=== mem_stage ===
[config.mk]
export PLATFORM = sky130hd
export DESIGN_NAME = mem_stage
export DESIGN_NICKNAME = d
export VERILOG_FILES = /design/src/rtl/cpu_pkg.sv /design/src/rtl/data_memory.sv /design/src/rtl/mem_stage.sv
export SDC_FILE = /design/constraint.sdc
export NUM_CORES = 1
export LEC_CHECK = 0
export CAP_MARGIN = 10
export CORE_UTILIZATION = 40
export DETAILED_ROUTE_END_ITERATION = 10
export MAX_ROUTING_LAYER = met4
export PLACE_DENSITY = 0.62
export REMOVE_ABC_BUFFERS = 1
export SYNTH_ARGS = -nofsm -noshare
export SYNTH_HDL_FRONTEND = slang
export SYNTH_SLANG_ARGS = --single-unit
[constraint.sdc]
create_clock -name clock -period 3.8 [get_ports clock]
set_clock_uncertainty 0.2 [all_clocks]
set_input_delay 0.38 -clock clock [delete_from_list [all_inputs] [get_ports clock]]
set_output_delay 0.38 -clock clock [all_outputs]
set_load 0.1 [all_outputs]
[src/rtl/cpu_pkg.sv]
// ----------------------------------------------------------------------------
// cpu_pkg
// Shared widths and constants for the pipelined CPU datapath.
//   DATA_W      : datapath / memory word width
//   REG_ADDR_W  : register-file address width
//   WORD_SHIFT  : byte-address to word-index shift (4-byte words)
// ----------------------------------------------------------------------------
package cpu_pkg;

    localparam int unsigned DATA_W     = 32;
    localparam int unsigned REG_ADDR_W = 5;
    localparam int unsigned WORD_SHIFT = 2;

endpackage : cpu_pkg

[src/rtl/data_memory.sv]
// ----------------------------------------------------------------------------
// data_memory
// Word-organised SIZE x DATA_W data memory with a clocked write port and a
// combinational, gated read port. Byte address bits below the word boundary
// are ignored; addresses whose word index is >= SIZE are out of range: stores
// there are dropped and loads return zero.
//
// Ports:
//   clock    in   rising-edge clock
//   reset    in   asynchronous active-high reset (blocks stores while held)
//   wr_en    in   store enable
//   rd_en    in   load enable
//   addr     in   byte address
//   wr_data  in   store data
//   rd_data  out  load data (zero when rd_en=0 or out of range)
//
// Optional build macro:
//   DMEM_RESET_CLEAR_EN  when defined, reset asynchronously clears every word.
// ----------------------------------------------------------------------------
module data_memory
    import cpu_pkg::*;
#(
    parameter int unsigned SIZE = 32
) (
    input  logic              clock,
    input  logic              reset,
    input  logic              wr_en,
    input  logic              rd_en,
    input  logic [DATA_W-1:0] addr,
    input  logic [DATA_W-1:0] wr_data,
    output logic [DATA_W-1:0] rd_data
);

    localparam int unsigned IDX_W = $clog2(SIZE);

    logic [DATA_W-1:0] mem_q [SIZE];

    logic [DATA_W-1:0] word_addr;
    logic [IDX_W-1:0]  word_idx;
    logic              in_range;
    logic              wr_commit;

    // Range check uses the full shifted address so that indices >= SIZE
    // never alias onto low words via truncation.
    always_comb begin
        // NOTE: every signal assigned in always_comb gets a value on all paths
        // (defaults first), otherwise synthesis infers a latch.
        word_addr = addr >> WORD_SHIFT;
        word_idx  = word_addr[IDX_W-1:0];
        in_range  = (word_addr < DATA_W'(SIZE));
        wr_commit = wr_en && in_range && !reset;
        rd_data   = '0;
        // Read returns the stored word before any same-cycle write commits.
        if (rd_en && in_range) begin
            rd_data = mem_q[word_idx];
        end
    end

`ifdef DMEM_RESET_CLEAR_EN
    always_ff @(posedge clock or posedge reset) begin
        if (reset) begin
            for (int i = 0; i < int'(SIZE); i++) begin
                mem_q[i] <= '0;
            end
        end else if (wr_commit) begin
            mem_q[word_idx] <= wr_data;
        end
    end
`else
    // NOTE: the memory array has no reset so it maps onto RAM macros; its
    // contents are undefined until written.
    always_ff @(posedge clock) begin
        if (wr_commit) begin
            mem_q[word_idx] <= wr_data;
        end
    end
`endif

endmodule : data_memory

[src/rtl/mem_stage.sv]
// ----------------------------------------------------------------------------
// mem_stage
// MEM stage of the 5-stage pipeline fused with the MEM/WB register.
// Resolves the branch decision, performs load/store on the data memory and
// registers the write-back payload.
//
// Ports:
//   clock, reset          rising-edge clock, asynchronous active-high reset
//   MemToReg_in/RegWrite_in, RegisterRd_in, ALU_Result_in   WB payload in
//   MemWrite, MemRead, WriteData                            memory access
//   Branch, Is_Zero, PC_Branch_in                           branch resolve
//   PCSrc, PC_Branch_out     combinational, to IF stage
//   MemToReg_out, RegWrite_out, ReadData_out, ALU_Result_out,
//   RegisterRd_out           MEM/WB register outputs (cleared by reset)
//
// Optional build macro:
//   DMEM_RESET_CLEAR_EN  reset also clears data memory (see data_memory).
// ----------------------------------------------------------------------------
module mem_stage
    import cpu_pkg::*;
#(
    parameter int unsigned SIZE = 32
) (
    input  logic                  clock,
    input  logic                  reset,
    input  logic                  MemToReg_in,
    input  logic                  RegWrite_in,
    input  logic                  MemWrite,
    input  logic                  MemRead,
    input  logic                  Branch,
    input  logic                  Is_Zero,
    input  logic [DATA_W-1:0]     ALU_Result_in,
    input  logic [DATA_W-1:0]     WriteData,
    input  logic [REG_ADDR_W-1:0] RegisterRd_in,
    input  logic [DATA_W-1:0]     PC_Branch_in,
    output logic                  PCSrc,
    output logic [DATA_W-1:0]     PC_Branch_out,
    output logic                  MemToReg_out,
    output logic                  RegWrite_out,
    output logic [DATA_W-1:0]     ReadData_out,
    output logic [DATA_W-1:0]     ALU_Result_out,
    output logic [REG_ADDR_W-1:0] RegisterRd_out
);

    logic [DATA_W-1:0] load_data;

    logic                  mem_to_reg_d, mem_to_reg_q;
    logic                  reg_write_d,  reg_write_q;
    logic [DATA_W-1:0]     read_data_d,  read_data_q;
    logic [DATA_W-1:0]     alu_result_d, alu_result_q;
    logic [REG_ADDR_W-1:0] reg_rd_d,     reg_rd_q;

    data_memory #(
        .SIZE    (SIZE)
    ) u_dmem (
        .clock   (clock),
        .reset   (reset),
        .wr_en   (MemWrite),
        .rd_en   (MemRead),
        .addr    (ALU_Result_in),
        .wr_data (WriteData),
        .rd_data (load_data)
    );

    // Branch resolution is purely combinational and ignores reset.
    assign PCSrc         = Branch & Is_Zero;
    assign PC_Branch_out = PC_Branch_in;

    always_comb begin
        mem_to_reg_d = MemToReg_in;
        reg_write_d  = RegWrite_in;
        read_data_d  = load_data;
        alu_result_d = ALU_Result_in;
        reg_rd_d     = RegisterRd_in;
    end

    // NOTE: sequential state uses non-blocking assignments so every flop
    // samples its input from before the edge, independent of block order.
    always_ff @(posedge clock or posedge reset) begin
        if (reset) begin
            mem_to_reg_q <= 1'b0;
            reg_write_q  <= 1'b0;
            read_data_q  <= '0;
            alu_result_q <= '0;
            reg_rd_q     <= '0;
        end else begin
            mem_to_reg_q <= mem_to_reg_d;
            reg_write_q  <= reg_write_d;
            read_data_q  <= read_data_d;
            alu_result_q <= alu_result_d;
            reg_rd_q     <= reg_rd_d;
        end
    end

    assign MemToReg_out   = mem_to_reg_q;
    assign RegWrite_out   = reg_write_q;
    assign ReadData_out   = read_data_q;
    assign ALU_Result_out = alu_result_q;
    assign RegisterRd_out = reg_rd_q;

endmodule : mem_stage

**mem_stage: cells by drive strength**

Bar = 100 µm.
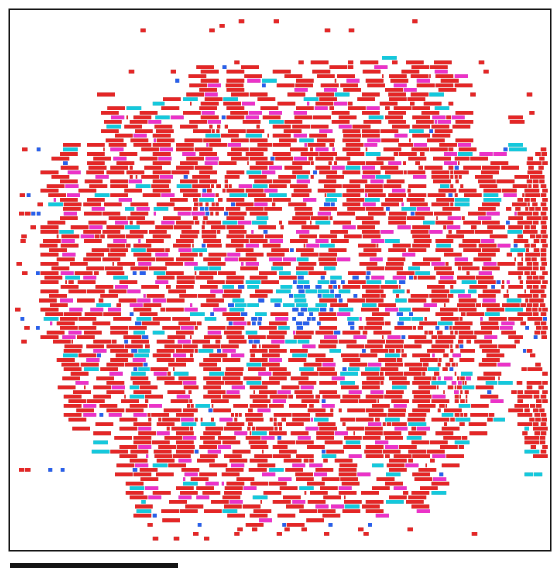
- drive 3 to 4: blue (cells 127; most used buf_4)
- drive 1 or less: red (cells 1550; most used edfxtp_1)
- drive 2: magenta (cells 276; most used mux4_2)
- drive 6 and up: cyan (cells 187; most used clkbuf_16)

**mem_stage: clock routing**

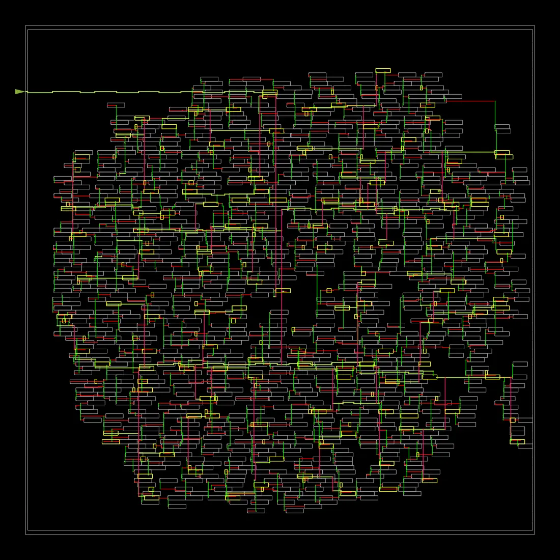
Num CTS Buffers: 108
TritonCTS Sinks: 1095
Clk. pwr: 10.3 mW

==> flow_summary.toml <==
# yosys + openroad results
[finish]
largest_register_ffs = 1024
n_sequential_cell = 1095
ff_latch_area_um2 = 32500
areaGrowthSynthToFinish_pct = 20.3
seq_area_share_pct = 66.5
clkbuf_count = 122
fin_util_pct = 48.7

[logic_synthesis]
synth_top_area_share_pct = 75.6
edf_count = 1024
top_cell = "edfxtp_1"
xor_area_share_pct = 0
netlist_area_um2 = 40700

[global_route]
grt_max_degree = 66

[critical_path]
crit_buf_inv = 3
crit_fanout = 16
critPathArrivalTime_ns = 3.43

[outcome]
status = "completed"

[clock_tree]
cts_tree = "done"
cts_buffer_depth = 3

[drt]
wl_met1_mm = 42.7
routed_wl_mm = 102

[placement]
detailed_place_hpwl_mm = 61.0
gp_congestion = 0.837
dp.cells = 3257

[power_and_ir_drop]
comb-power_mw = 1.23
switching_share_pct = 21.2
pg_seq_mw = 13.2

[sta]
worst_slew_pin_slew_ns = 1.25
period_used_pct = 81.8

[min_path]
min_to = "ALU_Result_out[6]"

=== fetch_ctrl ===
<file path="src/rtl/fetch_ctrl_pkg.sv">
// Shared sizing for the instruction-fetch sequencer and its prefetch buffer.
// Widths fall back to the 16-bit CPU defaults when defines.v is not in the build.
`ifndef INST_ADDR_LENGTH
`define INST_ADDR_LENGTH 8
`endif
`ifndef INST_BUS_LENGTH
`define INST_BUS_LENGTH 16
`endif
`ifndef ROM_DEPTH
`define ROM_DEPTH 38
`endif

package fetch_ctrl_pkg;

    localparam int ADDR_W    = `INST_ADDR_LENGTH;
    localparam int INST_W    = `INST_BUS_LENGTH;
    localparam int ROM_DEPTH = `ROM_DEPTH;
    localparam int BUF_DEPTH = 2;

endpackage

</file>
<file path="src/rtl/fetch_buf.sv">
// Prefetch FIFO of packed {pc, inst} entries with push, pop, flush and count.
// Storage is not reset; the consumer masks the head while the count is zero.
module fetch_buf
    import fetch_ctrl_pkg::*;
#(
    parameter int DEPTH = BUF_DEPTH,
    parameter int W     = ADDR_W + INST_W,
    localparam int PTR_W = $clog2(DEPTH),
    localparam int CNT_W = $clog2(DEPTH + 1)
) (
    input  logic             clk_i,
    input  logic             rst_n_i,
    input  logic             push_i,
    input  logic             pop_i,
    input  logic             flush_i,
    input  logic [W-1:0]     wdata_i,
    output logic [W-1:0]     rdata_o,
    output logic [CNT_W-1:0] count_o
);

    logic [W-1:0]     mem_q [DEPTH];
    logic [PTR_W-1:0] wr_ptr_q, wr_ptr_d;
    logic [PTR_W-1:0] rd_ptr_q, rd_ptr_d;
    logic [CNT_W-1:0] count_q, count_d;
    logic             do_push, do_pop, full;

    assign full    = (count_q == CNT_W'(DEPTH));
    assign do_pop  = pop_i & (count_q != '0);
    // A full buffer may still accept a write when its head leaves this cycle.
    assign do_push = push_i & (!full | do_pop) & !flush_i;

    always_comb begin
        wr_ptr_d = wr_ptr_q;
        rd_ptr_d = rd_ptr_q;
        count_d  = count_q;
        if (flush_i) begin
            wr_ptr_d = '0;
            rd_ptr_d = '0;
            count_d  = '0;
        end else begin
            if (do_push) wr_ptr_d = wr_ptr_q + PTR_W'(1);
            if (do_pop)  rd_ptr_d = rd_ptr_q + PTR_W'(1);
            if (do_push && !do_pop) count_d = count_q + CNT_W'(1);
            if (do_pop && !do_push) count_d = count_q - CNT_W'(1);
        end
    end

    always_ff @(posedge clk_i or negedge rst_n_i) begin
        if (!rst_n_i) begin
            wr_ptr_q <= '0;
            rd_ptr_q <= '0;
            count_q  <= '0;
        end else begin
            wr_ptr_q <= wr_ptr_d;
            rd_ptr_q <= rd_ptr_d;
            count_q  <= count_d;
        end
    end

    always_ff @(posedge clk_i) begin
        if (do_push) mem_q[wr_ptr_q] <= wdata_i;
    end

    assign rdata_o = mem_q[rd_ptr_q];
    assign count_o = count_q;

endmodule

</file>
<file path="src/rtl/fetch_ctrl.sv">
// Fetch sequencer: owns the PC, drives IMEM and feeds decode through a
// small prefetch buffer; execute redirects reload the PC and flush.
module fetch_ctrl
    import fetch_ctrl_pkg::*;
#(
    parameter int ADDR_W    = fetch_ctrl_pkg::ADDR_W,
    parameter int INST_W    = fetch_ctrl_pkg::INST_W,
    parameter int ROM_DEPTH = fetch_ctrl_pkg::ROM_DEPTH,
    parameter int BUF_DEPTH = fetch_ctrl_pkg::BUF_DEPTH,
    localparam int CNT_W = $clog2(BUF_DEPTH + 1)
) (
    input  logic              clk_i,
    input  logic              rst_n_i,
    output logic [ADDR_W-1:0] imem_addr_o,
    input  logic [INST_W-1:0] imem_inst_i,
    output logic              id_valid_o,
    input  logic              id_ready_i,
    output logic [INST_W-1:0] id_inst_o,
    output logic [ADDR_W-1:0] id_pc_o,
    input  logic              redirect_i,
    input  logic [ADDR_W-1:0] redirect_pc_i,
    output logic              end_o
);

    logic [ADDR_W-1:0] pc_q, pc_d;
    logic [CNT_W-1:0]  count;
    logic [ADDR_W+INST_W-1:0] head;
    logic in_rom, full, pop, fetch;

    assign in_rom = (pc_q < ADDR_W'(ROM_DEPTH));
    assign full   = (count == CNT_W'(BUF_DEPTH));
    assign pop    = id_valid_o & id_ready_i;
    assign fetch  = !redirect_i & in_rom & (!full | pop);

    always_comb begin
        pc_d = pc_q;
        if (redirect_i) begin
            pc_d = redirect_pc_i;
        end else if (fetch) begin
            // Only reached while in_rom, so the increment cannot wrap.
            pc_d = pc_q + ADDR_W'(1);
        end
    end

    always_ff @(posedge clk_i or negedge rst_n_i) begin
        if (!rst_n_i) begin
            pc_q <= '0;
        end else begin
            pc_q <= pc_d;
        end
    end

    fetch_buf #(
        .DEPTH (BUF_DEPTH),
        .W     (ADDR_W + INST_W)
    ) u_buf (
        .clk_i   (clk_i),
        .rst_n_i (rst_n_i),
        .push_i  (fetch),
        .pop_i   (pop),
        .flush_i (redirect_i),
        .wdata_i ({pc_q, imem_inst_i}),
        .rdata_o (head),
        .count_o (count)
    );

    assign imem_addr_o = pc_q;
    assign id_valid_o  = (count != '0);
    assign id_pc_o     = id_valid_o ? head[ADDR_W+INST_W-1:INST_W] : '0;
    assign id_inst_o   = id_valid_o ? head[INST_W-1:0] : '0;
    assign end_o       = !in_rom & (count == '0);

endmodule

</file>
<file path="config.mk">
export PLATFORM = sky130hd
export DESIGN_NAME = fetch_ctrl
export DESIGN_NICKNAME = d
export VERILOG_FILES = /design/src/rtl/fetch_ctrl_pkg.sv /design/src/rtl/fetch_buf.sv /design/src/rtl/fetch_ctrl.sv
export SDC_FILE = /design/constraint.sdc
export NUM_CORES = 1
export LEC_CHECK = 0
export CAP_MARGIN = 20
export CORE_MARGIN = 2
export CORE_UTILIZATION = 52
export CTS_CLUSTER_SIZE = 28
export DETAILED_ROUTE_END_ITERATION = 12
export GPL_TIMING_DRIVEN = 1
export PLACE_DENSITY = 0.93
export SYNTH_ARGS = -nofsm -noshare
export SYNTH_HDL_FRONTEND = slang
export SYNTH_SLANG_ARGS = --single-unit
</file>
<file path="constraint.sdc">
create_clock -name clk_i -period 9.5 [get_ports clk_i]
set_clock_uncertainty 0.2 [all_clocks]
set_input_delay 1.9 -clock clk_i [delete_from_list [all_inputs] [get_ports clk_i]]
set_output_delay 1.9 -clock clk_i [all_outputs]
set_load 0.02 [all_outputs]
</file>
**fetch_ctrl: cells by drive strength**

Bar = 20 µm.
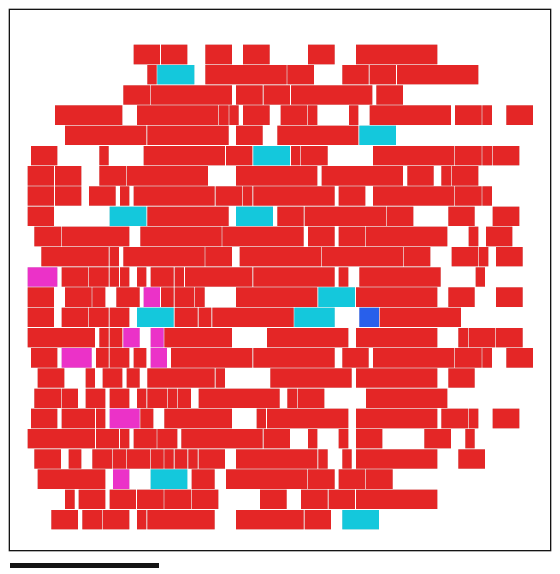
- drive 3 to 4: blue (cells 1; most used buf_4)
- drive 6 and up: cyan (cells 10; most used clkbuf_8)
- drive 1 or less: red (cells 224; most used clkdlybuf4s50_1)
- drive 2: magenta (cells 8)

==> flow_summary.toml <==
# yosys + openroad results
[finish]
area.combinational_um2 = 664
n_sequential_cell = 60

[critical_path]
r2r_slack_ns = 6.61
critPathArrivalTime_ns = 2.48
ff2ff_path_depth = 4
critical_path.slowest_cell = "nor2_2"

[placement]
pre_cts_slack_ns = 4.87

[sta]
maxSlewHeadroom_pct = 33.8
whs_ns = 0.386

[outcome]
status = "completed"

[drt]
drt_iter0_drc = 125

[global_route]
grt_max_degree = 26

[power_and_ir_drop]
p_seq_share_pct = 52.7

[logic_synthesis]
top_logic_kind = "multiplexers"
top_cell = "edfxtp_1"

[flow_run]
cap_viol_max_count = 0
**fetch_ctrl: clock wires, drivers and flops**

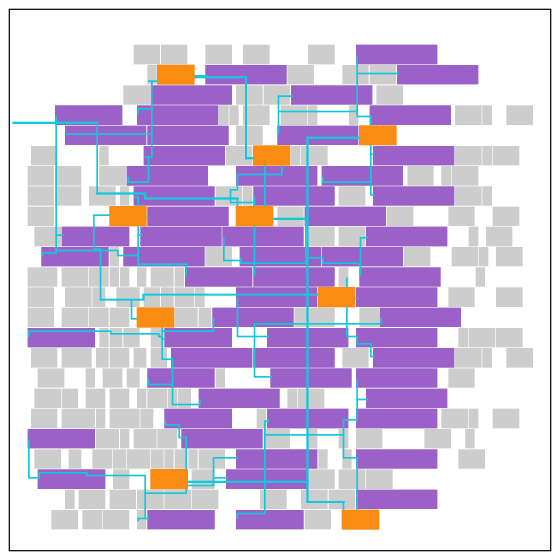
- flip-flops: purple (count 60)
- cells driving clock nets: orange (count 9)
- clock wires: cyan (length 641 µm)
- routed clock nets: 10


=== hyperbus_tx_serializer_flat ===
**hyperbus_tx_serializer_flat: placed cells, one color a class**

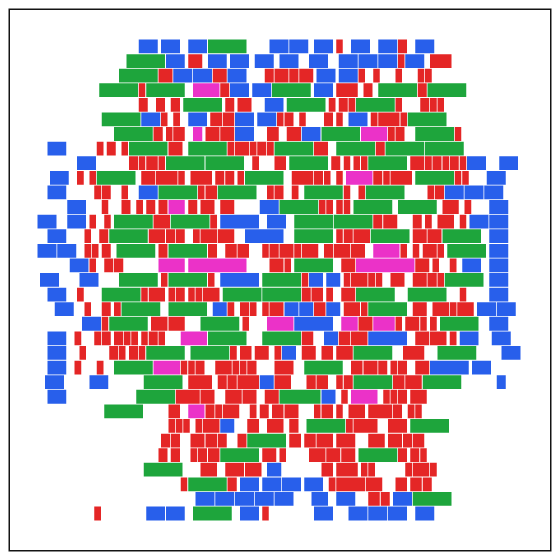
**hyperbus_tx_serializer_flat: register map, names as in the netlist**

Bar = 20 µm. Other sequential cells in the stronger gray, the rest of the logic in the fainter gray.
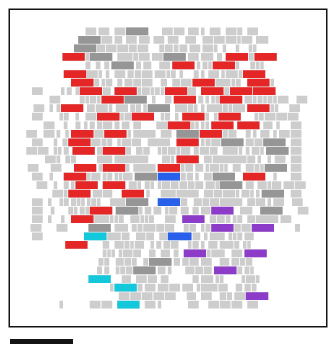
**hyperbus_tx_serializer_flat: clock routing**

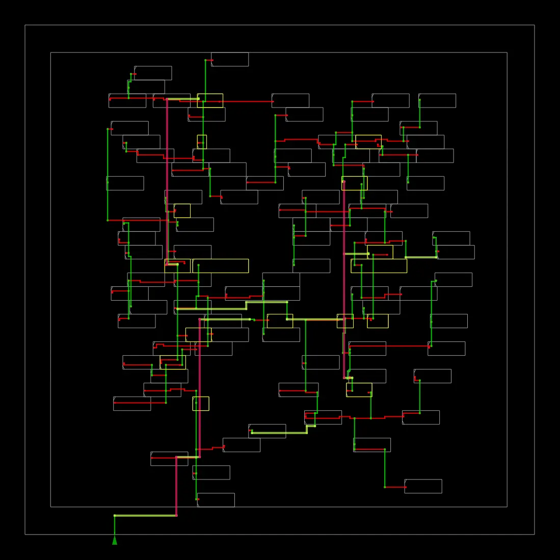
===== config.mk =====
export PLATFORM = sky130hd
export DESIGN_NAME = hyperbus_tx_serializer_flat
export DESIGN_NICKNAME = d
export VERILOG_FILES = /design/src/rtl/hyperbus_tx_if.sv /design/src/rtl/hyperbus_tx_serializer.sv /design/src/flat_wrapper.sv
export SDC_FILE = /design/constraint.sdc
export NUM_CORES = 1
export LEC_CHECK = 0
export CAP_MARGIN = 30
export CORE_MARGIN = 5
export CORE_UTILIZATION = 48
export DETAILED_ROUTE_END_ITERATION = 16
export MAX_ROUTING_LAYER = met4
export PLACE_DENSITY = 0.9
export SYNTH_ARGS = -nofsm -noshare
export SYNTH_HDL_FRONTEND = slang
export SYNTH_SLANG_ARGS = --single-unit

===== constraint.sdc =====
create_clock -name clk_i -period 2.13 [get_ports clk_i]
set_clock_uncertainty 0.2 [all_clocks]
set_input_delay 0.426 -clock clk_i [delete_from_list [all_inputs] [get_ports clk_i]]
set_output_delay 0.426 -clock clk_i [all_outputs]
set_load 0.02 [all_outputs]

===== src/rtl/hyperbus_tx_if.sv =====
// hyperbus_tx_if: command, write-data and DDR-cell output bundle for hyperbus_tx_serializer.
// slave = serializer side, master = command/data source and PHY cell side.
interface hyperbus_tx_if #(
    parameter int LAT_W = 4,
    parameter int LEN_W = 8
) ();
    logic             cmd_valid_i;
    logic             cmd_ready_o;
    logic [47:0]      cmd_ca_i;
    logic             cmd_write_i;
    logic [LAT_W-1:0] cmd_lat_i;
    logic [LEN_W-1:0] cmd_len_i;
    logic             wdata_valid_i;
    logic             wdata_ready_o;
    logic [15:0]      wdata_i;
    logic [1:0]       wstrb_i;
    logic [7:0]       dq_d0_o;
    logic [7:0]       dq_d1_o;
    logic             dq_oe_o;
    logic             rwds_d0_o;
    logic             rwds_d1_o;
    logic             rwds_oe_o;
    logic             clk_en_o;
    logic             busy_o;
    logic             done_o;

    modport slave (
        input  cmd_valid_i, cmd_ca_i, cmd_write_i, cmd_lat_i, cmd_len_i,
        input  wdata_valid_i, wdata_i, wstrb_i,
        output cmd_ready_o, wdata_ready_o,
        output dq_d0_o, dq_d1_o, dq_oe_o, rwds_d0_o, rwds_d1_o, rwds_oe_o,
        output clk_en_o, busy_o, done_o
    );

    modport master (
        output cmd_valid_i, cmd_ca_i, cmd_write_i, cmd_lat_i, cmd_len_i,
        output wdata_valid_i, wdata_i, wstrb_i,
        input  cmd_ready_o, wdata_ready_o,
        input  dq_d0_o, dq_d1_o, dq_oe_o, rwds_d0_o, rwds_d1_o, rwds_oe_o,
        input  clk_en_o, busy_o, done_o
    );
endinterface


===== src/rtl/hyperbus_tx_serializer.sv =====
// hyperbus_tx_serializer: HyperBus TX sequencer (CA, latency, write burst) with registered DDR-cell outputs.
// Define HYPERBUS_TX_MASK_EN to drive RWDS byte masks from wstrb_i during write data.
module hyperbus_tx_serializer #(
    parameter int LAT_W = 4,
    parameter int LEN_W = 8
) (
    input logic          clk_i,
    input logic          rst_i,
    hyperbus_tx_if.slave bus
);
    typedef enum logic [2:0] {
        S_IDLE,
        S_CA0,
        S_CA1,
        S_CA2,
        S_LAT,
        S_DATA
    } state_t;

    state_t           r_state;
    logic [47:0]      r_ca;
    logic             r_write;
    logic [LAT_W-1:0] r_lat;
    logic [LEN_W-1:0] r_cnt;

    logic [7:0]       r_dq_d0;
    logic [7:0]       r_dq_d1;
    logic             r_dq_oe;
    logic             r_rwds_d0;
    logic             r_rwds_d1;
    logic             r_rwds_oe;
    logic             r_clk_en;
    logic             r_cmd_ready;
    logic             r_busy;
    logic             r_done;

    logic [15:0]      w_ca_word;
    logic [1:0]       w_rwds;

`ifdef HYPERBUS_TX_MASK_EN
    // RWDS high marks a masked byte: [1] -> d0 (byte [15:8]), [0] -> d1 (byte [7:0])
    assign w_rwds = ~bus.wstrb_i;
`else
    logic w_unused_strb;
    assign w_unused_strb = ^bus.wstrb_i;
    assign w_rwds        = '0;
`endif

    always_comb begin
        w_ca_word = r_ca[15:0];
        case (r_state)
            S_CA0:   w_ca_word = r_ca[47:32];
            S_CA1:   w_ca_word = r_ca[31:16];
            default: w_ca_word = r_ca[15:0];
        endcase
    end

    // Outputs are registered from the current state, so they lag the state by one cycle;
    // cmd_ready/busy are registered from the next state and therefore track it exactly.
    always_ff @(posedge clk_i) begin
        if (rst_i) begin
            r_state     <= S_IDLE;
            r_ca        <= '0;
            r_write     <= 1'b0;
            r_lat       <= '0;
            r_cnt       <= '0;
            r_dq_d0     <= '0;
            r_dq_d1     <= '0;
            r_dq_oe     <= 1'b0;
            r_rwds_d0   <= 1'b0;
            r_rwds_d1   <= 1'b0;
            r_rwds_oe   <= 1'b0;
            r_clk_en    <= 1'b0;
            r_cmd_ready <= 1'b1;
            r_busy      <= 1'b0;
            r_done      <= 1'b0;
        end else begin
            r_done <= 1'b0;
            unique case (r_state)
                S_IDLE: begin
                    r_dq_d0   <= '0;
                    r_dq_d1   <= '0;
                    r_dq_oe   <= 1'b0;
                    r_rwds_d0 <= 1'b0;
                    r_rwds_d1 <= 1'b0;
                    r_rwds_oe <= 1'b0;
                    r_clk_en  <= 1'b0;
                    if (bus.cmd_valid_i) begin
                        r_ca        <= bus.cmd_ca_i;
                        r_write     <= bus.cmd_write_i;
                        r_lat       <= bus.cmd_lat_i;
                        r_cnt       <= bus.cmd_len_i;
                        r_state     <= S_CA0;
                        r_cmd_ready <= 1'b0;
                        r_busy      <= 1'b1;
                    end
                end
                S_CA0, S_CA1, S_CA2: begin
                    {r_dq_d0, r_dq_d1} <= w_ca_word;
                    r_dq_oe   <= 1'b1;
                    r_rwds_d0 <= 1'b0;
                    r_rwds_d1 <= 1'b0;
                    r_rwds_oe <= 1'b0;
                    r_clk_en  <= 1'b1;
                    if (r_state == S_CA0) begin
                        r_state <= S_CA1;
                    end else if (r_state == S_CA1) begin
                        r_state <= S_CA2;
                    end else if (!r_write) begin
                        r_state     <= S_IDLE;
                        r_done      <= 1'b1;
                        r_cmd_ready <= 1'b1;
                        r_busy      <= 1'b0;
                    end else if (r_lat == '0) begin
                        r_state <= S_DATA;
                    end else begin
                        r_state <= S_LAT;
                    end
                end
                S_LAT: begin
                    r_dq_d0   <= '0;
                    r_dq_d1   <= '0;
                    r_dq_oe   <= 1'b0;
                    r_rwds_d0 <= 1'b0;
                    r_rwds_d1 <= 1'b0;
                    r_rwds_oe <= 1'b0;
                    r_clk_en  <= 1'b1;
                    r_lat     <= r_lat - LAT_W'(1);
                    if (r_lat == LAT_W'(1)) begin
                        r_state <= S_DATA;
                    end
                end
                S_DATA: begin
                    if (bus.wdata_valid_i) begin
                        r_dq_d0   <= bus.wdata_i[15:8];
                        r_dq_d1   <= bus.wdata_i[7:0];
                        r_dq_oe   <= 1'b1;
                        r_rwds_d0 <= w_rwds[1];
                        r_rwds_d1 <= w_rwds[0];
                        r_rwds_oe <= 1'b1;
                        r_clk_en  <= 1'b1;
                        if (r_cnt == '0) begin
                            r_state     <= S_IDLE;
                            r_done      <= 1'b1;
                            r_cmd_ready <= 1'b1;
                            r_busy      <= 1'b0;
                        end else begin
                            r_cnt <= r_cnt - LEN_W'(1);
                        end
                    end else begin
                        // underrun: stop CK, leave DQ/RWDS and their enables where they were
                        r_clk_en <= 1'b0;
                    end
                end
                default: begin
                    r_state     <= S_IDLE;
                    r_cmd_ready <= 1'b1;
                    r_busy      <= 1'b0;
                end
            endcase
        end
    end

    assign bus.cmd_ready_o   = r_cmd_ready;
    assign bus.wdata_ready_o = (r_state == S_DATA);
    assign bus.dq_d0_o       = r_dq_d0;
    assign bus.dq_d1_o       = r_dq_d1;
    assign bus.dq_oe_o       = r_dq_oe;
    assign bus.rwds_d0_o     = r_rwds_d0;
    assign bus.rwds_d1_o     = r_rwds_d1;
    assign bus.rwds_oe_o     = r_rwds_oe;
    assign bus.clk_en_o      = r_clk_en;
    assign bus.busy_o        = r_busy;
    assign bus.done_o        = r_done;
endmodule


===== src/flat_wrapper.sv =====
// flat-port wrapper written by rule: the top's interface ports become plain ports
module hyperbus_tx_serializer_flat 
#(
    parameter int LAT_W = 4,
    parameter int LEN_W = 8
)
  (clk_i, rst_i, bus_cmd_valid_i, bus_cmd_ca_i, bus_cmd_write_i, bus_cmd_lat_i, bus_cmd_len_i, bus_wdata_valid_i, bus_wdata_i, bus_wstrb_i, bus_cmd_ready_o, bus_wdata_ready_o, bus_dq_d0_o, bus_dq_d1_o, bus_dq_oe_o, bus_rwds_d0_o, bus_rwds_d1_o, bus_rwds_oe_o, bus_clk_en_o, bus_busy_o, bus_done_o);
  hyperbus_tx_if #(.LAT_W(LAT_W), .LEN_W(LEN_W)) bus_i ();
  input logic clk_i;
  input logic rst_i;
  input wire logic [$bits(bus_i.cmd_valid_i)-1:0] bus_cmd_valid_i;
  input wire logic [$bits(bus_i.cmd_ca_i)-1:0] bus_cmd_ca_i;
  input wire logic [$bits(bus_i.cmd_write_i)-1:0] bus_cmd_write_i;
  input wire logic [$bits(bus_i.cmd_lat_i)-1:0] bus_cmd_lat_i;
  input wire logic [$bits(bus_i.cmd_len_i)-1:0] bus_cmd_len_i;
  input wire logic [$bits(bus_i.wdata_valid_i)-1:0] bus_wdata_valid_i;
  input wire logic [$bits(bus_i.wdata_i)-1:0] bus_wdata_i;
  input wire logic [$bits(bus_i.wstrb_i)-1:0] bus_wstrb_i;
  output wire logic [$bits(bus_i.cmd_ready_o)-1:0] bus_cmd_ready_o;
  output wire logic [$bits(bus_i.wdata_ready_o)-1:0] bus_wdata_ready_o;
  output wire logic [$bits(bus_i.dq_d0_o)-1:0] bus_dq_d0_o;
  output wire logic [$bits(bus_i.dq_d1_o)-1:0] bus_dq_d1_o;
  output wire logic [$bits(bus_i.dq_oe_o)-1:0] bus_dq_oe_o;
  output wire logic [$bits(bus_i.rwds_d0_o)-1:0] bus_rwds_d0_o;
  output wire logic [$bits(bus_i.rwds_d1_o)-1:0] bus_rwds_d1_o;
  output wire logic [$bits(bus_i.rwds_oe_o)-1:0] bus_rwds_oe_o;
  output wire logic [$bits(bus_i.clk_en_o)-1:0] bus_clk_en_o;
  output wire logic [$bits(bus_i.busy_o)-1:0] bus_busy_o;
  output wire logic [$bits(bus_i.done_o)-1:0] bus_done_o;
  assign bus_i.cmd_valid_i = bus_cmd_valid_i;
  assign bus_i.cmd_ca_i = bus_cmd_ca_i;
  assign bus_i.cmd_write_i = bus_cmd_write_i;
  assign bus_i.cmd_lat_i = bus_cmd_lat_i;
  assign bus_i.cmd_len_i = bus_cmd_len_i;
  assign bus_i.wdata_valid_i = bus_wdata_valid_i;
  assign bus_i.wdata_i = bus_wdata_i;
  assign bus_i.wstrb_i = bus_wstrb_i;
  assign bus_cmd_ready_o = bus_i.cmd_ready_o;
  assign bus_wdata_ready_o = bus_i.wdata_ready_o;
  assign bus_dq_d0_o = bus_i.dq_d0_o;
  assign bus_dq_d1_o = bus_i.dq_d1_o;
  assign bus_dq_oe_o = bus_i.dq_oe_o;
  assign bus_rwds_d0_o = bus_i.rwds_d0_o;
  assign bus_rwds_d1_o = bus_i.rwds_d1_o;
  assign bus_rwds_oe_o = bus_i.rwds_oe_o;
  assign bus_clk_en_o = bus_i.clk_en_o;
  assign bus_busy_o = bus_i.busy_o;
  assign bus_done_o = bus_i.done_o;
  hyperbus_tx_serializer #(.LAT_W(LAT_W), .LEN_W(LEN_W)) u_core (.clk_i(clk_i), .rst_i(rst_i), .bus(bus_i));
endmodule

==> flow_summary.toml <==
# yosys + openroad results
[drt]
firstDrtPassIters = 6
top_layer = "met4"
via_per_inst = 5.89

[logic_synthesis]
simple_gate_share_pct = 21.3
yosysWarnings = 0
mux_share_pct = 2.00
ys_ff = 86
netlist_area_um2 = 3940
synth_seq_share_pct = 43.7

[finish]
layout.nets = 671
comb_share_pct = 37.6
clk_share_pct = 4.22
n_all_buffers = 121
n_sequential_cell = 86
num_antenna_cells = 0

[clock_tree]
htreeDepth = 3
post_cts_buffers = 0

[power_and_ir_drop]
power_switching_mw = 2.51
maxPowerGroup = "combinational logic"
p_leak_nw = 1.95
worst_ir_drop_vdd_mv = 0.629

[min_path]
hold_depth = 2

[global_route]
grt_use_total_pct = 23.0
busiest_layer = "met2"
grt_pass1_wl_mm = 18.3

[outcome]
status = "completed"

[critical_path]
crit_cells = 4
crit_buf_inv = 0

[flow_run]
cap_viol_max_count = 0

[sta]
finalSetupTns_ns = 0
## Picture notes: 'placed cells, one color a class' of hyperbus_tx_serializer_flat
- clock drivers and dummy loads: magenta (cells 16)
- other buffers and delay cells: blue (cells 121)
- flip-flops: green (cells 86)
- all other logic: red (cells 366)

## Picture notes: 'register map, names as in the netlist' of hyperbus_tx_serializer_flat
- u_core.r_ca: red (placed flops 48)
- u_core.r_cnt: purple (placed flops 8)
- u_core.r_state: blue (placed flops 3)
- u_core.r_lat: cyan (placed flops 4)

## Picture notes: 'clock routing' of hyperbus_tx_serializer_flat
CLK BUF: 9
TritonCTS Sinks: 86
Clk. pwr: 1.33 mW
Num CTS Buffers: 9


=== fpr_wb_arbiter ===
--- src/rtl/fpr_pkg.sv ---
// Shared constants for the FP register file write-back arbiter.
package fpr_pkg;

  localparam int ADDR_W = 5;
  localparam int DATA_W = 32;
  localparam int NREGS  = 32;

  // Requester indices, also the encoding of last_grant.
  localparam logic REQ_LD  = 1'b0;
  localparam logic REQ_FPU = 1'b1;

endpackage

--- src/rtl/fpr_scoreboard.sv ---
// Pending-destination scoreboard: one bit per FPR that is awaiting an FPU
// result. Issue sets a bit, a granted FPU write-back clears it.
module fpr_scoreboard #(
  parameter int ADDR_W = 5,
  parameter int NREGS  = 32
) (
  input  logic              clk,
  input  logic              reset,
  input  logic              iss_valid,
  input  logic [ADDR_W-1:0] iss_rd,
  output logic              iss_ready,
  input  logic              clr_valid,
  input  logic [ADDR_W-1:0] clr_addr,
  input  logic [ADDR_W-1:0] chk_rs,
  input  logic [ADDR_W-1:0] chk_rt,
  output logic              raw_stall,
  output logic [NREGS-1:0]  pending
);

  logic [NREGS-1:0] pending_q;
  logic [NREGS-1:0] pending_d;

  // A second issue to a still-pending register must wait. When the clear
  // and the issue hit the same register, the issue sees the old bit and is
  // refused, so the clear lands first and the issue retries next cycle.
  assign iss_ready = !pending_q[iss_rd];

  // Stall reflects the registered state only; no forwarding of the value
  // being written this cycle.
  assign raw_stall = pending_q[chk_rs] | pending_q[chk_rt];
  assign pending   = pending_q;

  // Next pending vector: apply the clear, then the set.
  always_comb begin
    pending_d = pending_q;
    if (clr_valid) pending_d[clr_addr] = 1'b0;
    if (iss_valid && iss_ready) pending_d[iss_rd] = 1'b1;
  end

  // Scoreboard register.
  always_ff @(posedge clk or negedge reset) begin
    if (!reset) pending_q <= '0;
    else        pending_q <= pending_d;
  end

endmodule

--- src/rtl/fpr_wb_arbiter.sv ---
// FP register file write-port arbiter between the load/move path (requester 0)
// and the FPU result path (requester 1), with a pending-destination
// scoreboard for WAW blocking and RAW stall reporting.
//
// Handshake: a transfer happens on a rising edge where valid && ready. ready
// is a combinational grant; a requester holds addr/data while valid && !ready.
module fpr_wb_arbiter #(
  parameter int DATA_W = fpr_pkg::DATA_W,
  parameter int ADDR_W = fpr_pkg::ADDR_W,
  parameter int NREGS  = fpr_pkg::NREGS
) (
  input  logic              clk,
  input  logic              reset,
  input  logic              ld_valid,
  input  logic [ADDR_W-1:0] ld_addr,
  input  logic [DATA_W-1:0] ld_data,
  output logic              ld_ready,
  input  logic              fpu_valid,
  input  logic [ADDR_W-1:0] fpu_addr,
  input  logic [DATA_W-1:0] fpu_data,
  output logic              fpu_ready,
  input  logic              iss_valid,
  input  logic [ADDR_W-1:0] iss_rd,
  output logic              iss_ready,
  input  logic [ADDR_W-1:0] chk_rs,
  input  logic [ADDR_W-1:0] chk_rt,
  output logic              raw_stall,
  output logic [NREGS-1:0]  pending,
  output logic              regWr,
  output logic [ADDR_W-1:0] Rw,
  output logic [DATA_W-1:0] busW
);

  import fpr_pkg::*;

  logic              ld_elig;
  logic              fpu_elig;
  logic              grant_ld;
  logic              grant_fpu;
  logic              last_grant_q, last_grant_d;
  logic              regwr_q, regwr_d;
  logic [ADDR_W-1:0] rw_q, rw_d;
  logic [DATA_W-1:0] busw_q, busw_d;

  fpr_scoreboard #(
    .ADDR_W (ADDR_W),
    .NREGS  (NREGS)
  ) u_scoreboard (
    .clk       (clk),
    .reset     (reset),
    .iss_valid (iss_valid),
    .iss_rd    (iss_rd),
    .iss_ready (iss_ready),
    .clr_valid (grant_fpu),
    .clr_addr  (fpu_addr),
    .chk_rs    (chk_rs),
    .chk_rt    (chk_rt),
    .raw_stall (raw_stall),
    .pending   (pending)
  );

  // Eligibility and round-robin grant; a load may not overtake an
  // outstanding FPU write to the same register.
  always_comb begin
    ld_elig   = ld_valid && !pending[ld_addr];
    fpu_elig  = fpu_valid;
    grant_ld  = ld_elig && (!fpu_elig || (last_grant_q == REQ_FPU));
    grant_fpu = fpu_elig && !grant_ld;
  end

  assign ld_ready  = grant_ld;
  assign fpu_ready = grant_fpu;

  // Next-state for the grant history and the registered write port.
  always_comb begin
    last_grant_d = last_grant_q;
    regwr_d      = grant_ld | grant_fpu;
    rw_d         = rw_q;
    busw_d       = busw_q;
    if (grant_fpu) begin
      last_grant_d = REQ_FPU;
      rw_d         = fpu_addr;
      busw_d       = fpu_data;
    end else if (grant_ld) begin
      last_grant_d = REQ_LD;
      rw_d         = ld_addr;
      busw_d       = ld_data;
    end
  end

  // Grant history and write-port registers.
  always_ff @(posedge clk or negedge reset) begin
    if (!reset) begin
      last_grant_q <= REQ_FPU;
      regwr_q      <= 1'b0;
      rw_q         <= '0;
      busw_q       <= '0;
    end else begin
      last_grant_q <= last_grant_d;
      regwr_q      <= regwr_d;
      rw_q         <= rw_d;
      busw_q       <= busw_d;
    end
  end

  assign regWr = regwr_q;
  assign Rw    = rw_q;
  assign busW  = busw_q;

endmodule

--- config.mk ---
export PLATFORM = sky130hd
export DESIGN_NAME = fpr_wb_arbiter
export DESIGN_NICKNAME = d
export VERILOG_FILES = /design/src/rtl/fpr_pkg.sv /design/src/rtl/fpr_scoreboard.sv /design/src/rtl/fpr_wb_arbiter.sv
export SDC_FILE = /design/constraint.sdc
export NUM_CORES = 1
export LEC_CHECK = 0
export CAP_MARGIN = 20
export CELL_PAD_IN_SITES_DETAIL_PLACEMENT = 2
export CELL_PAD_IN_SITES_GLOBAL_PLACEMENT = 2
export CORE_ASPECT_RATIO = 0.9
export CORE_MARGIN = 2
export CORE_UTILIZATION = 31
export DETAILED_ROUTE_END_ITERATION = 16
export PLACE_DENSITY = 0.89
export REMOVE_ABC_BUFFERS = 1
export SLEW_MARGIN = 20
export SYNTH_ARGS = -nofsm -noshare
export SYNTH_HDL_FRONTEND = slang
export SYNTH_SLANG_ARGS = --single-unit
--- constraint.sdc ---
create_clock -name clk -period 4.4 [get_ports clk]
set_clock_uncertainty 0.2 [all_clocks]
set_input_delay 0.88 -clock clk [delete_from_list [all_inputs] [get_ports clk]]
set_output_delay 0.88 -clock clk [all_outputs]
set_load 0.02 [all_outputs]
**fpr_wb_arbiter: register map, names as in the netlist**

Bar = 50 µm. Other sequential cells in the stronger gray, the rest of the logic in the fainter gray.
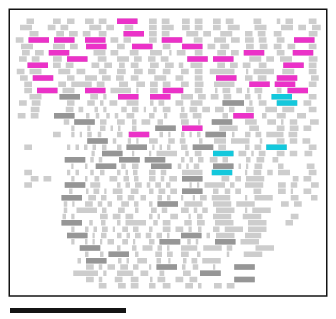
- Rw: cyan (placed flops 5; where right middle)
- busW: magenta (placed flops 32; where a horizontal strip, top)

**fpr_wb_arbiter: clock routing**

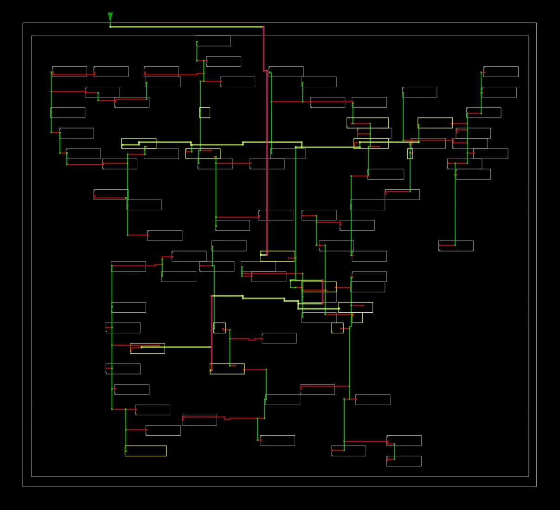
Clk. pwr: 0.817 mW
TritonCTS Sinks: 71
flip-flops: 71

==> flow_summary.toml <==
# yosys + openroad results
[global_route]
use_met1_pct = 32.7
grt_pass1_vias = 5395

[power_and_ir_drop]
p_seq_share_pct = 33.9
switching_share_pct = 36.2

[sta]
setup_viol = 0
finalSetupTns_ns = 0

[logic_synthesis]
ys_cells = 442
synth-async-reset-ratio_pct = 100
ys.flop_type = "dfrtp_1"

[outcome]
status = "completed"

[finish]
fin_util_pct = 46.4
areaGrowthSynthToFinish_pct = 46.5
num_antenna_cells = 0

[critical_path]
crit_end = "fpu_ready"
critical_path.slowest_cell = "clkdlybuf4s50_1"

[min_path]
min_to = "last_grant_q"

[drt]
vias = 4839
via_per_inst = 5.93
**fpr_wb_arbiter: placed cells, one color a class**

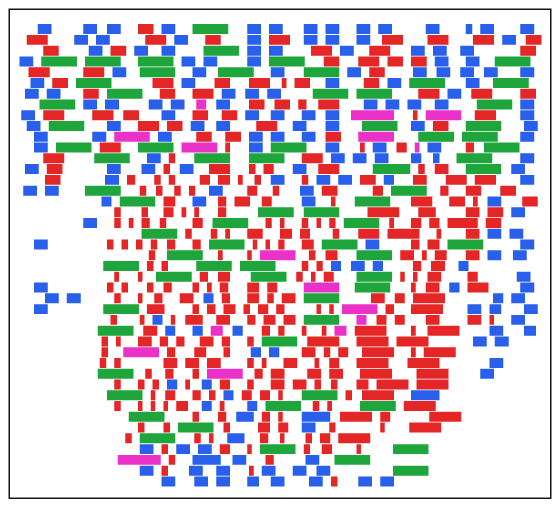
- clock drivers and dummy loads: magenta (cells 16)
- flip-flops: green (cells 71)
- all other logic: red (cells 337)
- other buffers and delay cells: blue (cells 190)


=== timer_counter ===
**timer_counter: register map, names as in the netlist**

Bar = 20 µm. Other sequential cells in the stronger gray, the rest of the logic in the fainter gray.
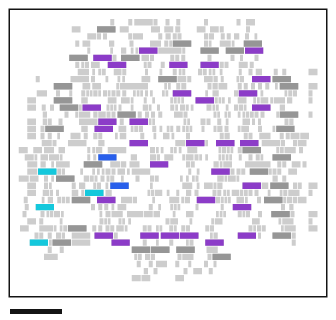
**timer_counter: clock wires, drivers and flops**

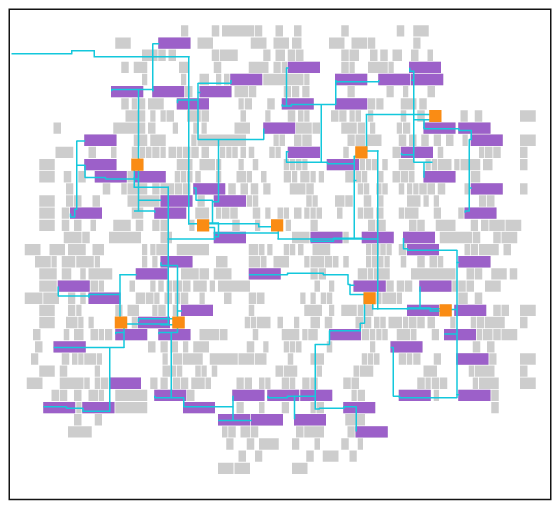
<file path="src/rtl/timer_counter.sv">
// Programmable down-counting timer with CTRL/PRESET/COUNT registers and a masked interrupt.
// Define TIMER_PRESCALE_EN to divide the COUNT decrement rate by PRESCALE.
module timer_counter #(
    parameter int PRESCALE = 4
) (
    input  logic        clk,
    input  logic        reset,
    input  logic [1:0]  ADD,
    input  logic        WE,
    input  logic [31:0] DataIn,
    output logic [31:0] DataOut,
    output logic        IRQ
);

    typedef enum logic [1:0] {
        IDLE = 2'd0,
        LOAD = 2'd1,
        CNT  = 2'd2,
        INT  = 2'd3
    } state_t;

    localparam logic [1:0] ADD_CTRL   = 2'b00;
    localparam logic [1:0] ADD_PRESET = 2'b01;
    localparam logic [1:0] ADD_COUNT  = 2'b10;

    generate
        if (PRESCALE < 1 || PRESCALE > 255) begin : g_prescale_range
            $error("timer_counter: PRESCALE must be in 1..255");
        end
    endgenerate

    state_t      state_q, state_d;
    logic [3:0]  ctrl_q, ctrl_d;
    logic [31:0] preset_q, preset_d;
    logic [31:0] count_q, count_d;
    logic        irq_q, irq_d;
    logic        tick;

    logic ctrl_en, ctrl_auto, ctrl_im;
    assign ctrl_en   = ctrl_q[0];
    assign ctrl_auto = (ctrl_q[2:1] == 2'b01);
    assign ctrl_im   = ctrl_q[3];

`ifdef TIMER_PRESCALE_EN
    localparam logic [7:0] PSC_LAST = 8'(PRESCALE - 1);

    logic [7:0] psc_q, psc_d;

    // Prescaler only advances while counting; LOAD and CTRL writes restart it.
    always_comb begin
        psc_d = psc_q;
        tick  = (psc_q == PSC_LAST);
        if (WE && ADD == ADD_CTRL) begin
            psc_d = 8'd0;
        end else if (state_q == LOAD) begin
            psc_d = 8'd0;
        end else if (state_q == CNT && ctrl_en) begin
            psc_d = tick ? 8'd0 : psc_q + 8'd1;
        end
    end

    always_ff @(posedge clk) begin
        if (reset) begin
            psc_q <= 8'd0;
        end else begin
            psc_q <= psc_d;
        end
    end
`else
    assign tick = 1'b1;
`endif

    always_comb begin
        state_d  = state_q;
        ctrl_d   = ctrl_q;
        preset_d = preset_q;
        count_d  = count_q;
        irq_d    = irq_q;

        // A CTRL write restarts the timer and wins over any state-machine update.
        if (WE && ADD == ADD_CTRL) begin
            ctrl_d  = DataIn[3:0];
            state_d = IDLE;
            irq_d   = 1'b0;
        end else begin
            if (WE && ADD == ADD_PRESET) begin
                preset_d = DataIn;
            end
            case (state_q)
                IDLE: begin
                    if (ctrl_en) begin
                        state_d = LOAD;
                    end
                end
                LOAD: begin
                    count_d = preset_q;
                    state_d = CNT;
                end
                CNT: begin
                    if (!ctrl_en) begin
                        state_d = IDLE;
                    end else if (tick) begin
                        if (count_q > 32'd1) begin
                            count_d = count_q - 32'd1;
                        end else begin
                            count_d = 32'd0;
                            irq_d   = 1'b1;
                            state_d = INT;
                        end
                    end
                end
                INT: begin
                    if (ctrl_auto) begin
                        irq_d   = 1'b0;
                        state_d = LOAD;
                    end else begin
                        ctrl_d[0] = 1'b0;
                        state_d   = IDLE;
                    end
                end
                default: state_d = IDLE;
            endcase
        end
    end

    always_ff @(posedge clk) begin
        if (reset) begin
            state_q  <= IDLE;
            ctrl_q   <= 4'd0;
            preset_q <= 32'd0;
            count_q  <= 32'd0;
            irq_q    <= 1'b0;
        end else begin
            state_q  <= state_d;
            ctrl_q   <= ctrl_d;
            preset_q <= preset_d;
            count_q  <= count_d;
            irq_q    <= irq_d;
        end
    end

    always_comb begin
        DataOut = 32'd0;
        case (ADD)
            ADD_CTRL:   DataOut = {28'd0, ctrl_q};
            ADD_PRESET: DataOut = preset_q;
            ADD_COUNT:  DataOut = count_q;
            default:    DataOut = 32'd0;
        endcase
    end

    // Masking hides a pending interrupt without discarding it.
    assign IRQ = irq_q & ctrl_im;

endmodule

</file>
<file path="config.mk">
export PLATFORM = sky130hd
export DESIGN_NAME = timer_counter
export DESIGN_NICKNAME = d
export VERILOG_FILES = /design/src/rtl/timer_counter.sv
export SDC_FILE = /design/constraint.sdc
export NUM_CORES = 1
export LEC_CHECK = 0
export ABC_AREA = 1
export CORE_ASPECT_RATIO = 0.9
export CORE_MARGIN = 3
export CORE_UTILIZATION = 35
export CTS_BUF_LIST = sky130_fd_sc_hd__clkbuf_4
export DETAILED_ROUTE_END_ITERATION = 16
export HOLD_SLACK_MARGIN = 0.02
export PLACE_DENSITY = 0.58
export SETUP_SLACK_MARGIN = 0.05
export SYNTH_ARGS = -nofsm -noshare
export SYNTH_HDL_FRONTEND = slang
export SYNTH_SLANG_ARGS = --single-unit
</file>
<file path="constraint.sdc">
create_clock -name clk -period 2.4 [get_ports clk]
set_input_delay 0.72 -clock clk [delete_from_list [all_inputs] [get_ports clk]]
set_output_delay 0.72 -clock clk [all_outputs]
set_load 0.01 [all_outputs]
</file>
==> flow_summary.toml <==
# yosys + openroad results
[power_and_ir_drop]
maxPowerGroup = "sequential cells"
worst_ir_drop_vdd_mv = 0.250
power_switching_mw = 1.15

[sta]
maxSlewViolCount = 0
period_used_pct = 96.1

[drt]
firstDrtPassIters = 4
via_per_inst = 5.14
wl_met2_mm = 5.51

[critical_path]
path_delay_family = "buffers and inverters"
crit_top_cell = "buf_6"

[outcome]
status = "completed"

[min_path]
min_from = "preset_q[23]"

[die]
coreArea_um2 = 11500

[clock_tree]
cts.clk_slew.worst_paths_ns = 0.12
cts_buffers = 9
post_cts_buffers = 1

[flow_run]
warnings = 27

[finish]
fin_cells = 840
drive_above_1_share_pct = 20.3
largest_class = "multi-input combinational cells"
clkbuf_count = 10

[global_route]
grt_use_met3_pct = 3.70
busiest_layer = "met2"
grt_pass1_vias = 4042

[logic_synthesis]
yosys.area_share.aoi_pct = 28.3
mux_share_pct = 0
top_cell = "a21oi_1"
## Picture notes: 'register map, names as in the netlist' of timer_counter
- ctrl_q: cyan (placed flops 4)
- state_q: blue (placed flops 2)
- count_q: purple (placed flops 32)
- not colored: 33

## Picture notes: 'clock wires, drivers and flops' of timer_counter
- clock wires: cyan (length 1000 µm)
- flip-flops: purple (count 71)
- cells driving clock nets: orange (count 9)
- flops lie: widely spread
- routed clock nets: 10


=== alu_led_reader ===
**alu_led_reader: cells by drive strength**

Bar = 20 µm.
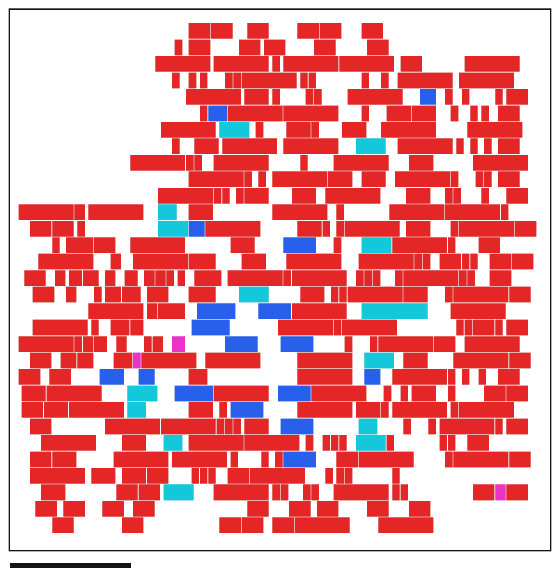
===== src/rtl/alu_led_reader.sv =====
// -----------------------------------------------------------------------------
// alu_led_reader
//
// On-chip reader for the ALU top-level switch/LED interface. Drives the operand
// select, operation code and LED window select in place of the board switches.
// It then sweeps the five LED windows (F bytes 0..3, then flags) and rebuilds
// the 32-bit result F and the 4 flag bits from the 8-bit LED bus.
//
// Each window is given SETTLE_CYCLES cycles to propagate through the ALU top.
// It is then sampled for one cycle. Sampled bytes collect in a shadow register.
// The shadow register is published to result/flags only when the sweep finishes.
//
// Ports
//   clk       : system clock, rising edge
//   rst       : asynchronous, active-high reset
//   start     : request one read transaction (honoured only when idle)
//   ab_sel    : operand-pair select, copied to AB_SW on an accepted start
//   alu_op    : ALU operation code, copied to ALU_OP on an accepted start
//   LED       : ALU top LED bus (combinational function of the switch outputs)
//   AB_SW     : operand select driven to the ALU top
//   ALU_OP    : operation code driven to the ALU top
//   F_LED_SW  : LED window select, 0..3 = F byte 0..3, 4 = flags
//   busy      : high from the accepted start through the done cycle
//   done      : one-cycle pulse; result/flags were just updated
//   result    : reassembled F, {byte3,byte2,byte1,byte0}
//   flags     : LED[3:0] seen with window 4 selected ({SF,OF,CF,ZF})
// -----------------------------------------------------------------------------
module alu_led_reader #(
  parameter int SETTLE_CYCLES = 2
) (
  input  logic        clk,
  input  logic        rst,
  input  logic        start,
  input  logic [2:0]  ab_sel,
  input  logic [3:0]  alu_op,
  input  logic [7:0]  LED,
  output logic [2:0]  AB_SW,
  output logic [3:0]  ALU_OP,
  output logic [2:0]  F_LED_SW,
  output logic        busy,
  output logic        done,
  output logic [31:0] result,
  output logic [3:0]  flags
);

  localparam int                CNT_W    = $clog2(SETTLE_CYCLES + 1);
  localparam logic [CNT_W-1:0]  CNT_LAST = CNT_W'(SETTLE_CYCLES - 1);
  localparam logic [2:0]        IDX_FLAGS = 3'd4;

  typedef enum logic [1:0] {
    IDLE,
    SETTLE,
    SAMPLE,
    DONE
  } state_t;

  state_t            state;
  state_t            state_nxt;
  logic [CNT_W-1:0]  cnt;
  logic [2:0]        idx;
  logic [31:0]       shadow;

  logic settle_end;
  logic last_field;

  assign settle_end = (cnt == CNT_LAST);
  assign last_field = (idx == IDX_FLAGS);

  // State register.
  // NOTE: sequential state uses non-blocking assignments so every register
  // samples pre-edge values, independent of process ordering.
  always_ff @(posedge clk or posedge rst) begin
    if (rst) begin
      state <= IDLE;
    end else begin
      state <= state_nxt;
    end
  end

  // Next-state logic.
  // NOTE: the default before the case guarantees every path assigns
  // state_nxt, so no latch is inferred.
  always_comb begin
    state_nxt = state;
    unique case (state)
      IDLE:    if (start)      state_nxt = SETTLE;
      SETTLE:  if (settle_end) state_nxt = SAMPLE;
      SAMPLE:  state_nxt = last_field ? DONE : SETTLE;
      DONE:    state_nxt = IDLE;
      default: state_nxt = IDLE;
    endcase
  end

  // Datapath and registered outputs. Every output is a flop, so there is no
  // combinational path from LED to any output.
  // NOTE: the shadow register is reset along with everything else. That keeps
  // a transaction aborted by reset from leaving stale bytes behind.
  always_ff @(posedge clk or posedge rst) begin
    if (rst) begin
      AB_SW    <= '0;
      ALU_OP   <= '0;
      F_LED_SW <= '0;
      busy     <= 1'b0;
      done     <= 1'b0;
      result   <= '0;
      flags    <= '0;
      cnt      <= '0;
      idx      <= '0;
      shadow   <= '0;
    end else begin
      done <= 1'b0;
      unique case (state)
        IDLE: begin
          if (start) begin
            AB_SW    <= ab_sel;
            ALU_OP   <= alu_op;
            F_LED_SW <= 3'd0;
            idx      <= 3'd0;
            cnt      <= '0;
            busy     <= 1'b1;
          end
        end

        SETTLE: begin
          if (!settle_end) cnt <= cnt + 1'b1;
        end

        SAMPLE: begin
          if (!last_field) begin
            unique case (idx[1:0])
              2'd0: shadow[7:0]   <= LED;
              2'd1: shadow[15:8]  <= LED;
              2'd2: shadow[23:16] <= LED;
              2'd3: shadow[31:24] <= LED;
              default: ;
            endcase
            idx      <= idx + 3'd1;
            F_LED_SW <= idx + 3'd1;
            cnt      <= '0;
          end else begin
            // Flags are the last window sampled. They go straight to the
            // output on the same edge that publishes the collected F bytes.
            result <= shadow;
            flags  <= LED[3:0];
            done   <= 1'b1;
          end
        end

        DONE: begin
          busy <= 1'b0;
        end

        default: ;
      endcase
    end
  end

endmodule


===== config.mk =====
export PLATFORM = sky130hd
export DESIGN_NAME = alu_led_reader
export DESIGN_NICKNAME = d
export VERILOG_FILES = /design/src/rtl/alu_led_reader.sv
export SDC_FILE = /design/constraint.sdc
export NUM_CORES = 1
export LEC_CHECK = 0
export CAP_MARGIN = 30
export CORE_MARGIN = 1
export CORE_UTILIZATION = 45
export CTS_BUF_LIST = sky130_fd_sc_hd__clkbuf_4 sky130_fd_sc_hd__clkbuf_8
export DETAILED_ROUTE_END_ITERATION = 7
export HOLD_SLACK_MARGIN = 0.06
export PLACE_DENSITY = 0.71
export SLEW_MARGIN = 20
export SYNTH_ARGS = -nofsm -noshare
export SYNTH_HDL_FRONTEND = slang
export SYNTH_SLANG_ARGS = --single-unit

===== constraint.sdc =====
create_clock -name clk -period 3.7 [get_ports clk]
set_input_delay 0.74 -clock clk [delete_from_list [all_inputs] [get_ports clk]]
set_output_delay 0.74 -clock clk [all_outputs]
set_load 0.02 [all_outputs]

==> flow_summary.toml <==
# yosys + openroad results
[outcome]
status = "completed"

[sta]
setup_viol = 0
whs_ns = 0.472
post-route-min-period_ns = 2.26

[logic_synthesis]
simple_gate_share_pct = 15.7
ys_sh_adder_pct = 1.83
netlist_area_um2 = 3420
ys.flop_type = "dfrtp_1"
synth_seq_share_pct = 61.5

[power_and_ir_drop]
comb-power_mw = 0.961
comb_power_share_pct = 31.8
switching_share_pct = 32.7
p_int_mw = 2.03

[die]
coreArea_um2 = 7290

[finish]
layout.nets = 378
nNonClkInverters = 7
fin_util_pct = 59.2
n_fill_cell = 649

[drt]
met3_wirelength_um = 318
postRouteAntennaNets = 0

[critical_path]
crit_end = "F_LED_SW[2]"
Notes on 'cells by drive strength' of alu_led_reader above:
- drive 2: magenta (cells 3)
- drive 6 and up: cyan (cells 14; most used clkbuf_8)
- drive 1 or less: red (cells 326; most used nand2_1)
- drive 3 to 4: blue (cells 17; most used mux2_4)


=== ex_flags_stage ===
==> config.mk <==
export PLATFORM = sky130hd
export DESIGN_NAME = ex_flags_stage
export DESIGN_NICKNAME = d
export VERILOG_FILES = /design/src/rtl/ex_flags_stage.sv
export SDC_FILE = /design/constraint.sdc
export NUM_CORES = 1
export LEC_CHECK = 0
export ABC_AREA = 1
export CORE_MARGIN = 5
export CORE_UTILIZATION = 36
export CTS_CLUSTER_SIZE = 20
export DETAILED_ROUTE_END_ITERATION = 8
export PLACE_DENSITY = 0.95
export REMOVE_ABC_BUFFERS = 1
export SYNTH_ARGS = -nofsm -noshare
export SYNTH_HDL_FRONTEND = slang
export SYNTH_SLANG_ARGS = --single-unit
export TNS_END_PERCENT = 1
==> constraint.sdc <==
create_clock -name clk -period 2 [get_ports clk]
set_input_delay 0.4 -clock clk [delete_from_list [all_inputs] [get_ports clk]]
set_output_delay 0.4 -clock clk [all_outputs]
set_load 0.05 [all_outputs]
==> src/rtl/ex_flags_stage.sv <==
// ex_flags_stage: NZCV derivation, architectural flags register and EX/MEM result latch
module ex_flags_stage #(
  parameter int WIDTH = 64
) (
  input  logic             clk,
  input  logic             reset,
  input  logic             in_valid,
  input  logic             stall,
  input  logic             flush,
  input  logic [WIDTH-1:0] result,
  input  logic [WIDTH-1:0] carry_chain,
  input  logic             is_arith,
  input  logic             set_flags,
  output logic             out_valid,
  output logic [WIDTH-1:0] out_result,
  output logic             flag_n,
  output logic             flag_z,
  output logic             flag_c,
  output logic             flag_v,
  output logic             eff_n,
  output logic             eff_z,
  output logic             eff_c,
  output logic             eff_v,
  output logic             zero_now
);
  logic d_n, d_z, d_c, d_v, accept, wr_flags;
  // derive flags from the chain; C/V come from the top two carries only for add/sub
  always_comb begin
    d_n      = result[WIDTH-1];
    d_z      = result == '0;
    d_c      = is_arith & carry_chain[WIDTH-1];
    d_v      = is_arith & (carry_chain[WIDTH-1] ^ carry_chain[WIDTH-2]);
    accept   = in_valid & ~stall & ~flush;
    wr_flags = accept & set_flags;
    eff_n    = wr_flags ? d_n : flag_n;
    eff_z    = wr_flags ? d_z : flag_z;
    eff_c    = wr_flags ? d_c : flag_c;
    eff_v    = wr_flags ? d_v : flag_v;
    zero_now = d_z;
  end
  // pipeline register and flags: reset > flush > stall > accept
  always_ff @(posedge clk) begin
    if (reset) begin
      out_valid  <= 1'b0;
      out_result <= '0;
      {flag_n, flag_z, flag_c, flag_v} <= 4'b0;
    end else if (flush) begin
      out_valid <= 1'b0;
    end else if (!stall) begin
      out_valid <= in_valid;
      if (in_valid) out_result <= result;
      if (wr_flags) {flag_n, flag_z, flag_c, flag_v} <= {d_n, d_z, d_c, d_v};
    end
  end
endmodule

==> flow_summary.toml <==
# yosys + openroad results
[critical_path]
crit_end = "zero_now"
reg2reg_from = "flag_v"
cp-end-kind = "primary output"
r2r_slack_ns = 1.14

[sta]
setup_viol = 0
period_used_pct = 96.9
maxSlewViolCount = 0
maxSlewHeadroom_pct = 64.3

[logic_synthesis]
yosysWarnings = 0
xor_area_share_pct = 0
ys_ff = 69

[placement]
pre_cts_slack_ns = -0.245
detailed_place_hpwl_mm = 6.82

[drt]
wl_met2_mm = 4.68
top_layer = "met4"

[finish]
regMostFlops = "out_result"
drive_above_1_share_pct = 15.8
comb_share_pct = 27.1
clkbuf_count = 15
layout.nets = 668

[power_and_ir_drop]
p_leak_nw = 1.77
power.total_mw = 3.01

[die]
taps = 99

[outcome]
status = "completed"

[clock_tree]
cts.clk_slew.worst_paths_ns = 0.07
**ex_flags_stage: clock wires, drivers and flops**

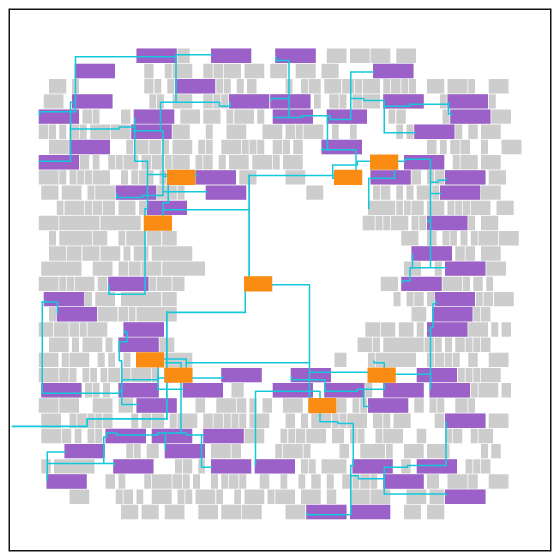
- cells driving clock nets: orange (count 9)
- flip-flops: purple (count 69)
- clock wires: cyan (length 880 µm)
- flops lie: widely spread

**ex_flags_stage: placed cells, one color a class**

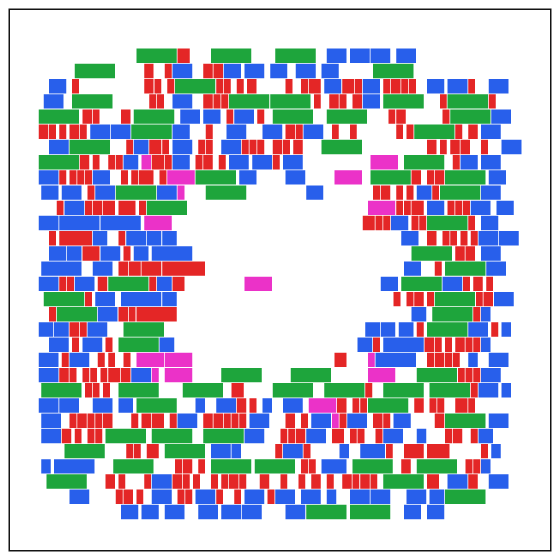
- other buffers and delay cells: blue (cells 170)
- flip-flops: green (cells 69)
- all other logic: red (cells 283)
- clock drivers and dummy loads: magenta (cells 16)


=== inv_add_round_key_stage ===
**inv_add_round_key_stage: cells by drive strength**

Bar = 100 µm.
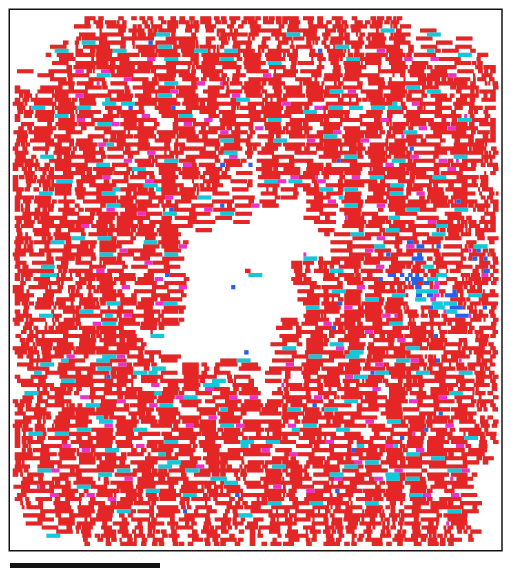
**inv_add_round_key_stage: clock wires, drivers and flops**

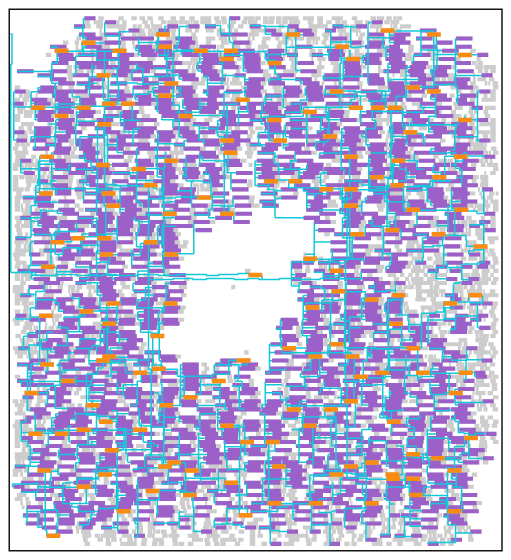
### config.mk
export PLATFORM = sky130hd
export DESIGN_NAME = inv_add_round_key_stage
export DESIGN_NICKNAME = d
export VERILOG_FILES = /design/src/rtl/inv_add_round_key_stage.sv
export SDC_FILE = /design/constraint.sdc
export NUM_CORES = 1
export LEC_CHECK = 0
export CORE_ASPECT_RATIO = 1.1
export CORE_MARGIN = 1.5
export CORE_UTILIZATION = 55
export DETAILED_ROUTE_END_ITERATION = 10
export GPL_TIMING_DRIVEN = 1
export PLACE_DENSITY_LB_ADDON = 0.2
export SLEW_MARGIN = 5
export SYNTH_ARGS = -nofsm -noshare
export SYNTH_HDL_FRONTEND = slang
export SYNTH_SLANG_ARGS = --single-unit
### constraint.sdc
create_clock -name clk -period 32.5 [get_ports clk]
set_input_delay 6.5 -clock clk [delete_from_list [all_inputs] [get_ports clk]]
set_output_delay 6.5 -clock clk [all_outputs]
set_load 0.05 [all_outputs]
### src/rtl/inv_add_round_key_stage.sv
// Inverse-cipher AddRoundKey stage with a local round-key store.
// Rounds are applied from NR down to 0; one output register, full rate.
module inv_add_round_key_stage #(
  parameter int NR = 10
) (
  input  logic         clk,
  input  logic         rst_n,
  input  logic         key_we,
  input  logic [3:0]   key_idx,
  input  logic [127:0] key_data,
  input  logic         key_clear,
  output logic         keys_ready,
  input  logic         in_valid,
  output logic         in_ready,
  input  logic [127:0] in_state,
  output logic         out_valid,
  input  logic         out_ready,
  output logic [127:0] out_state,
  output logic [3:0]   out_round,
  output logic         out_mix_en,
  output logic         out_last,
  output logic         key_err
);

  localparam logic [3:0] LAST_IDX = 4'(NR);
  localparam logic [0:0] WAIT_KEYS = 1'b0;
  localparam logic [0:0] RUN       = 1'b1;

  logic [127:0] keys [0:NR];
  logic [NR:0]  key_vld;
  logic [3:0]   rnd_cnt;
  logic [0:0]   state;

  logic         blk_idle;
  logic         idx_ok;
  logic         key_wr;
  logic         key_bad;
  logic         xfer;
  logic         mix_nxt;
  logic [3:0]   rnd_nxt;
  logic [127:0] rkey;

  assign blk_idle   = (rnd_cnt == LAST_IDX);
  assign idx_ok     = (key_idx <= LAST_IDX);
  assign key_wr     = key_we && !key_clear && idx_ok && blk_idle;
  assign key_bad    = key_we && !key_clear && !(idx_ok && blk_idle);
  assign keys_ready = &key_vld;
  assign in_ready   = (state == RUN) && (!out_valid || out_ready);
  assign xfer       = in_valid && in_ready && !key_clear;
  assign rkey       = keys[rnd_cnt];
  assign mix_nxt    = (rnd_cnt != 4'd0) && (rnd_cnt != LAST_IDX);
  assign rnd_nxt    = (rnd_cnt == 4'd0) ? LAST_IDX : rnd_cnt - 4'd1;

  // Key contents need no reset; validity is tracked separately.
  always_ff @(posedge clk) begin
    if (key_wr) begin
      keys[key_idx] <= key_data;
    end
  end

  always_ff @(posedge clk) begin
    if (!rst_n) begin
      key_vld    <= '0;
      rnd_cnt    <= LAST_IDX;
      state      <= WAIT_KEYS;
      out_valid  <= 1'b0;
      out_state  <= '0;
      out_round  <= '0;
      out_mix_en <= 1'b0;
      out_last   <= 1'b0;
      key_err    <= 1'b0;
    end else if (key_clear) begin
      key_vld   <= '0;
      rnd_cnt   <= LAST_IDX;
      state     <= WAIT_KEYS;
      out_valid <= 1'b0;
    end else begin
      if (key_wr) begin
        key_vld[key_idx] <= 1'b1;
      end
      if (key_bad) begin
        key_err <= 1'b1;
      end
      if (state == WAIT_KEYS && keys_ready) begin
        state <= RUN;
      end
      if (xfer) begin
        out_valid  <= 1'b1;
        out_state  <= in_state ^ rkey;
        out_round  <= rnd_cnt;
        out_mix_en <= mix_nxt;
        out_last   <= (rnd_cnt == 4'd0);
        rnd_cnt    <= rnd_nxt;
      end else if (out_ready) begin
        out_valid <= 1'b0;
      end
    end
  end

endmodule

==> flow_summary.toml <==
# yosys + openroad results
[sta]
period_used_pct = 44.9
finalSetupTns_ns = 0
maxSlewHeadroom_pct = 22.7
worst_slew_pin_slew_ns = 1.16

[finish]
num_antenna_cells = 1
largest_register_ffs = 1408
fin_cells = 5964
n_sequential_cell = 1564

[critical_path]
worst_r2r_endpoint = "out_state[62]"
path_cells = "clkdlybuf4s50_1 -> nand2b_1 -> and2_1 -> clkdlybuf4s50_1"

[global_route]
grt_use_total_pct = 23.2
grt_max_degree = 147

[min_path]
hold_depth = 1
min_to = "key_vld[9]"

[placement]
portBuffers = 403

[power_and_ir_drop]
maxPowerGroup = "sequential cells"
p_int_mw = 3.23

[die]
fp.dieH_um = 360

[logic_synthesis]
synth-async-reset-ratio_pct = 0
floorplan.nets = 4233
top_logic_kind = "multiplexers"

[clock_tree]
cts_sinks = 1564

[outcome]
status = "completed"
## Picture notes: 'cells by drive strength' of inv_add_round_key_stage
- drive 6 and up: cyan (cells 199; most used clkbuf_16)
- drive 3 to 4: blue (cells 59; most used buf_4)
- drive 2: magenta (cells 149; most used a221oi_2)
- drive 1 or less: red (cells 4038; most used edfxtp_1)

## Picture notes: 'clock wires, drivers and flops' of inv_add_round_key_stage
- flip-flops: purple (count 1564)
- clock wires: cyan (length 16500 µm)
- cells driving clock nets: orange (count 155)
- flops lie: widely spread


=== mem_access ===
`src/rtl/mem_access.sv`:
```
// Memory-access stage: issues loads/stores on a req/ack port, aligns and extends load
// data, and hands pc/rd/wselector plus the merged data word to write-back.
module mem_access #(
   parameter int ADDR_WIDTH = 17
) (
   input  logic                  clk,
   input  logic                  rstn,
   input  logic                  enable,
   output logic                  done,
   input  logic                  is_load,
   input  logic                  is_store,
   input  logic [2:0]            funct3,
   input  logic [31:0]           addr,
   input  logic [31:0]           store_data,
   input  logic [31:0]           ex_result,
   input  logic [31:0]           pc_in,
   input  logic [4:0]            rd_in,
   input  logic [2:0]            wselector_in,
   output logic [31:0]           pc,
   output logic [4:0]            rd,
   output logic [2:0]            wselector,
   output logic [31:0]           data,
   output logic                  misaligned,
   output logic                  mem_req,
   output logic                  mem_we,
   output logic [ADDR_WIDTH-1:0] mem_addr,
   output logic [3:0]            mem_wstrb,
   output logic [31:0]           mem_wdata,
   input  logic [31:0]           mem_rdata,
   input  logic                  mem_ack
);

   typedef enum logic [1:0] {IDLE, REQ, FIN} state_t;

   state_t      state, nxt;
   logic [2:0]  f3_q;
   logic [1:0]  lane_q;
   logic        mem_op, mis_now;
   logic [3:0]  strb;
   logic [31:0] wd, ld;
   logic [7:0]  ld_b;
   logic [15:0] ld_h;
   logic        unused_ok;

   assign unused_ok = &{1'b0, addr[31:ADDR_WIDTH+2]};
   assign mem_op    = is_load | is_store;
   assign done      = (state == FIN);

   // funct3[1:0] encodes the access size; bit 2 only selects zero-extension on loads
   always_comb begin
      mis_now = 1'b0;
      strb    = 4'b1111;
      wd      = store_data;
      case (funct3[1:0])
         2'b00: begin
            strb = 4'b0001 << addr[1:0];
            wd   = {4{store_data[7:0]}};
         end
         2'b01: begin
            mis_now = addr[0];
            strb    = 4'b0011 << {addr[1], 1'b0};
            wd      = {2{store_data[15:0]}};
         end
         2'b10: mis_now = (addr[1:0] != 2'b00);
         default: ;
      endcase
      mis_now = mis_now & mem_op;
   end

   always_comb begin
      ld_b = mem_rdata[7:0];
      case (lane_q)
         2'd1: ld_b = mem_rdata[15:8];
         2'd2: ld_b = mem_rdata[23:16];
         2'd3: ld_b = mem_rdata[31:24];
         default: ;
      endcase
      ld_h = lane_q[1] ? mem_rdata[31:16] : mem_rdata[15:0];
      case (f3_q)
         3'b000:  ld = {{24{ld_b[7]}}, ld_b};
         3'b100:  ld = {24'd0, ld_b};
         3'b001:  ld = {{16{ld_h[15]}}, ld_h};
         3'b101:  ld = {16'd0, ld_h};
         default: ld = mem_rdata;
      endcase
   end

   always_ff @(posedge clk) begin
      if (!rstn) state <= IDLE;
      else       state <= nxt;
   end

   always_comb begin
      nxt = state;
      case (state)
         IDLE:    if (enable) nxt = (mem_op && !mis_now) ? REQ : FIN;
         REQ:     if (mem_ack) nxt = FIN;
         FIN:     nxt = IDLE;
         default: nxt = IDLE;
      endcase
   end

   always_ff @(posedge clk) begin
      if (!rstn) begin
         pc         <= '0;
         rd         <= '0;
         wselector  <= '0;
         data       <= '0;
         misaligned <= 1'b0;
         f3_q       <= '0;
         lane_q     <= '0;
         mem_req    <= 1'b0;
         mem_we     <= 1'b0;
         mem_addr   <= '0;
         mem_wstrb  <= '0;
         mem_wdata  <= '0;
      end else begin
         if (state == IDLE && enable) begin
            pc         <= pc_in;
            rd         <= rd_in;
            wselector  <= {wselector_in[2], wselector_in[1] & ~mis_now, wselector_in[0]};
            data       <= ex_result;
            misaligned <= mis_now;
            f3_q       <= funct3;
            lane_q     <= addr[1:0];
            if (mem_op && !mis_now) begin
               mem_req   <= 1'b1;
               mem_we    <= is_store;
               mem_addr  <= addr[ADDR_WIDTH+1:2];
               mem_wstrb <= is_store ? strb : 4'b0000;
               mem_wdata <= wd;
            end
         end
         if (state == REQ && mem_ack) begin
            mem_req   <= 1'b0;
            mem_we    <= 1'b0;
            mem_wstrb <= 4'b0000;
            // stores keep ex_result, which was captured at enable
            if (!mem_we) data <= ld;
         end
      end
   end

endmodule

```
`config.mk`:
```
export PLATFORM = sky130hd
export DESIGN_NAME = mem_access
export DESIGN_NICKNAME = d
export VERILOG_FILES = /design/src/rtl/mem_access.sv
export SDC_FILE = /design/constraint.sdc
export NUM_CORES = 1
export LEC_CHECK = 0
export CAP_MARGIN = 20
export CORE_ASPECT_RATIO = 2
export CORE_MARGIN = 5
export CORE_UTILIZATION = 37
export DETAILED_ROUTE_END_ITERATION = 6
export GPL_TIMING_DRIVEN = 0
export HOLD_SLACK_MARGIN = 0.06
export PLACE_DENSITY = 0.76
export SLEW_MARGIN = 0
export SYNTH_ARGS = -nofsm -noshare
export SYNTH_HDL_FRONTEND = slang
export SYNTH_SLANG_ARGS = --single-unit
```
`constraint.sdc`:
```
create_clock -name clk -period 1.82 [get_ports clk]
set_input_delay 0.182 -clock clk [delete_from_list [all_inputs] [get_ports clk]]
set_output_delay 0.182 -clock clk [all_outputs]
set_load 0.005 [all_outputs]
```
**mem_access: clock routing**

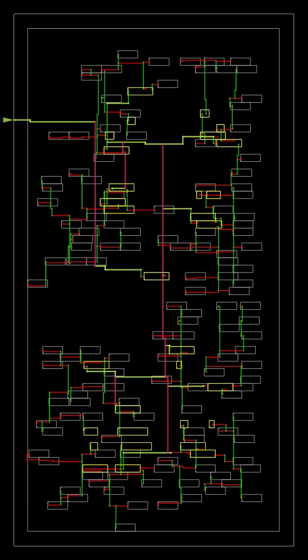
TritonCTS Sinks: 135
later-pin clock latency in the skew report: 0.42 ns

**mem_access: register map, names as in the netlist**

Bar = 20 µm. Other sequential cells in the stronger gray, the rest of the logic in the fainter gray.
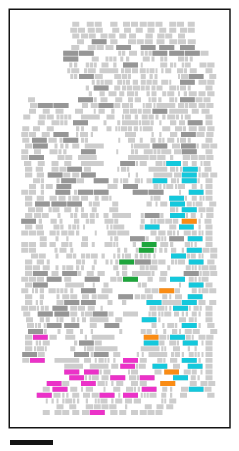
- mem_addr: magenta (placed flops 17)
- rd: orange (placed flops 5; where bottom right)
- pc: cyan (placed flops 32)
- mem_wstrb: green (placed flops 4; where middle)

==> flow_summary.toml <==
# yosys + openroad results
[outcome]
status = "completed"

[critical_path]
worst_r2r_endpoint = "mem_addr[14]"
cp-end-kind = "flip-flop"
crit_start = "funct3[1]"
crit_buf_inv = 4
reg2reg_from = "state[0]"

[drt]
drt_iter0_drc = 259
routed_wl_mm = 23.9

[min_path]
min_from = "funct3[0]"

[finish]
nNonClkInverters = 7
seq_area_share_pct = 26.2
num_antenna_cells = 1
clkbuf_count = 19

[die]
dieArea_um2 = 20100
fp.dieH_um = 196

[sta]
fin_ws_ns = 0.0871
period_used_pct = 95.2
finalHoldViolations = 0

[logic_synthesis]
netlist_area_um2 = 6380
ys_sh_adder_pct = 0.588

[clock_tree]
htreeDepth = 4

[placement]
dp.cells = 1226

[power_and_ir_drop]
p_leak_nw = 4.14

=== hc08_tester ===
**config.mk**
```make
export PLATFORM = sky130hd
export DESIGN_NAME = hc08_tester
export DESIGN_NICKNAME = d
export VERILOG_FILES = /design/src/rtl/hc08_tester.sv
export SDC_FILE = /design/constraint.sdc
export NUM_CORES = 1
export LEC_CHECK = 0
export ABC_AREA = 1
export ABC_CLOCK_PERIOD_IN_PS = 5610
export CORE_MARGIN = 5
export CORE_UTILIZATION = 43
export DETAILED_ROUTE_END_ITERATION = 12
export PLACE_DENSITY = 0.65
export SLEW_MARGIN = 20
export SYNTH_ARGS = -nofsm -noshare
export SYNTH_HDL_FRONTEND = slang
export SYNTH_SLANG_ARGS = --single-unit
```
**constraint.sdc**
```tcl
create_clock -name i_clk -period 5.61 [get_ports i_clk]
set_input_delay 0.561 -clock i_clk [delete_from_list [all_inputs] [get_ports i_clk]]
set_output_delay 0.561 -clock i_clk [all_outputs]
set_load 0.05 [all_outputs]
```
**src/rtl/hc08_tester.sv**
```systemverilog
// Exhaustive tester for one 74HC08 quad 2-input AND: walks all 256 {B,A} vectors,
// waits a settle time, compares the synchronized Y against A&B and reports the results.
module hc08_tester #(
  parameter int SETTLE_CYCLES = 4
) (
  input  logic       i_clk,
  input  logic       i_rst,
  input  logic       i_start,
  output logic [4:1] o_a,
  output logic [4:1] o_b,
  input  logic [4:1] i_y,
  output logic       o_busy,
  output logic       o_done,
  output logic       o_pass,
  output logic [8:0] o_errCnt,
  output logic [4:1] o_failGate,
  output logic [7:0] o_firstFail
);

  if (SETTLE_CYCLES < 2 || SETTLE_CYCLES > 255) begin : g_badSettle
    $error("hc08_tester: SETTLE_CYCLES must be in 2..255");
  end

  localparam logic [7:0] LAST_SETTLE = 8'(SETTLE_CYCLES - 1);

  typedef enum logic [1:0] {IDLE, SETTLE, CHECK, REPORT} state_t;

  state_t     r_state;
  logic [7:0] r_vec;
  logic [7:0] r_settleCnt;
  logic [4:1] r_a;
  logic [4:1] r_b;
  logic [4:1] r_ySync1;
  logic [4:1] r_ySync2;
  logic       r_busy;
  logic       r_done;
  logic       r_pass;
  logic [8:0] r_errCnt;
  logic [4:1] r_failGate;
  logic [7:0] r_firstFail;

  logic [4:1] w_mm;
  logic [8:0] w_errNext;
  logic [7:0] w_vecNext;

  // Y is only looked at in CHECK, by which time both sync stages hold the settled response
  assign w_mm      = r_ySync2 ^ (r_a & r_b);
  assign w_errNext = r_errCnt + {8'd0, (w_mm != 4'd0)};
  assign w_vecNext = r_vec + 8'd1;

  always_ff @(posedge i_clk) begin
    if (i_rst) begin
      r_state     <= IDLE;
      r_vec       <= 8'd0;
      r_settleCnt <= 8'd0;
      r_a         <= 4'd0;
      r_b         <= 4'd0;
      r_ySync1    <= 4'd0;
      r_ySync2    <= 4'd0;
      r_busy      <= 1'b0;
      r_done      <= 1'b0;
      r_pass      <= 1'b0;
      r_errCnt    <= 9'd0;
      r_failGate  <= 4'd0;
      r_firstFail <= 8'd0;
    end else begin
      r_ySync1 <= i_y;
      r_ySync2 <= r_ySync1;
      r_done   <= 1'b0;
      case (r_state)
        IDLE: begin
          if (i_start) begin
            r_state     <= SETTLE;
            r_vec       <= 8'd0;
            r_settleCnt <= 8'd0;
            r_a         <= 4'd0;
            r_b         <= 4'd0;
            r_busy      <= 1'b1;
            r_pass      <= 1'b0;
            r_errCnt    <= 9'd0;
            r_failGate  <= 4'd0;
            r_firstFail <= 8'd0;
          end
        end
        SETTLE: begin
          if (r_settleCnt == LAST_SETTLE) begin
            r_state <= CHECK;
          end else begin
            r_settleCnt <= r_settleCnt + 8'd1;
          end
        end
        CHECK: begin
          if (w_mm != 4'd0) begin
            r_errCnt   <= w_errNext;
            r_failGate <= r_failGate | w_mm;
            if (r_errCnt == 9'd0) begin
              r_firstFail <= r_vec;
            end
          end
          if (r_vec == 8'hFF) begin
            r_state <= REPORT;
            r_busy  <= 1'b0;
            r_done  <= 1'b1;
            r_pass  <= (w_errNext == 9'd0);
            r_a     <= 4'd0;
            r_b     <= 4'd0;
          end else begin
            r_state     <= SETTLE;
            r_vec       <= w_vecNext;
            r_settleCnt <= 8'd0;
            r_a         <= w_vecNext[3:0];
            r_b         <= w_vecNext[7:4];
          end
        end
        REPORT: begin
          r_state <= IDLE;
        end
        default: begin
          r_state <= IDLE;
        end
      endcase
    end
  end

  assign o_a         = r_a;
  assign o_b         = r_b;
  assign o_busy      = r_busy;
  assign o_done      = r_done;
  assign o_pass      = r_pass;
  assign o_errCnt    = r_errCnt;
  assign o_failGate  = r_failGate;
  assign o_firstFail = r_firstFail;

endmodule

```
==> flow_summary.toml <==
# yosys + openroad results
[outcome]
status = "completed"

[die]
die_width_um = 91.4
ios = 39
rows = 29

[drt]
via_per_inst = 4.93
top_layer = "met4"

[critical_path]
crit_cells = 14

[logic_synthesis]
floorplan.nets = 425
yosysTopAreaCell = "dfxtp_1"

[power_and_ir_drop]
clkPwrFrac_pct = 39.3
pg_seq_mw = 0.442
p_seq_share_pct = 45.7

[finish]
stdcell_area_um2 = 3450
buffer_area_share_pct = 11.3
num_antenna_cells = 0
logic_gates = 296

[global_route]
grt_use_met3_pct = 5.45

[min_path]
hold_depth = 2
**hc08_tester: cells by drive strength**

Bar = 20 µm.
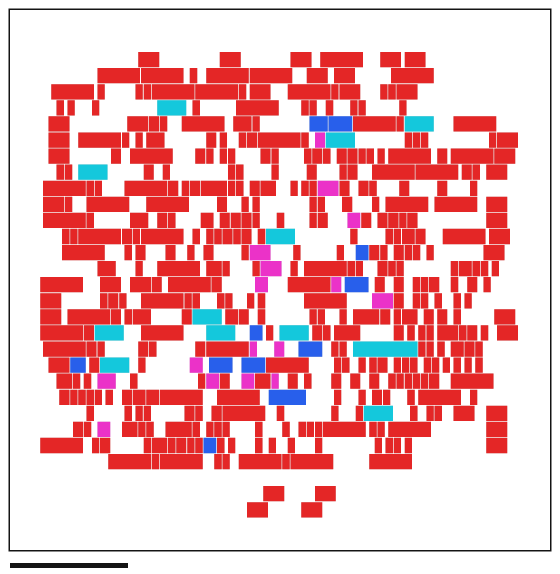
- drive 1 or less: red (cells 417; most used nand2_1)
- drive 6 and up: cyan (cells 12; most used clkbuf_8)
- drive 3 to 4: blue (cells 11; most used nand2_4)
- drive 2: magenta (cells 16)

**hc08_tester: placed cells, one color a class**

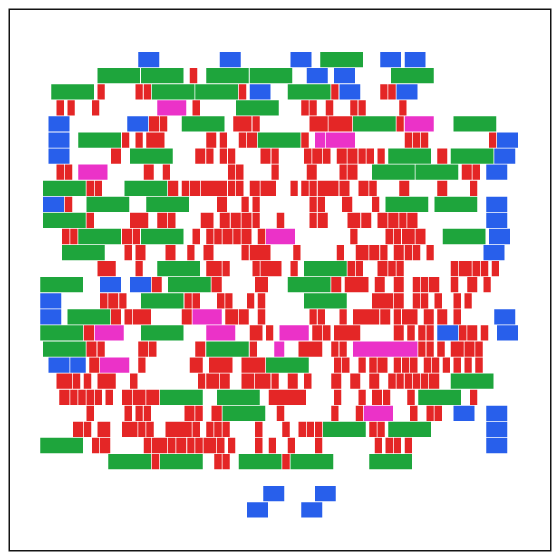
- clock drivers and dummy loads: magenta (cells 14)
- other buffers and delay cells: blue (cells 39)
- all other logic: red (cells 345)
- flip-flops: green (cells 58)


=== cursor_scheduler ===
**cursor_scheduler: placed cells, one color a class**

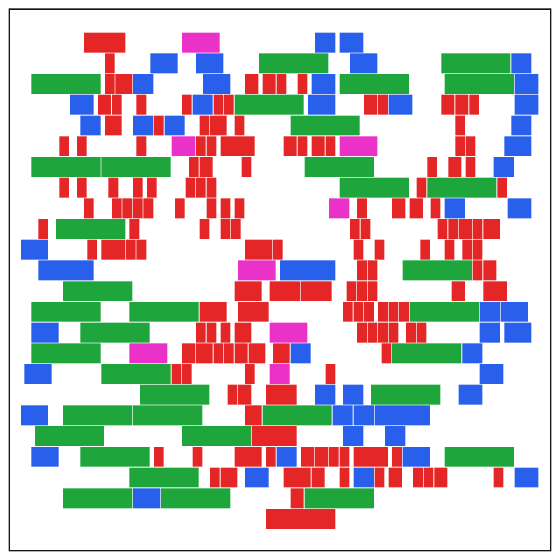
**cursor_scheduler: clock routing**

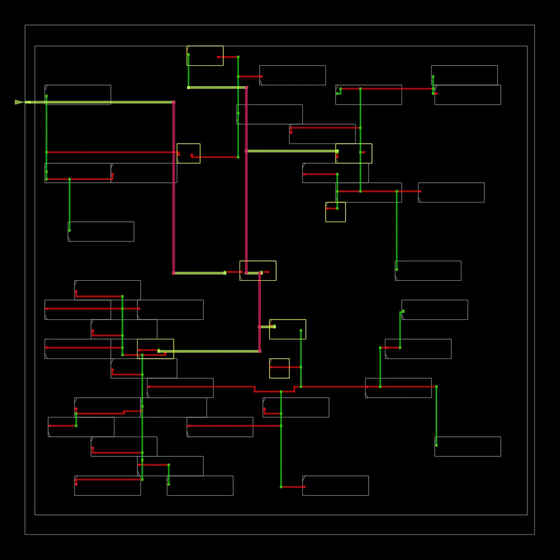
**src/rtl/cursor_scheduler.sv**
```systemverilog
// cursor_scheduler
// Turns debounced button levels into cursor moves on a COLS x ROWS grid,
// arbitrates simultaneous presses and issues select requests over req/ack.
// Optional macro: CURSOR_REPEAT_EN adds hold-to-repeat (tick generator,
// repeat counter, HOLD/REPEAT states). Without it every rising edge of a
// direction button produces exactly one move.
module cursor_scheduler #(
    parameter int COLS         = 8,
    parameter int ROWS         = 6,
    parameter int TICK_DIV     = 100000,
    parameter int REPEAT_DELAY = 400,
    parameter int REPEAT_RATE  = 100
) (
    input  logic       clk,
    input  logic       rst,
    input  logic       up_in,
    input  logic       right_in,
    input  logic       down_in,
    input  logic       left_in,
    input  logic       s_in,
    input  logic       busy,
    output logic [3:0] cur_x,
    output logic [3:0] cur_y,
    output logic       moved,
    output logic       sel_req,
    output logic [3:0] sel_x,
    output logic [3:0] sel_y,
    input  logic       sel_ack
);

    typedef enum logic [1:0] {
        ST_IDLE     = 2'd0,
        ST_HOLD     = 2'd1,
        ST_REPEAT   = 2'd2,
        ST_SEL_WAIT = 2'd3
    } state_t;

    // Button bit positions double as direction codes for bits 0..3
    localparam logic [1:0] DIR_UP    = 2'd0;
    localparam logic [1:0] DIR_RIGHT = 2'd1;
    localparam logic [1:0] DIR_DOWN  = 2'd2;
    localparam logic [1:0] DIR_LEFT  = 2'd3;
    localparam int         BTN_SEL   = 4;

    localparam logic [3:0] X_MAX = 4'(COLS - 1);
    localparam logic [3:0] Y_MAX = 4'(ROWS - 1);

    logic [4:0] btn_raw;
    logic [4:0] btn_level;
    logic [4:0] edge_pulse;

    state_t     state_reg, state_next;
    logic [3:0] cur_x_reg, cur_x_next;
    logic [3:0] cur_y_reg, cur_y_next;
    logic       moved_reg;
    logic       sel_req_reg, sel_req_next;
    logic [3:0] sel_x_reg, sel_x_next;
    logic [3:0] sel_y_reg, sel_y_next;

    logic       sel_edge;
    logic       dir_edge;
    logic [1:0] dir_win;
    logic       move_en;
    logic [1:0] move_dir;

    assign btn_raw = {s_in, left_in, down_in, right_in, up_in};

    genvar gi;
    generate
        for (gi = 0; gi < 5; gi++) begin : g_btn
            logic sync1_reg, sync2_reg, hist_reg;

            // Two-flop synchronizer plus history flop for rising-edge detect
            always_ff @(posedge clk or posedge rst) begin
                if (rst) begin
                    sync1_reg <= 1'b0;
                    sync2_reg <= 1'b0;
                    hist_reg  <= 1'b0;
                end else begin
                    sync1_reg <= btn_raw[gi];
                    sync2_reg <= sync1_reg;
                    hist_reg  <= sync2_reg;
                end
            end

            // While busy every edge is swallowed; the history flop still tracks
            // the level so a button held across busy needs a fresh press
            assign btn_level[gi]  = sync2_reg;
            assign edge_pulse[gi] = sync2_reg & ~hist_reg & ~busy;
        end
    endgenerate

    // Arbitration: select outranks directions, directions up > right > down > left
    always_comb begin
        sel_edge = edge_pulse[BTN_SEL];
        dir_edge = |edge_pulse[3:0];
        if (edge_pulse[DIR_UP])         dir_win = DIR_UP;
        else if (edge_pulse[DIR_RIGHT]) dir_win = DIR_RIGHT;
        else if (edge_pulse[DIR_DOWN])  dir_win = DIR_DOWN;
        else                            dir_win = DIR_LEFT;
    end

`ifdef CURSOR_REPEAT_EN
    localparam int TICK_W  = (TICK_DIV > 1) ? $clog2(TICK_DIV) : 1;
    localparam int REP_MAX = (REPEAT_DELAY > REPEAT_RATE) ? REPEAT_DELAY : REPEAT_RATE;
    localparam int REP_W   = $clog2(REP_MAX + 1);
    localparam logic [TICK_W-1:0] TICK_LAST  = TICK_W'(TICK_DIV - 1);
    localparam logic [REP_W-1:0]  DELAY_LAST = REP_W'(REPEAT_DELAY - 1);
    localparam logic [REP_W-1:0]  RATE_LAST  = REP_W'(REPEAT_RATE - 1);

    logic [TICK_W-1:0] tick_cnt_reg;
    logic              tick;
    logic [REP_W-1:0]  rep_cnt_reg, rep_cnt_next;
    logic [1:0]        dir_reg, dir_next;

    assign tick = (tick_cnt_reg == TICK_LAST);

    // Free-running 1 ms tick divider
    always_ff @(posedge clk or posedge rst) begin
        if (rst)       tick_cnt_reg <= '0;
        else if (tick) tick_cnt_reg <= '0;
        else           tick_cnt_reg <= tick_cnt_reg + 1'b1;
    end

    // Repeat counter and the latched held direction
    always_ff @(posedge clk or posedge rst) begin
        if (rst) begin
            rep_cnt_reg <= '0;
            dir_reg     <= DIR_UP;
        end else begin
            rep_cnt_reg <= rep_cnt_next;
            dir_reg     <= dir_next;
        end
    end
`else
    // Repeat timing parameters have no meaning without hold-to-repeat
    logic [31:0] unused_repeat_cfg;
    assign unused_repeat_cfg = 32'(TICK_DIV) ^ 32'(REPEAT_DELAY) ^ 32'(REPEAT_RATE);
`endif

    // Next-state, move request and select capture
    always_comb begin
        state_next   = state_reg;
        sel_req_next = sel_req_reg;
        sel_x_next   = sel_x_reg;
        sel_y_next   = sel_y_reg;
        move_en      = 1'b0;
        move_dir     = dir_win;
`ifdef CURSOR_REPEAT_EN
        rep_cnt_next = rep_cnt_reg;
        dir_next     = dir_reg;
`endif
        case (state_reg)
            ST_IDLE: begin
                if (sel_edge) begin
                    sel_req_next = 1'b1;
                    sel_x_next   = cur_x_reg;
                    sel_y_next   = cur_y_reg;
                    state_next   = ST_SEL_WAIT;
                end else if (dir_edge) begin
                    move_en = 1'b1;
`ifdef CURSOR_REPEAT_EN
                    dir_next     = dir_win;
                    rep_cnt_next = '0;
                    state_next   = ST_HOLD;
`endif
                end
            end
`ifdef CURSOR_REPEAT_EN
            ST_HOLD, ST_REPEAT: begin
                if (sel_edge) begin
                    sel_req_next = 1'b1;
                    sel_x_next   = cur_x_reg;
                    sel_y_next   = cur_y_reg;
                    rep_cnt_next = '0;
                    state_next   = ST_SEL_WAIT;
                end else if (dir_edge) begin
                    move_en      = 1'b1;
                    dir_next     = dir_win;
                    rep_cnt_next = '0;
                    state_next   = ST_HOLD;
                end else if (!btn_level[dir_reg]) begin
                    rep_cnt_next = '0;
                    state_next   = ST_IDLE;
                end else if (tick) begin
                    if ((state_reg == ST_HOLD) ? (rep_cnt_reg == DELAY_LAST)
                                               : (rep_cnt_reg == RATE_LAST)) begin
                        move_en      = 1'b1;
                        move_dir     = dir_reg;
                        rep_cnt_next = '0;
                        state_next   = ST_REPEAT;
                    end else begin
                        rep_cnt_next = rep_cnt_reg + 1'b1;
                    end
                end
            end
`endif
            ST_SEL_WAIT: begin
                if (sel_ack) begin
                    sel_req_next = 1'b0;
                    state_next   = ST_IDLE;
                end
            end
            default: state_next = ST_IDLE;
        endcase

        // Busy freezes repeat timing and abandons any hold, but never a select
        if (busy) begin
            move_en = 1'b0;
`ifdef CURSOR_REPEAT_EN
            rep_cnt_next = '0;
`endif
            if (state_reg != ST_SEL_WAIT) state_next = ST_IDLE;
        end
    end

    // Explicit compare-and-wrap cursor stepping
    always_comb begin
        cur_x_next = cur_x_reg;
        cur_y_next = cur_y_reg;
        if (move_en) begin
            case (move_dir)
                DIR_UP:   cur_y_next = (cur_y_reg == 4'd0)  ? Y_MAX : cur_y_reg - 4'd1;
                DIR_DOWN: cur_y_next = (cur_y_reg == Y_MAX) ? 4'd0  : cur_y_reg + 4'd1;
                DIR_LEFT: cur_x_next = (cur_x_reg == 4'd0)  ? X_MAX : cur_x_reg - 4'd1;
                default:  cur_x_next = (cur_x_reg == X_MAX) ? 4'd0  : cur_x_reg + 4'd1;
            endcase
        end
    end

    // State, cursor and select registers
    always_ff @(posedge clk or posedge rst) begin
        if (rst) begin
            state_reg   <= ST_IDLE;
            cur_x_reg   <= 4'd0;
            cur_y_reg   <= 4'd0;
            moved_reg   <= 1'b0;
            sel_req_reg <= 1'b0;
            sel_x_reg   <= 4'd0;
            sel_y_reg   <= 4'd0;
        end else begin
            state_reg   <= state_next;
            cur_x_reg   <= cur_x_next;
            cur_y_reg   <= cur_y_next;
            moved_reg   <= move_en;
            sel_req_reg <= sel_req_next;
            sel_x_reg   <= sel_x_next;
            sel_y_reg   <= sel_y_next;
        end
    end

    assign cur_x   = cur_x_reg;
    assign cur_y   = cur_y_reg;
    assign moved   = moved_reg;
    assign sel_req = sel_req_reg;
    assign sel_x   = sel_x_reg;
    assign sel_y   = sel_y_reg;

endmodule

```
**config.mk**
```make
export PLATFORM = sky130hd
export DESIGN_NAME = cursor_scheduler
export DESIGN_NICKNAME = d
export VERILOG_FILES = /design/src/rtl/cursor_scheduler.sv
export SDC_FILE = /design/constraint.sdc
export NUM_CORES = 1
export LEC_CHECK = 0
export ABC_AREA = 1
export CAP_MARGIN = 25
export CELL_PAD_IN_SITES_DETAIL_PLACEMENT = 0
export CELL_PAD_IN_SITES_GLOBAL_PLACEMENT = 1
export CORE_UTILIZATION = 35
export DETAILED_ROUTE_END_ITERATION = 10
export MAX_ROUTING_LAYER = met4
export PLACE_DENSITY_LB_ADDON = 0.05
export SYNTH_ARGS = -nofsm -noshare
export SYNTH_HDL_FRONTEND = slang
export SYNTH_SLANG_ARGS = --single-unit
```
**constraint.sdc**
```tcl
create_clock -name clk -period 1.37 [get_ports clk]
set_input_delay 0.411 -clock clk [delete_from_list [all_inputs] [get_ports clk]]
set_output_delay 0.411 -clock clk [all_outputs]
set_load 0.005 [all_outputs]
```
==> flow_summary.toml <==
# yosys + openroad results
[logic_synthesis]
mux_share_pct = 0
top_logic_kind = "simple AND/OR/NAND/NOR gates"
ys_sh_adder_pct = 3.01
synth_seq_share_pct = 52.7
yosysTopAreaCell = "dfrtp_1"

[drt]
top_layer = "met4"

[sta]
max_freq_mhz = 741
whs_ns = 0.353
maxSlewViolCount = 0
maxSlewHeadroom_pct = 81.3

[power_and_ir_drop]
p_seq_share_pct = 36.1

[die]
fp.dieH_um = 70.9

[outcome]
status = "completed"

[global_route]
grt_max_degree = 36

[finish]
fin_util_pct = 51.3
## Picture notes: 'placed cells, one color a class' of cursor_scheduler
- all other logic: red (cells 160)
- other buffers and delay cells: blue (cells 51)
- flip-flops: green (cells 35)
- clock drivers and dummy loads: magenta (cells 8)

## Picture notes: 'clock routing' of cursor_scheduler
later-pin clock latency in the skew report: 0.30 ns
clk_skew: 0.00661 ns
CLK BUF: 5


=== downcount_monitor_flat ===
File: config.mk
export PLATFORM = sky130hd
export DESIGN_NAME = downcount_monitor_flat
export DESIGN_NICKNAME = d
export VERILOG_FILES = /design/src/rtl/dcmon_pkg.sv /design/src/rtl/downcount_monitor_if.sv /design/src/rtl/dcmon_step_chk.sv /design/src/rtl/downcount_monitor.sv /design/src/flat_wrapper.sv
export SDC_FILE = /design/constraint.sdc
export NUM_CORES = 1
export LEC_CHECK = 0
export ABC_AREA = 1
export CORE_MARGIN = 2
export CORE_UTILIZATION = 40
export DETAILED_ROUTE_END_ITERATION = 12
export PLACE_DENSITY = 0.73
export SYNTH_ARGS = -nofsm -noshare
export SYNTH_HDL_FRONTEND = slang
export SYNTH_SLANG_ARGS = --single-unit
File: constraint.sdc
create_clock -name clk -period 3.25 [get_ports clk]
set_clock_uncertainty 0.1 [all_clocks]
set_input_delay 0.8125 -clock clk [delete_from_list [all_inputs] [get_ports clk]]
set_output_delay 0.8125 -clock clk [all_outputs]
set_load 0.01 [all_outputs]
File: src/rtl/dcmon_pkg.sv
// Shared types and defaults for the down-counter sequence monitor.
//   dcmon_state_e : monitor FSM state, encoded INIT=0, TRACK=1, ERROR=2
//   DCMON_CW      : default monitored count width
//   DCMON_WCW     : default wrap tally width
package dcmon_pkg;

  localparam int unsigned DCMON_CW  = 4;
  localparam int unsigned DCMON_WCW = 8;

  typedef enum logic [1:0] {
    StInit  = 2'd0,
    StTrack = 2'd1,
    StError = 2'd2
  } dcmon_state_e;

endpackage

File: src/rtl/downcount_monitor_if.sv
// Signal bundle between the down-counter side and the sequence monitor.
//   count_in   : count value from the upstream down counter
//   clr        : synchronous clear of wrap_cnt
//   err_ack    : acknowledge of seq_err (honoured only in ERROR)
//   wrap_pulse : one-cycle pulse per detected 0 -> all-ones wrap
//   wrap_cnt   : saturating wrap tally
//   seq_err    : sticky sequence-violation flag
//   state      : monitor FSM state
// master drives the inputs and observes results; slave is the monitor.
interface downcount_monitor_if
  import dcmon_pkg::*;
#(
  parameter int unsigned CW  = DCMON_CW,
  parameter int unsigned WCW = DCMON_WCW
) ();

  logic [CW-1:0]  count_in;
  logic           clr;
  logic           err_ack;
  logic           wrap_pulse;
  logic [WCW-1:0] wrap_cnt;
  logic           seq_err;
  dcmon_state_e   state;

  modport master (
    output count_in, clr, err_ack,
    input  wrap_pulse, wrap_cnt, seq_err, state
  );

  modport slave (
    input  count_in, clr, err_ack,
    output wrap_pulse, wrap_cnt, seq_err, state
  );

endinterface

File: src/rtl/dcmon_step_chk.sv
// Combinational classifier of one count transition (prev -> cur).
//   prev       : previously sampled count
//   cur        : current count
//   is_step    : cur == prev - 1, excluding the wrap case
//   is_wrap    : prev == 0 and cur == all-ones
//   is_hold    : cur == prev
//   is_illegal : transition is a sequence violation
// Build option: DCMON_STRICT_EN makes a hold illegal (counter must move every clock).
module dcmon_step_chk #(
  parameter int unsigned CW = 4
) (
  input  logic [CW-1:0] prev,
  input  logic [CW-1:0] cur,
  output logic          is_step,
  output logic          is_wrap,
  output logic          is_hold,
  output logic          is_illegal
);

  logic [CW-1:0] prev_dec;

  always_comb begin
    // Modulo decrement: 0 - 1 naturally yields all-ones.
    prev_dec = prev - CW'(1);
    is_wrap  = (prev == '0) && (cur == '1);
    is_step  = (cur == prev_dec) && !is_wrap;
    is_hold  = (cur == prev);
`ifdef DCMON_STRICT_EN
    is_illegal = !(is_step || is_wrap);
`else
    is_illegal = !(is_step || is_wrap || is_hold);
`endif
  end

endmodule

File: src/rtl/downcount_monitor.sv
// Sequence monitor for a free-running down counter.
//   clk : system clock, all state updates on its rising edge
//   rst : asynchronous active-high reset, discards all history
//   bus : downcount_monitor_if.slave (count_in, clr, err_ack in;
//         wrap_pulse, wrap_cnt, seq_err, state out)
// INIT absorbs the first sample (the counter's all-ones reset value) without checking.
// TRACK checks every transition; an illegal one enters ERROR with a sticky seq_err
// until err_ack, which resyncs to the current count.
// Build option: DCMON_STRICT_EN (see dcmon_step_chk) treats a held count as illegal.
module downcount_monitor
  import dcmon_pkg::*;
#(
  parameter int unsigned CW  = DCMON_CW,
  parameter int unsigned WCW = DCMON_WCW
) (
  input  logic               clk,
  input  logic               rst,
  downcount_monitor_if.slave bus
);

  dcmon_state_e   state_q, state_d;
  logic [CW-1:0]  prev_q, prev_d;
  logic           pulse_q, pulse_d;
  logic [WCW-1:0] cnt_q, cnt_d;
  logic           err_q, err_d;

  logic [WCW-1:0] cnt_base;
  logic           is_step, is_wrap, is_hold, is_illegal;

  dcmon_step_chk #(
    .CW(CW)
  ) u_step_chk (
    .prev       (prev_q),
    .cur        (bus.count_in),
    .is_step    (is_step),
    .is_wrap    (is_wrap),
    .is_hold    (is_hold),
    .is_illegal (is_illegal)
  );

  always_comb begin
    state_d  = state_q;
    prev_d   = bus.count_in;  // prev tracks the input in every state
    pulse_d  = 1'b0;
    err_d    = err_q;
    // clr wins over the old tally but a same-edge wrap still counts from zero.
    cnt_base = bus.clr ? '0 : cnt_q;
    cnt_d    = cnt_base;

    unique case (state_q)
      StInit: begin
        state_d = StTrack;
      end
      StTrack: begin
        if (is_illegal) begin
          state_d = StError;
          err_d   = 1'b1;
        end else if (is_wrap) begin
          pulse_d = 1'b1;
          cnt_d   = (cnt_base == '1) ? cnt_base : cnt_base + WCW'(1);
        end
      end
      StError: begin
        if (bus.err_ack) begin
          state_d = StTrack;
          err_d   = 1'b0;
        end
      end
      default: begin
        state_d = StInit;
      end
    endcase
  end

  always_ff @(posedge clk or posedge rst) begin
    if (rst) begin
      state_q <= StInit;
      prev_q  <= '0;
      pulse_q <= 1'b0;
      cnt_q   <= '0;
      err_q   <= 1'b0;
    end else begin
      state_q <= state_d;
      prev_q  <= prev_d;
      pulse_q <= pulse_d;
      cnt_q   <= cnt_d;
      err_q   <= err_d;
    end
  end

  assign bus.wrap_pulse = pulse_q;
  assign bus.wrap_cnt   = cnt_q;
  assign bus.seq_err    = err_q;
  assign bus.state      = state_q;

endmodule

File: src/flat_wrapper.sv
// flat-port wrapper written by rule: the top's interface ports become plain ports
module downcount_monitor_flat import dcmon_pkg::*;
#(
  parameter int unsigned CW  = DCMON_CW,
  parameter int unsigned WCW = DCMON_WCW
)
  (clk, rst, bus_count_in, bus_clr, bus_err_ack, bus_wrap_pulse, bus_wrap_cnt, bus_seq_err, bus_state);
  downcount_monitor_if #(.CW(CW), .WCW(WCW)) bus_i ();
  input  logic clk;
  input  logic rst;
  input wire logic [$bits(bus_i.count_in)-1:0] bus_count_in;
  input wire logic [$bits(bus_i.clr)-1:0] bus_clr;
  input wire logic [$bits(bus_i.err_ack)-1:0] bus_err_ack;
  output wire logic [$bits(bus_i.wrap_pulse)-1:0] bus_wrap_pulse;
  output wire logic [$bits(bus_i.wrap_cnt)-1:0] bus_wrap_cnt;
  output wire logic [$bits(bus_i.seq_err)-1:0] bus_seq_err;
  output wire logic [$bits(bus_i.state)-1:0] bus_state;
  assign bus_i.count_in = bus_count_in;
  assign bus_i.clr = bus_clr;
  assign bus_i.err_ack = bus_err_ack;
  assign bus_wrap_pulse = bus_i.wrap_pulse;
  assign bus_wrap_cnt = bus_i.wrap_cnt;
  assign bus_seq_err = bus_i.seq_err;
  assign bus_state = bus_i.state;
  downcount_monitor #(.CW(CW), .WCW(WCW)) u_core (.clk(clk), .rst(rst), .bus(bus_i));
endmodule
**downcount_monitor_flat: placed cells, one color a class**

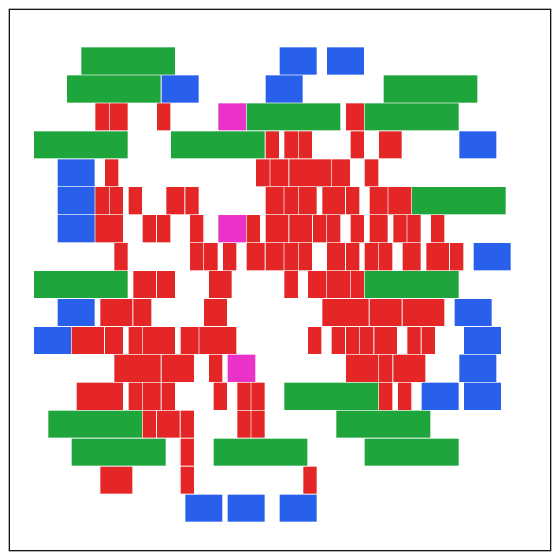
- flip-flops: green (cells 16)
- cells driving clock nets: magenta (cells 3)
- all other logic: red (cells 106)
- other buffers and delay cells: blue (cells 19)

**downcount_monitor_flat: register map, names as in the netlist**

Bar = 20 µm. Other sequential cells in the stronger gray, the rest of the logic in the fainter gray.
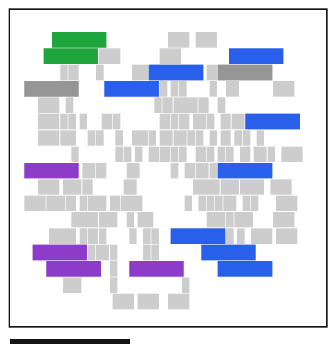
- u_core.bus.state: green (placed flops 2)
- u_core.bus.wrap_cnt: blue (placed flops 8)
- u_core.prev_q: purple (placed flops 4; where bottom left)
- not colored: 2

**downcount_monitor_flat: clock wires, drivers and flops**

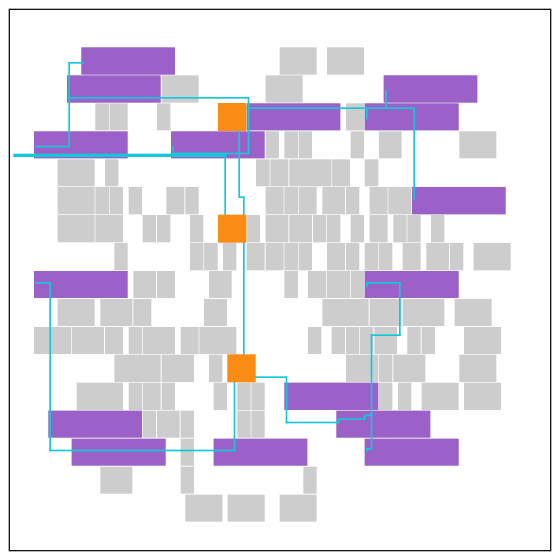
- flip-flops: purple (count 16)
- clock wires: cyan (length 211 µm)
- cells driving clock nets: orange (count 3)
- routed clock nets: 4
- flops lie: widely spread

==> flow_summary.toml <==
# yosys + openroad results
[outcome]
status = "completed"

[finish]
n_fill_cell = 224

[sta]
setup_viol = 0
finalSetupTns_ns = 0

[min_path]
hold_depth = 2

[logic_synthesis]
ys_types = 22
synth.avg_cell_area_um2 = 7.73
top_logic_kind = "simple AND/OR/NAND/NOR gates"
common_cells = "nand2_1 (29), dfrtp_1 (16), inv_1 (15), nor2_1 (14), nand3_1 (13)"

[clock_tree]
clockRootBuffer = "clkbuf_4"
cts.clk_slew.worst_paths_ns = 0.09

[critical_path]
required_ns = 3.36

[global_route]
busiest_layer = "met2"
grt_use_total_pct = 14.7

[drt]
firstDrtPassIters = 4

[power_and_ir_drop]
pg_seq_mw = 0.232
p_int_mw = 0.318

=== uart_tx_arbiter ===
`src/rtl/uart_pkg.sv`:
```
// uart_pkg: types and constants shared by uart_tx and its arbiter
//   arb_state_t: arbiter sequencing states
//   PARITY/STOP: uart_tx frame format (8N1)
package uart_pkg;
  typedef enum logic [2:0] {ARB, ISSUE, WAIT_BUSY, WAIT_DONE, GAP, HOLD} arb_state_t;
  localparam string PARITY = "NONE";
  localparam string STOP = "1";
endpackage

```
`src/rtl/uart_tx_arbiter_rr_pick.sv`:
```
// rr_pick: combinational round-robin priority select
//   req: request vector; ptr: index with highest priority
//   winner: first requesting index at or after ptr (wrapping); any: some request present
module rr_pick #(
  parameter int N = 4,
  parameter int W = $clog2(N)
) (
  input  logic [N-1:0] req,
  input  logic [W-1:0] ptr,
  output logic [W-1:0] winner,
  output logic         any
);
  logic [W-1:0] idx;
  assign any = |req;
  // scan farthest-to-nearest so the nearest requester overwrites the rest
  always_comb begin
    winner = '0;
    idx = '0;
    for (int k = N - 1; k >= 0; k--) begin
      idx = W'((int'(ptr) + k) % N);
      if (req[idx]) winner = idx;
    end
  end
endmodule

```
`src/rtl/uart_tx_arbiter.sv`:
```
// uart_tx_arbiter: packet-granular round-robin sharing of one uart_tx
//   req/data/last: per-requester byte stream; ack: one-cycle consume pulse
//   grant_id/active: current packet owner and lock flag
//   uart_data/uart_tx_en/uart_busy: handshake with the uart_tx instance
module uart_tx_arbiter #(
  parameter int NUM_REQ = 4,
  parameter int GAP_CYCLES = 0,
  parameter int HOLD_TIMEOUT = 0
) (
  input  logic                         clk,
  input  logic                         rst_n,
  input  logic [NUM_REQ-1:0]           req,
  input  logic [NUM_REQ*8-1:0]         data,
  input  logic [NUM_REQ-1:0]           last,
  output logic [NUM_REQ-1:0]           ack,
  output logic [$clog2(NUM_REQ)-1:0]   grant_id,
  output logic                         active,
  output logic [7:0]                   uart_data,
  output logic                         uart_tx_en,
  input  logic                         uart_busy
);
  import uart_pkg::*;
  localparam int W = $clog2(NUM_REQ);
  arb_state_t state, nxt;
  logic [W-1:0] ptr, ptr_d, gid_d, winner, ptr_inc;
  logic         act_d, last_q, last_d, any, resolve, load, rel;
  logic [7:0]   dat_d;
  logic [31:0]  cnt, cnt_d;
  rr_pick #(.N(NUM_REQ)) u_pick (.req(req), .ptr(ptr), .winner(winner), .any(any));
  assign uart_tx_en = state == ISSUE;
  assign ack = uart_tx_en ? NUM_REQ'(1) << grant_id : '0;
  assign ptr_inc = grant_id == W'(NUM_REQ - 1) ? '0 : grant_id + 1'b1;
  always_comb begin
    nxt = state;
    ptr_d = ptr;
    gid_d = grant_id;
    act_d = active;
    dat_d = uart_data;
    last_d = last_q;
    cnt_d = (state == GAP || state == HOLD) ? cnt + 32'd1 : '0;
    resolve = 1'b0;
    load = 1'b0;
    rel = 1'b0;
    case (state)
      ARB: if (any) begin
        nxt = ISSUE;
        gid_d = winner;
        act_d = 1'b1;
        dat_d = data[{winner, 3'b000} +: 8];
        last_d = last[winner];
      end
      ISSUE: nxt = WAIT_BUSY;
      // busy from uart_tx lags tx_en by a cycle; do not trust busy=0 before it rises
      WAIT_BUSY: if (uart_busy) nxt = WAIT_DONE;
      WAIT_DONE: if (!uart_busy) begin
        if (GAP_CYCLES > 0) nxt = GAP;
        else resolve = 1'b1;
      end
      GAP: if (cnt == 32'(GAP_CYCLES - 1)) resolve = 1'b1;
      HOLD: begin
        if (req[grant_id]) load = 1'b1;
        else if (HOLD_TIMEOUT > 0 && cnt == 32'(HOLD_TIMEOUT - 1)) rel = 1'b1;
      end
      default: nxt = ARB;
    endcase
    if (resolve) begin
      if (last_q) rel = 1'b1;
      else if (req[grant_id]) load = 1'b1;
      else begin
        nxt = HOLD;
        cnt_d = '0;
      end
    end
    if (load) begin
      nxt = ISSUE;
      dat_d = data[{grant_id, 3'b000} +: 8];
      last_d = last[grant_id];
    end
    if (rel) begin
      nxt = ARB;
      ptr_d = ptr_inc;
      act_d = 1'b0;
    end
  end
  always_ff @(posedge clk or negedge rst_n) begin
    if (!rst_n) begin
      state <= ARB;
      ptr <= '0;
      grant_id <= '0;
      active <= 1'b0;
      uart_data <= '0;
      last_q <= 1'b0;
      cnt <= '0;
    end else begin
      state <= nxt;
      ptr <= ptr_d;
      grant_id <= gid_d;
      active <= act_d;
      uart_data <= dat_d;
      last_q <= last_d;
      cnt <= cnt_d;
    end
  end
endmodule

```
`config.mk`:
```
export PLATFORM = sky130hd
export DESIGN_NAME = uart_tx_arbiter
export DESIGN_NICKNAME = d
export VERILOG_FILES = /design/src/rtl/uart_pkg.sv /design/src/rtl/uart_tx_arbiter_rr_pick.sv /design/src/rtl/uart_tx_arbiter.sv
export SDC_FILE = /design/constraint.sdc
export NUM_CORES = 1
export LEC_CHECK = 0
export CAP_MARGIN = 10
export CORE_MARGIN = 5
export CORE_UTILIZATION = 45
export CTS_CLUSTER_SIZE = 8
export DETAILED_ROUTE_END_ITERATION = 8
export MAX_ROUTING_LAYER = met4
export PLACE_DENSITY = 0.72
export SLEW_MARGIN = 20
export SYNTH_ARGS = -nofsm -noshare
export SYNTH_HDL_FRONTEND = slang
export SYNTH_SLANG_ARGS = --single-unit
export TNS_END_PERCENT = 100
```
`constraint.sdc`:
```
create_clock -name clk -period 5.4 [get_ports clk]
set_input_delay 1.62 -clock clk [delete_from_list [all_inputs] [get_ports clk]]
set_output_delay 1.62 -clock clk [all_outputs]
set_load 0.005 [all_outputs]
```
**uart_tx_arbiter: placed cells, one color a class**

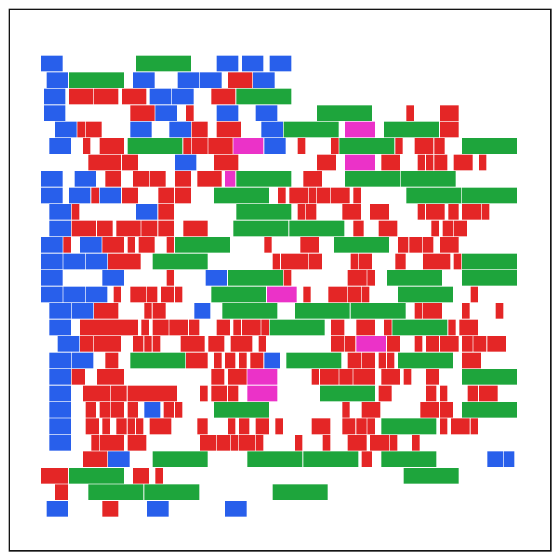
- all other logic: red (cells 227)
- flip-flops: green (cells 49)
- other buffers and delay cells: blue (cells 62)
- clock drivers and dummy loads: magenta (cells 8)

**uart_tx_arbiter: register map, names as in the netlist**

Bar = 20 µm. Other sequential cells in the stronger gray, the rest of the logic in the fainter gray.
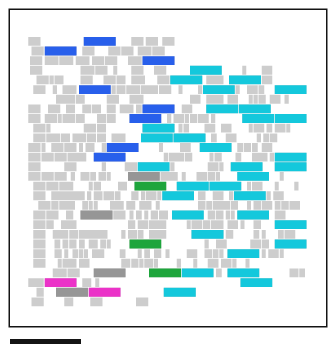
- ptr: magenta (placed flops 2)
- uart_data: blue (placed flops 8)
- state: green (placed flops 3)
- cnt: cyan (placed flops 32)
- not colored: 4

==> flow_summary.toml <==
# yosys + openroad results
[drt]
via_per_inst = 5.43

[logic_synthesis]
top_cell = "dfrtp_1"
yosysTopAreaCell = "dfrtp_1"
ys_ff = 49
floorplan.nets = 334

[power_and_ir_drop]
comb_power_share_pct = 41.1
p_int_mw = 0.836
clkPwrFrac_pct = 18.6

[sta]
post-route-min-period_ns = 4.20

[critical_path]
crit_start = "req[0]"
reg2reg_from = "cnt[8]"
critPathArrivalTime_ns = 4.39
crit_end = "uart_data[0]"
crit_fanout = 16

[finish]
largest_class = "multi-input combinational cells"
final_layout_top_logic_cell = "clkdlybuf4s50_1"
fin_cells = 421
num_antenna_cells = 0
regMostFlops = "cnt"

[clock_tree]
clock_latency_ns = 0.30
postCtsHoldBufs = 0
post_cts_buffers = 0

[placement]
pre_cts_slack_ns = 0.833

[outcome]
status = "completed"

[global_route]
grt_pass1_wl_mm = 10.3
grtUsageMet2_pct = 26.4


==> gallery <==
Register map, names as in the netlist.
image #1
Bar = 20 µm. Other sequential cells in the stronger gray, the rest of the logic in the fainter gray.
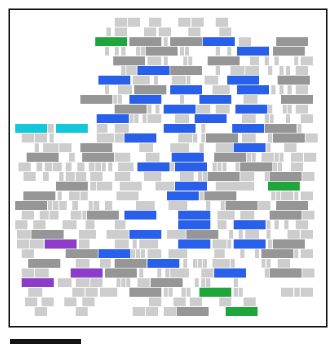
image #2
Bar = 100 µm. Other sequential cells in the stronger gray, the rest of the logic in the fainter gray.
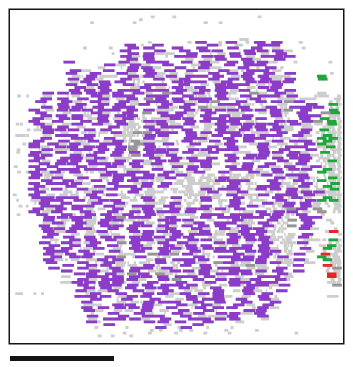
image #3
Bar = 20 µm. Other sequential cells in the stronger gray, the rest of the logic in the fainter gray.
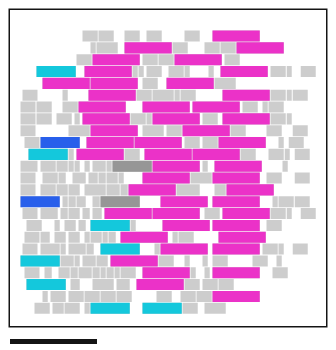
image #4
Bar = 100 µm. Other sequential cells in the stronger gray, the rest of the logic in the fainter gray.
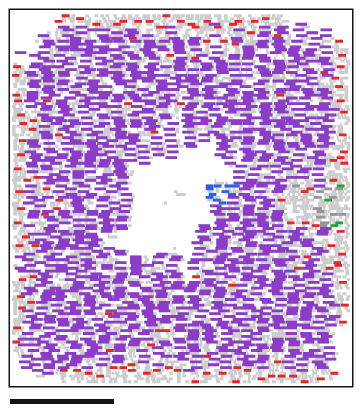
image #5
Bar = 20 µm. Other sequential cells in the stronger gray, the rest of the logic in the fainter gray.
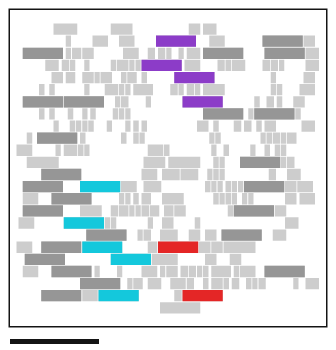
image #6
Bar = 20 µm. Other sequential cells in the stronger gray, the rest of the logic in the fainter gray.
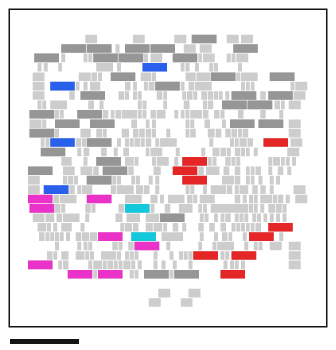
Of these, fewest sequential cells: image #5
Of these, most sequential cells: image #4
For alu_led_reader, see image #1.
For mem_stage, see image #2.
For hc08_tester, see image #6.
For inv_add_round_key_stage, see image #4.
For cursor_scheduler, see image #5.
For fetch_ctrl, see image #3.

Key to image #1:
- shadow: blue (placed flops 32)
- flags: green (placed flops 4)
- AB_SW: purple (placed flops 3)
- cnt: cyan (placed flops 2)
- not colored: 43


==> screenshots <==
Clock routing.
panel A
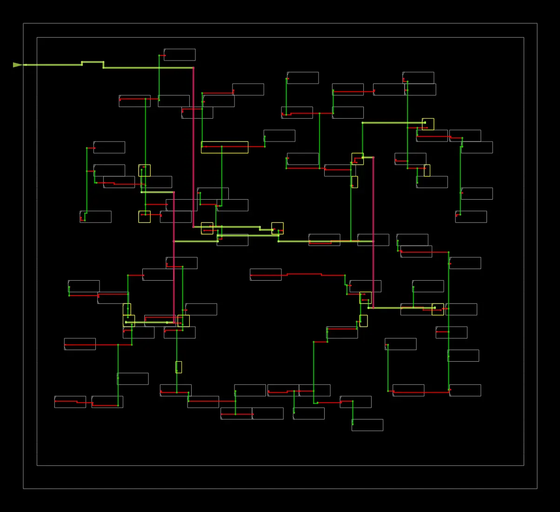
panel B
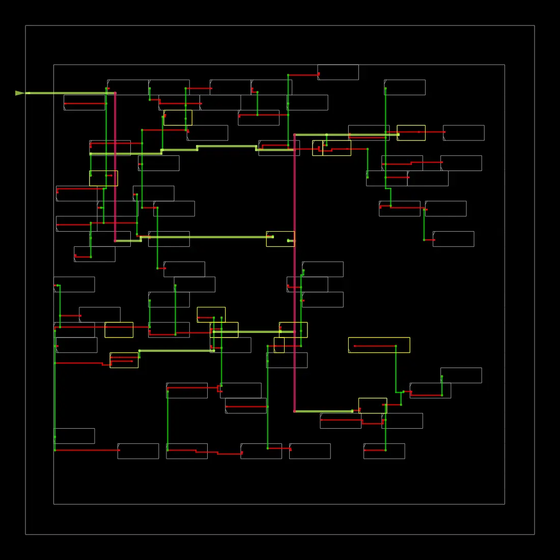
panel C
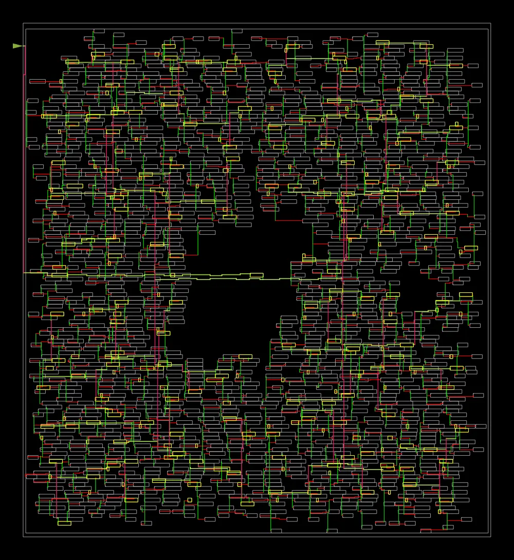
panel D
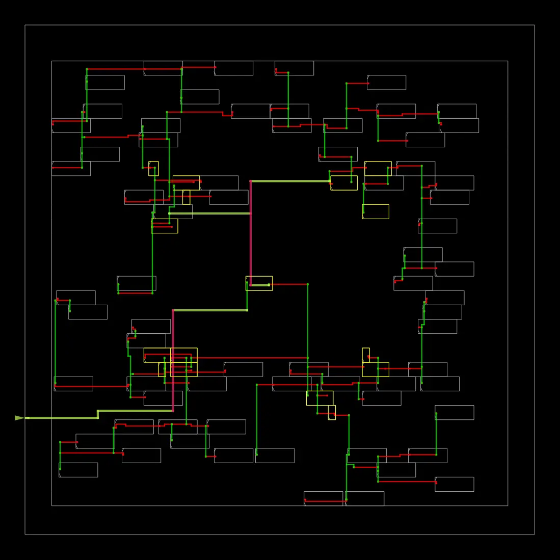
panel E
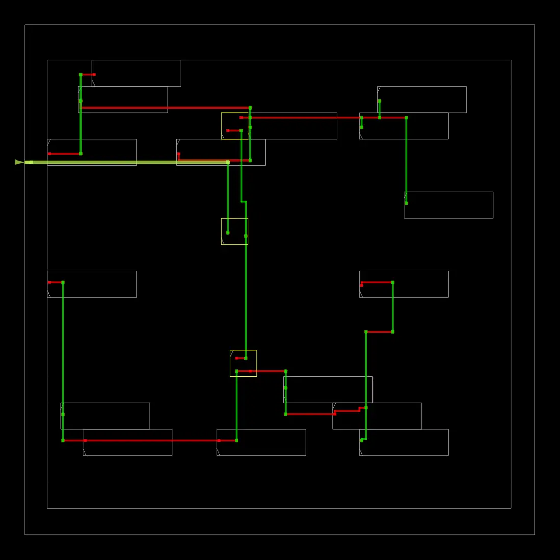
panel F
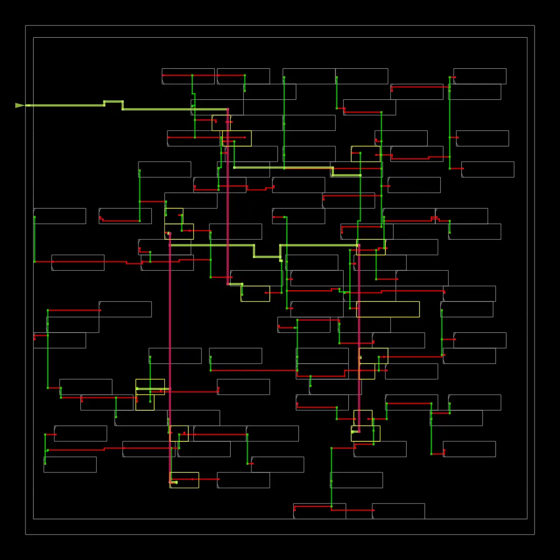
- panel B = hc08_tester
- panel E = downcount_monitor_flat
- panel C = inv_add_round_key_stage
- panel F = alu_led_reader
- panel A = timer_counter
- panel D = ex_flags_stage
Of these, fewest clock buffers: panel E
Of these, most clock buffers: panel C

Power is estimated from default activity; no workload was simulated.
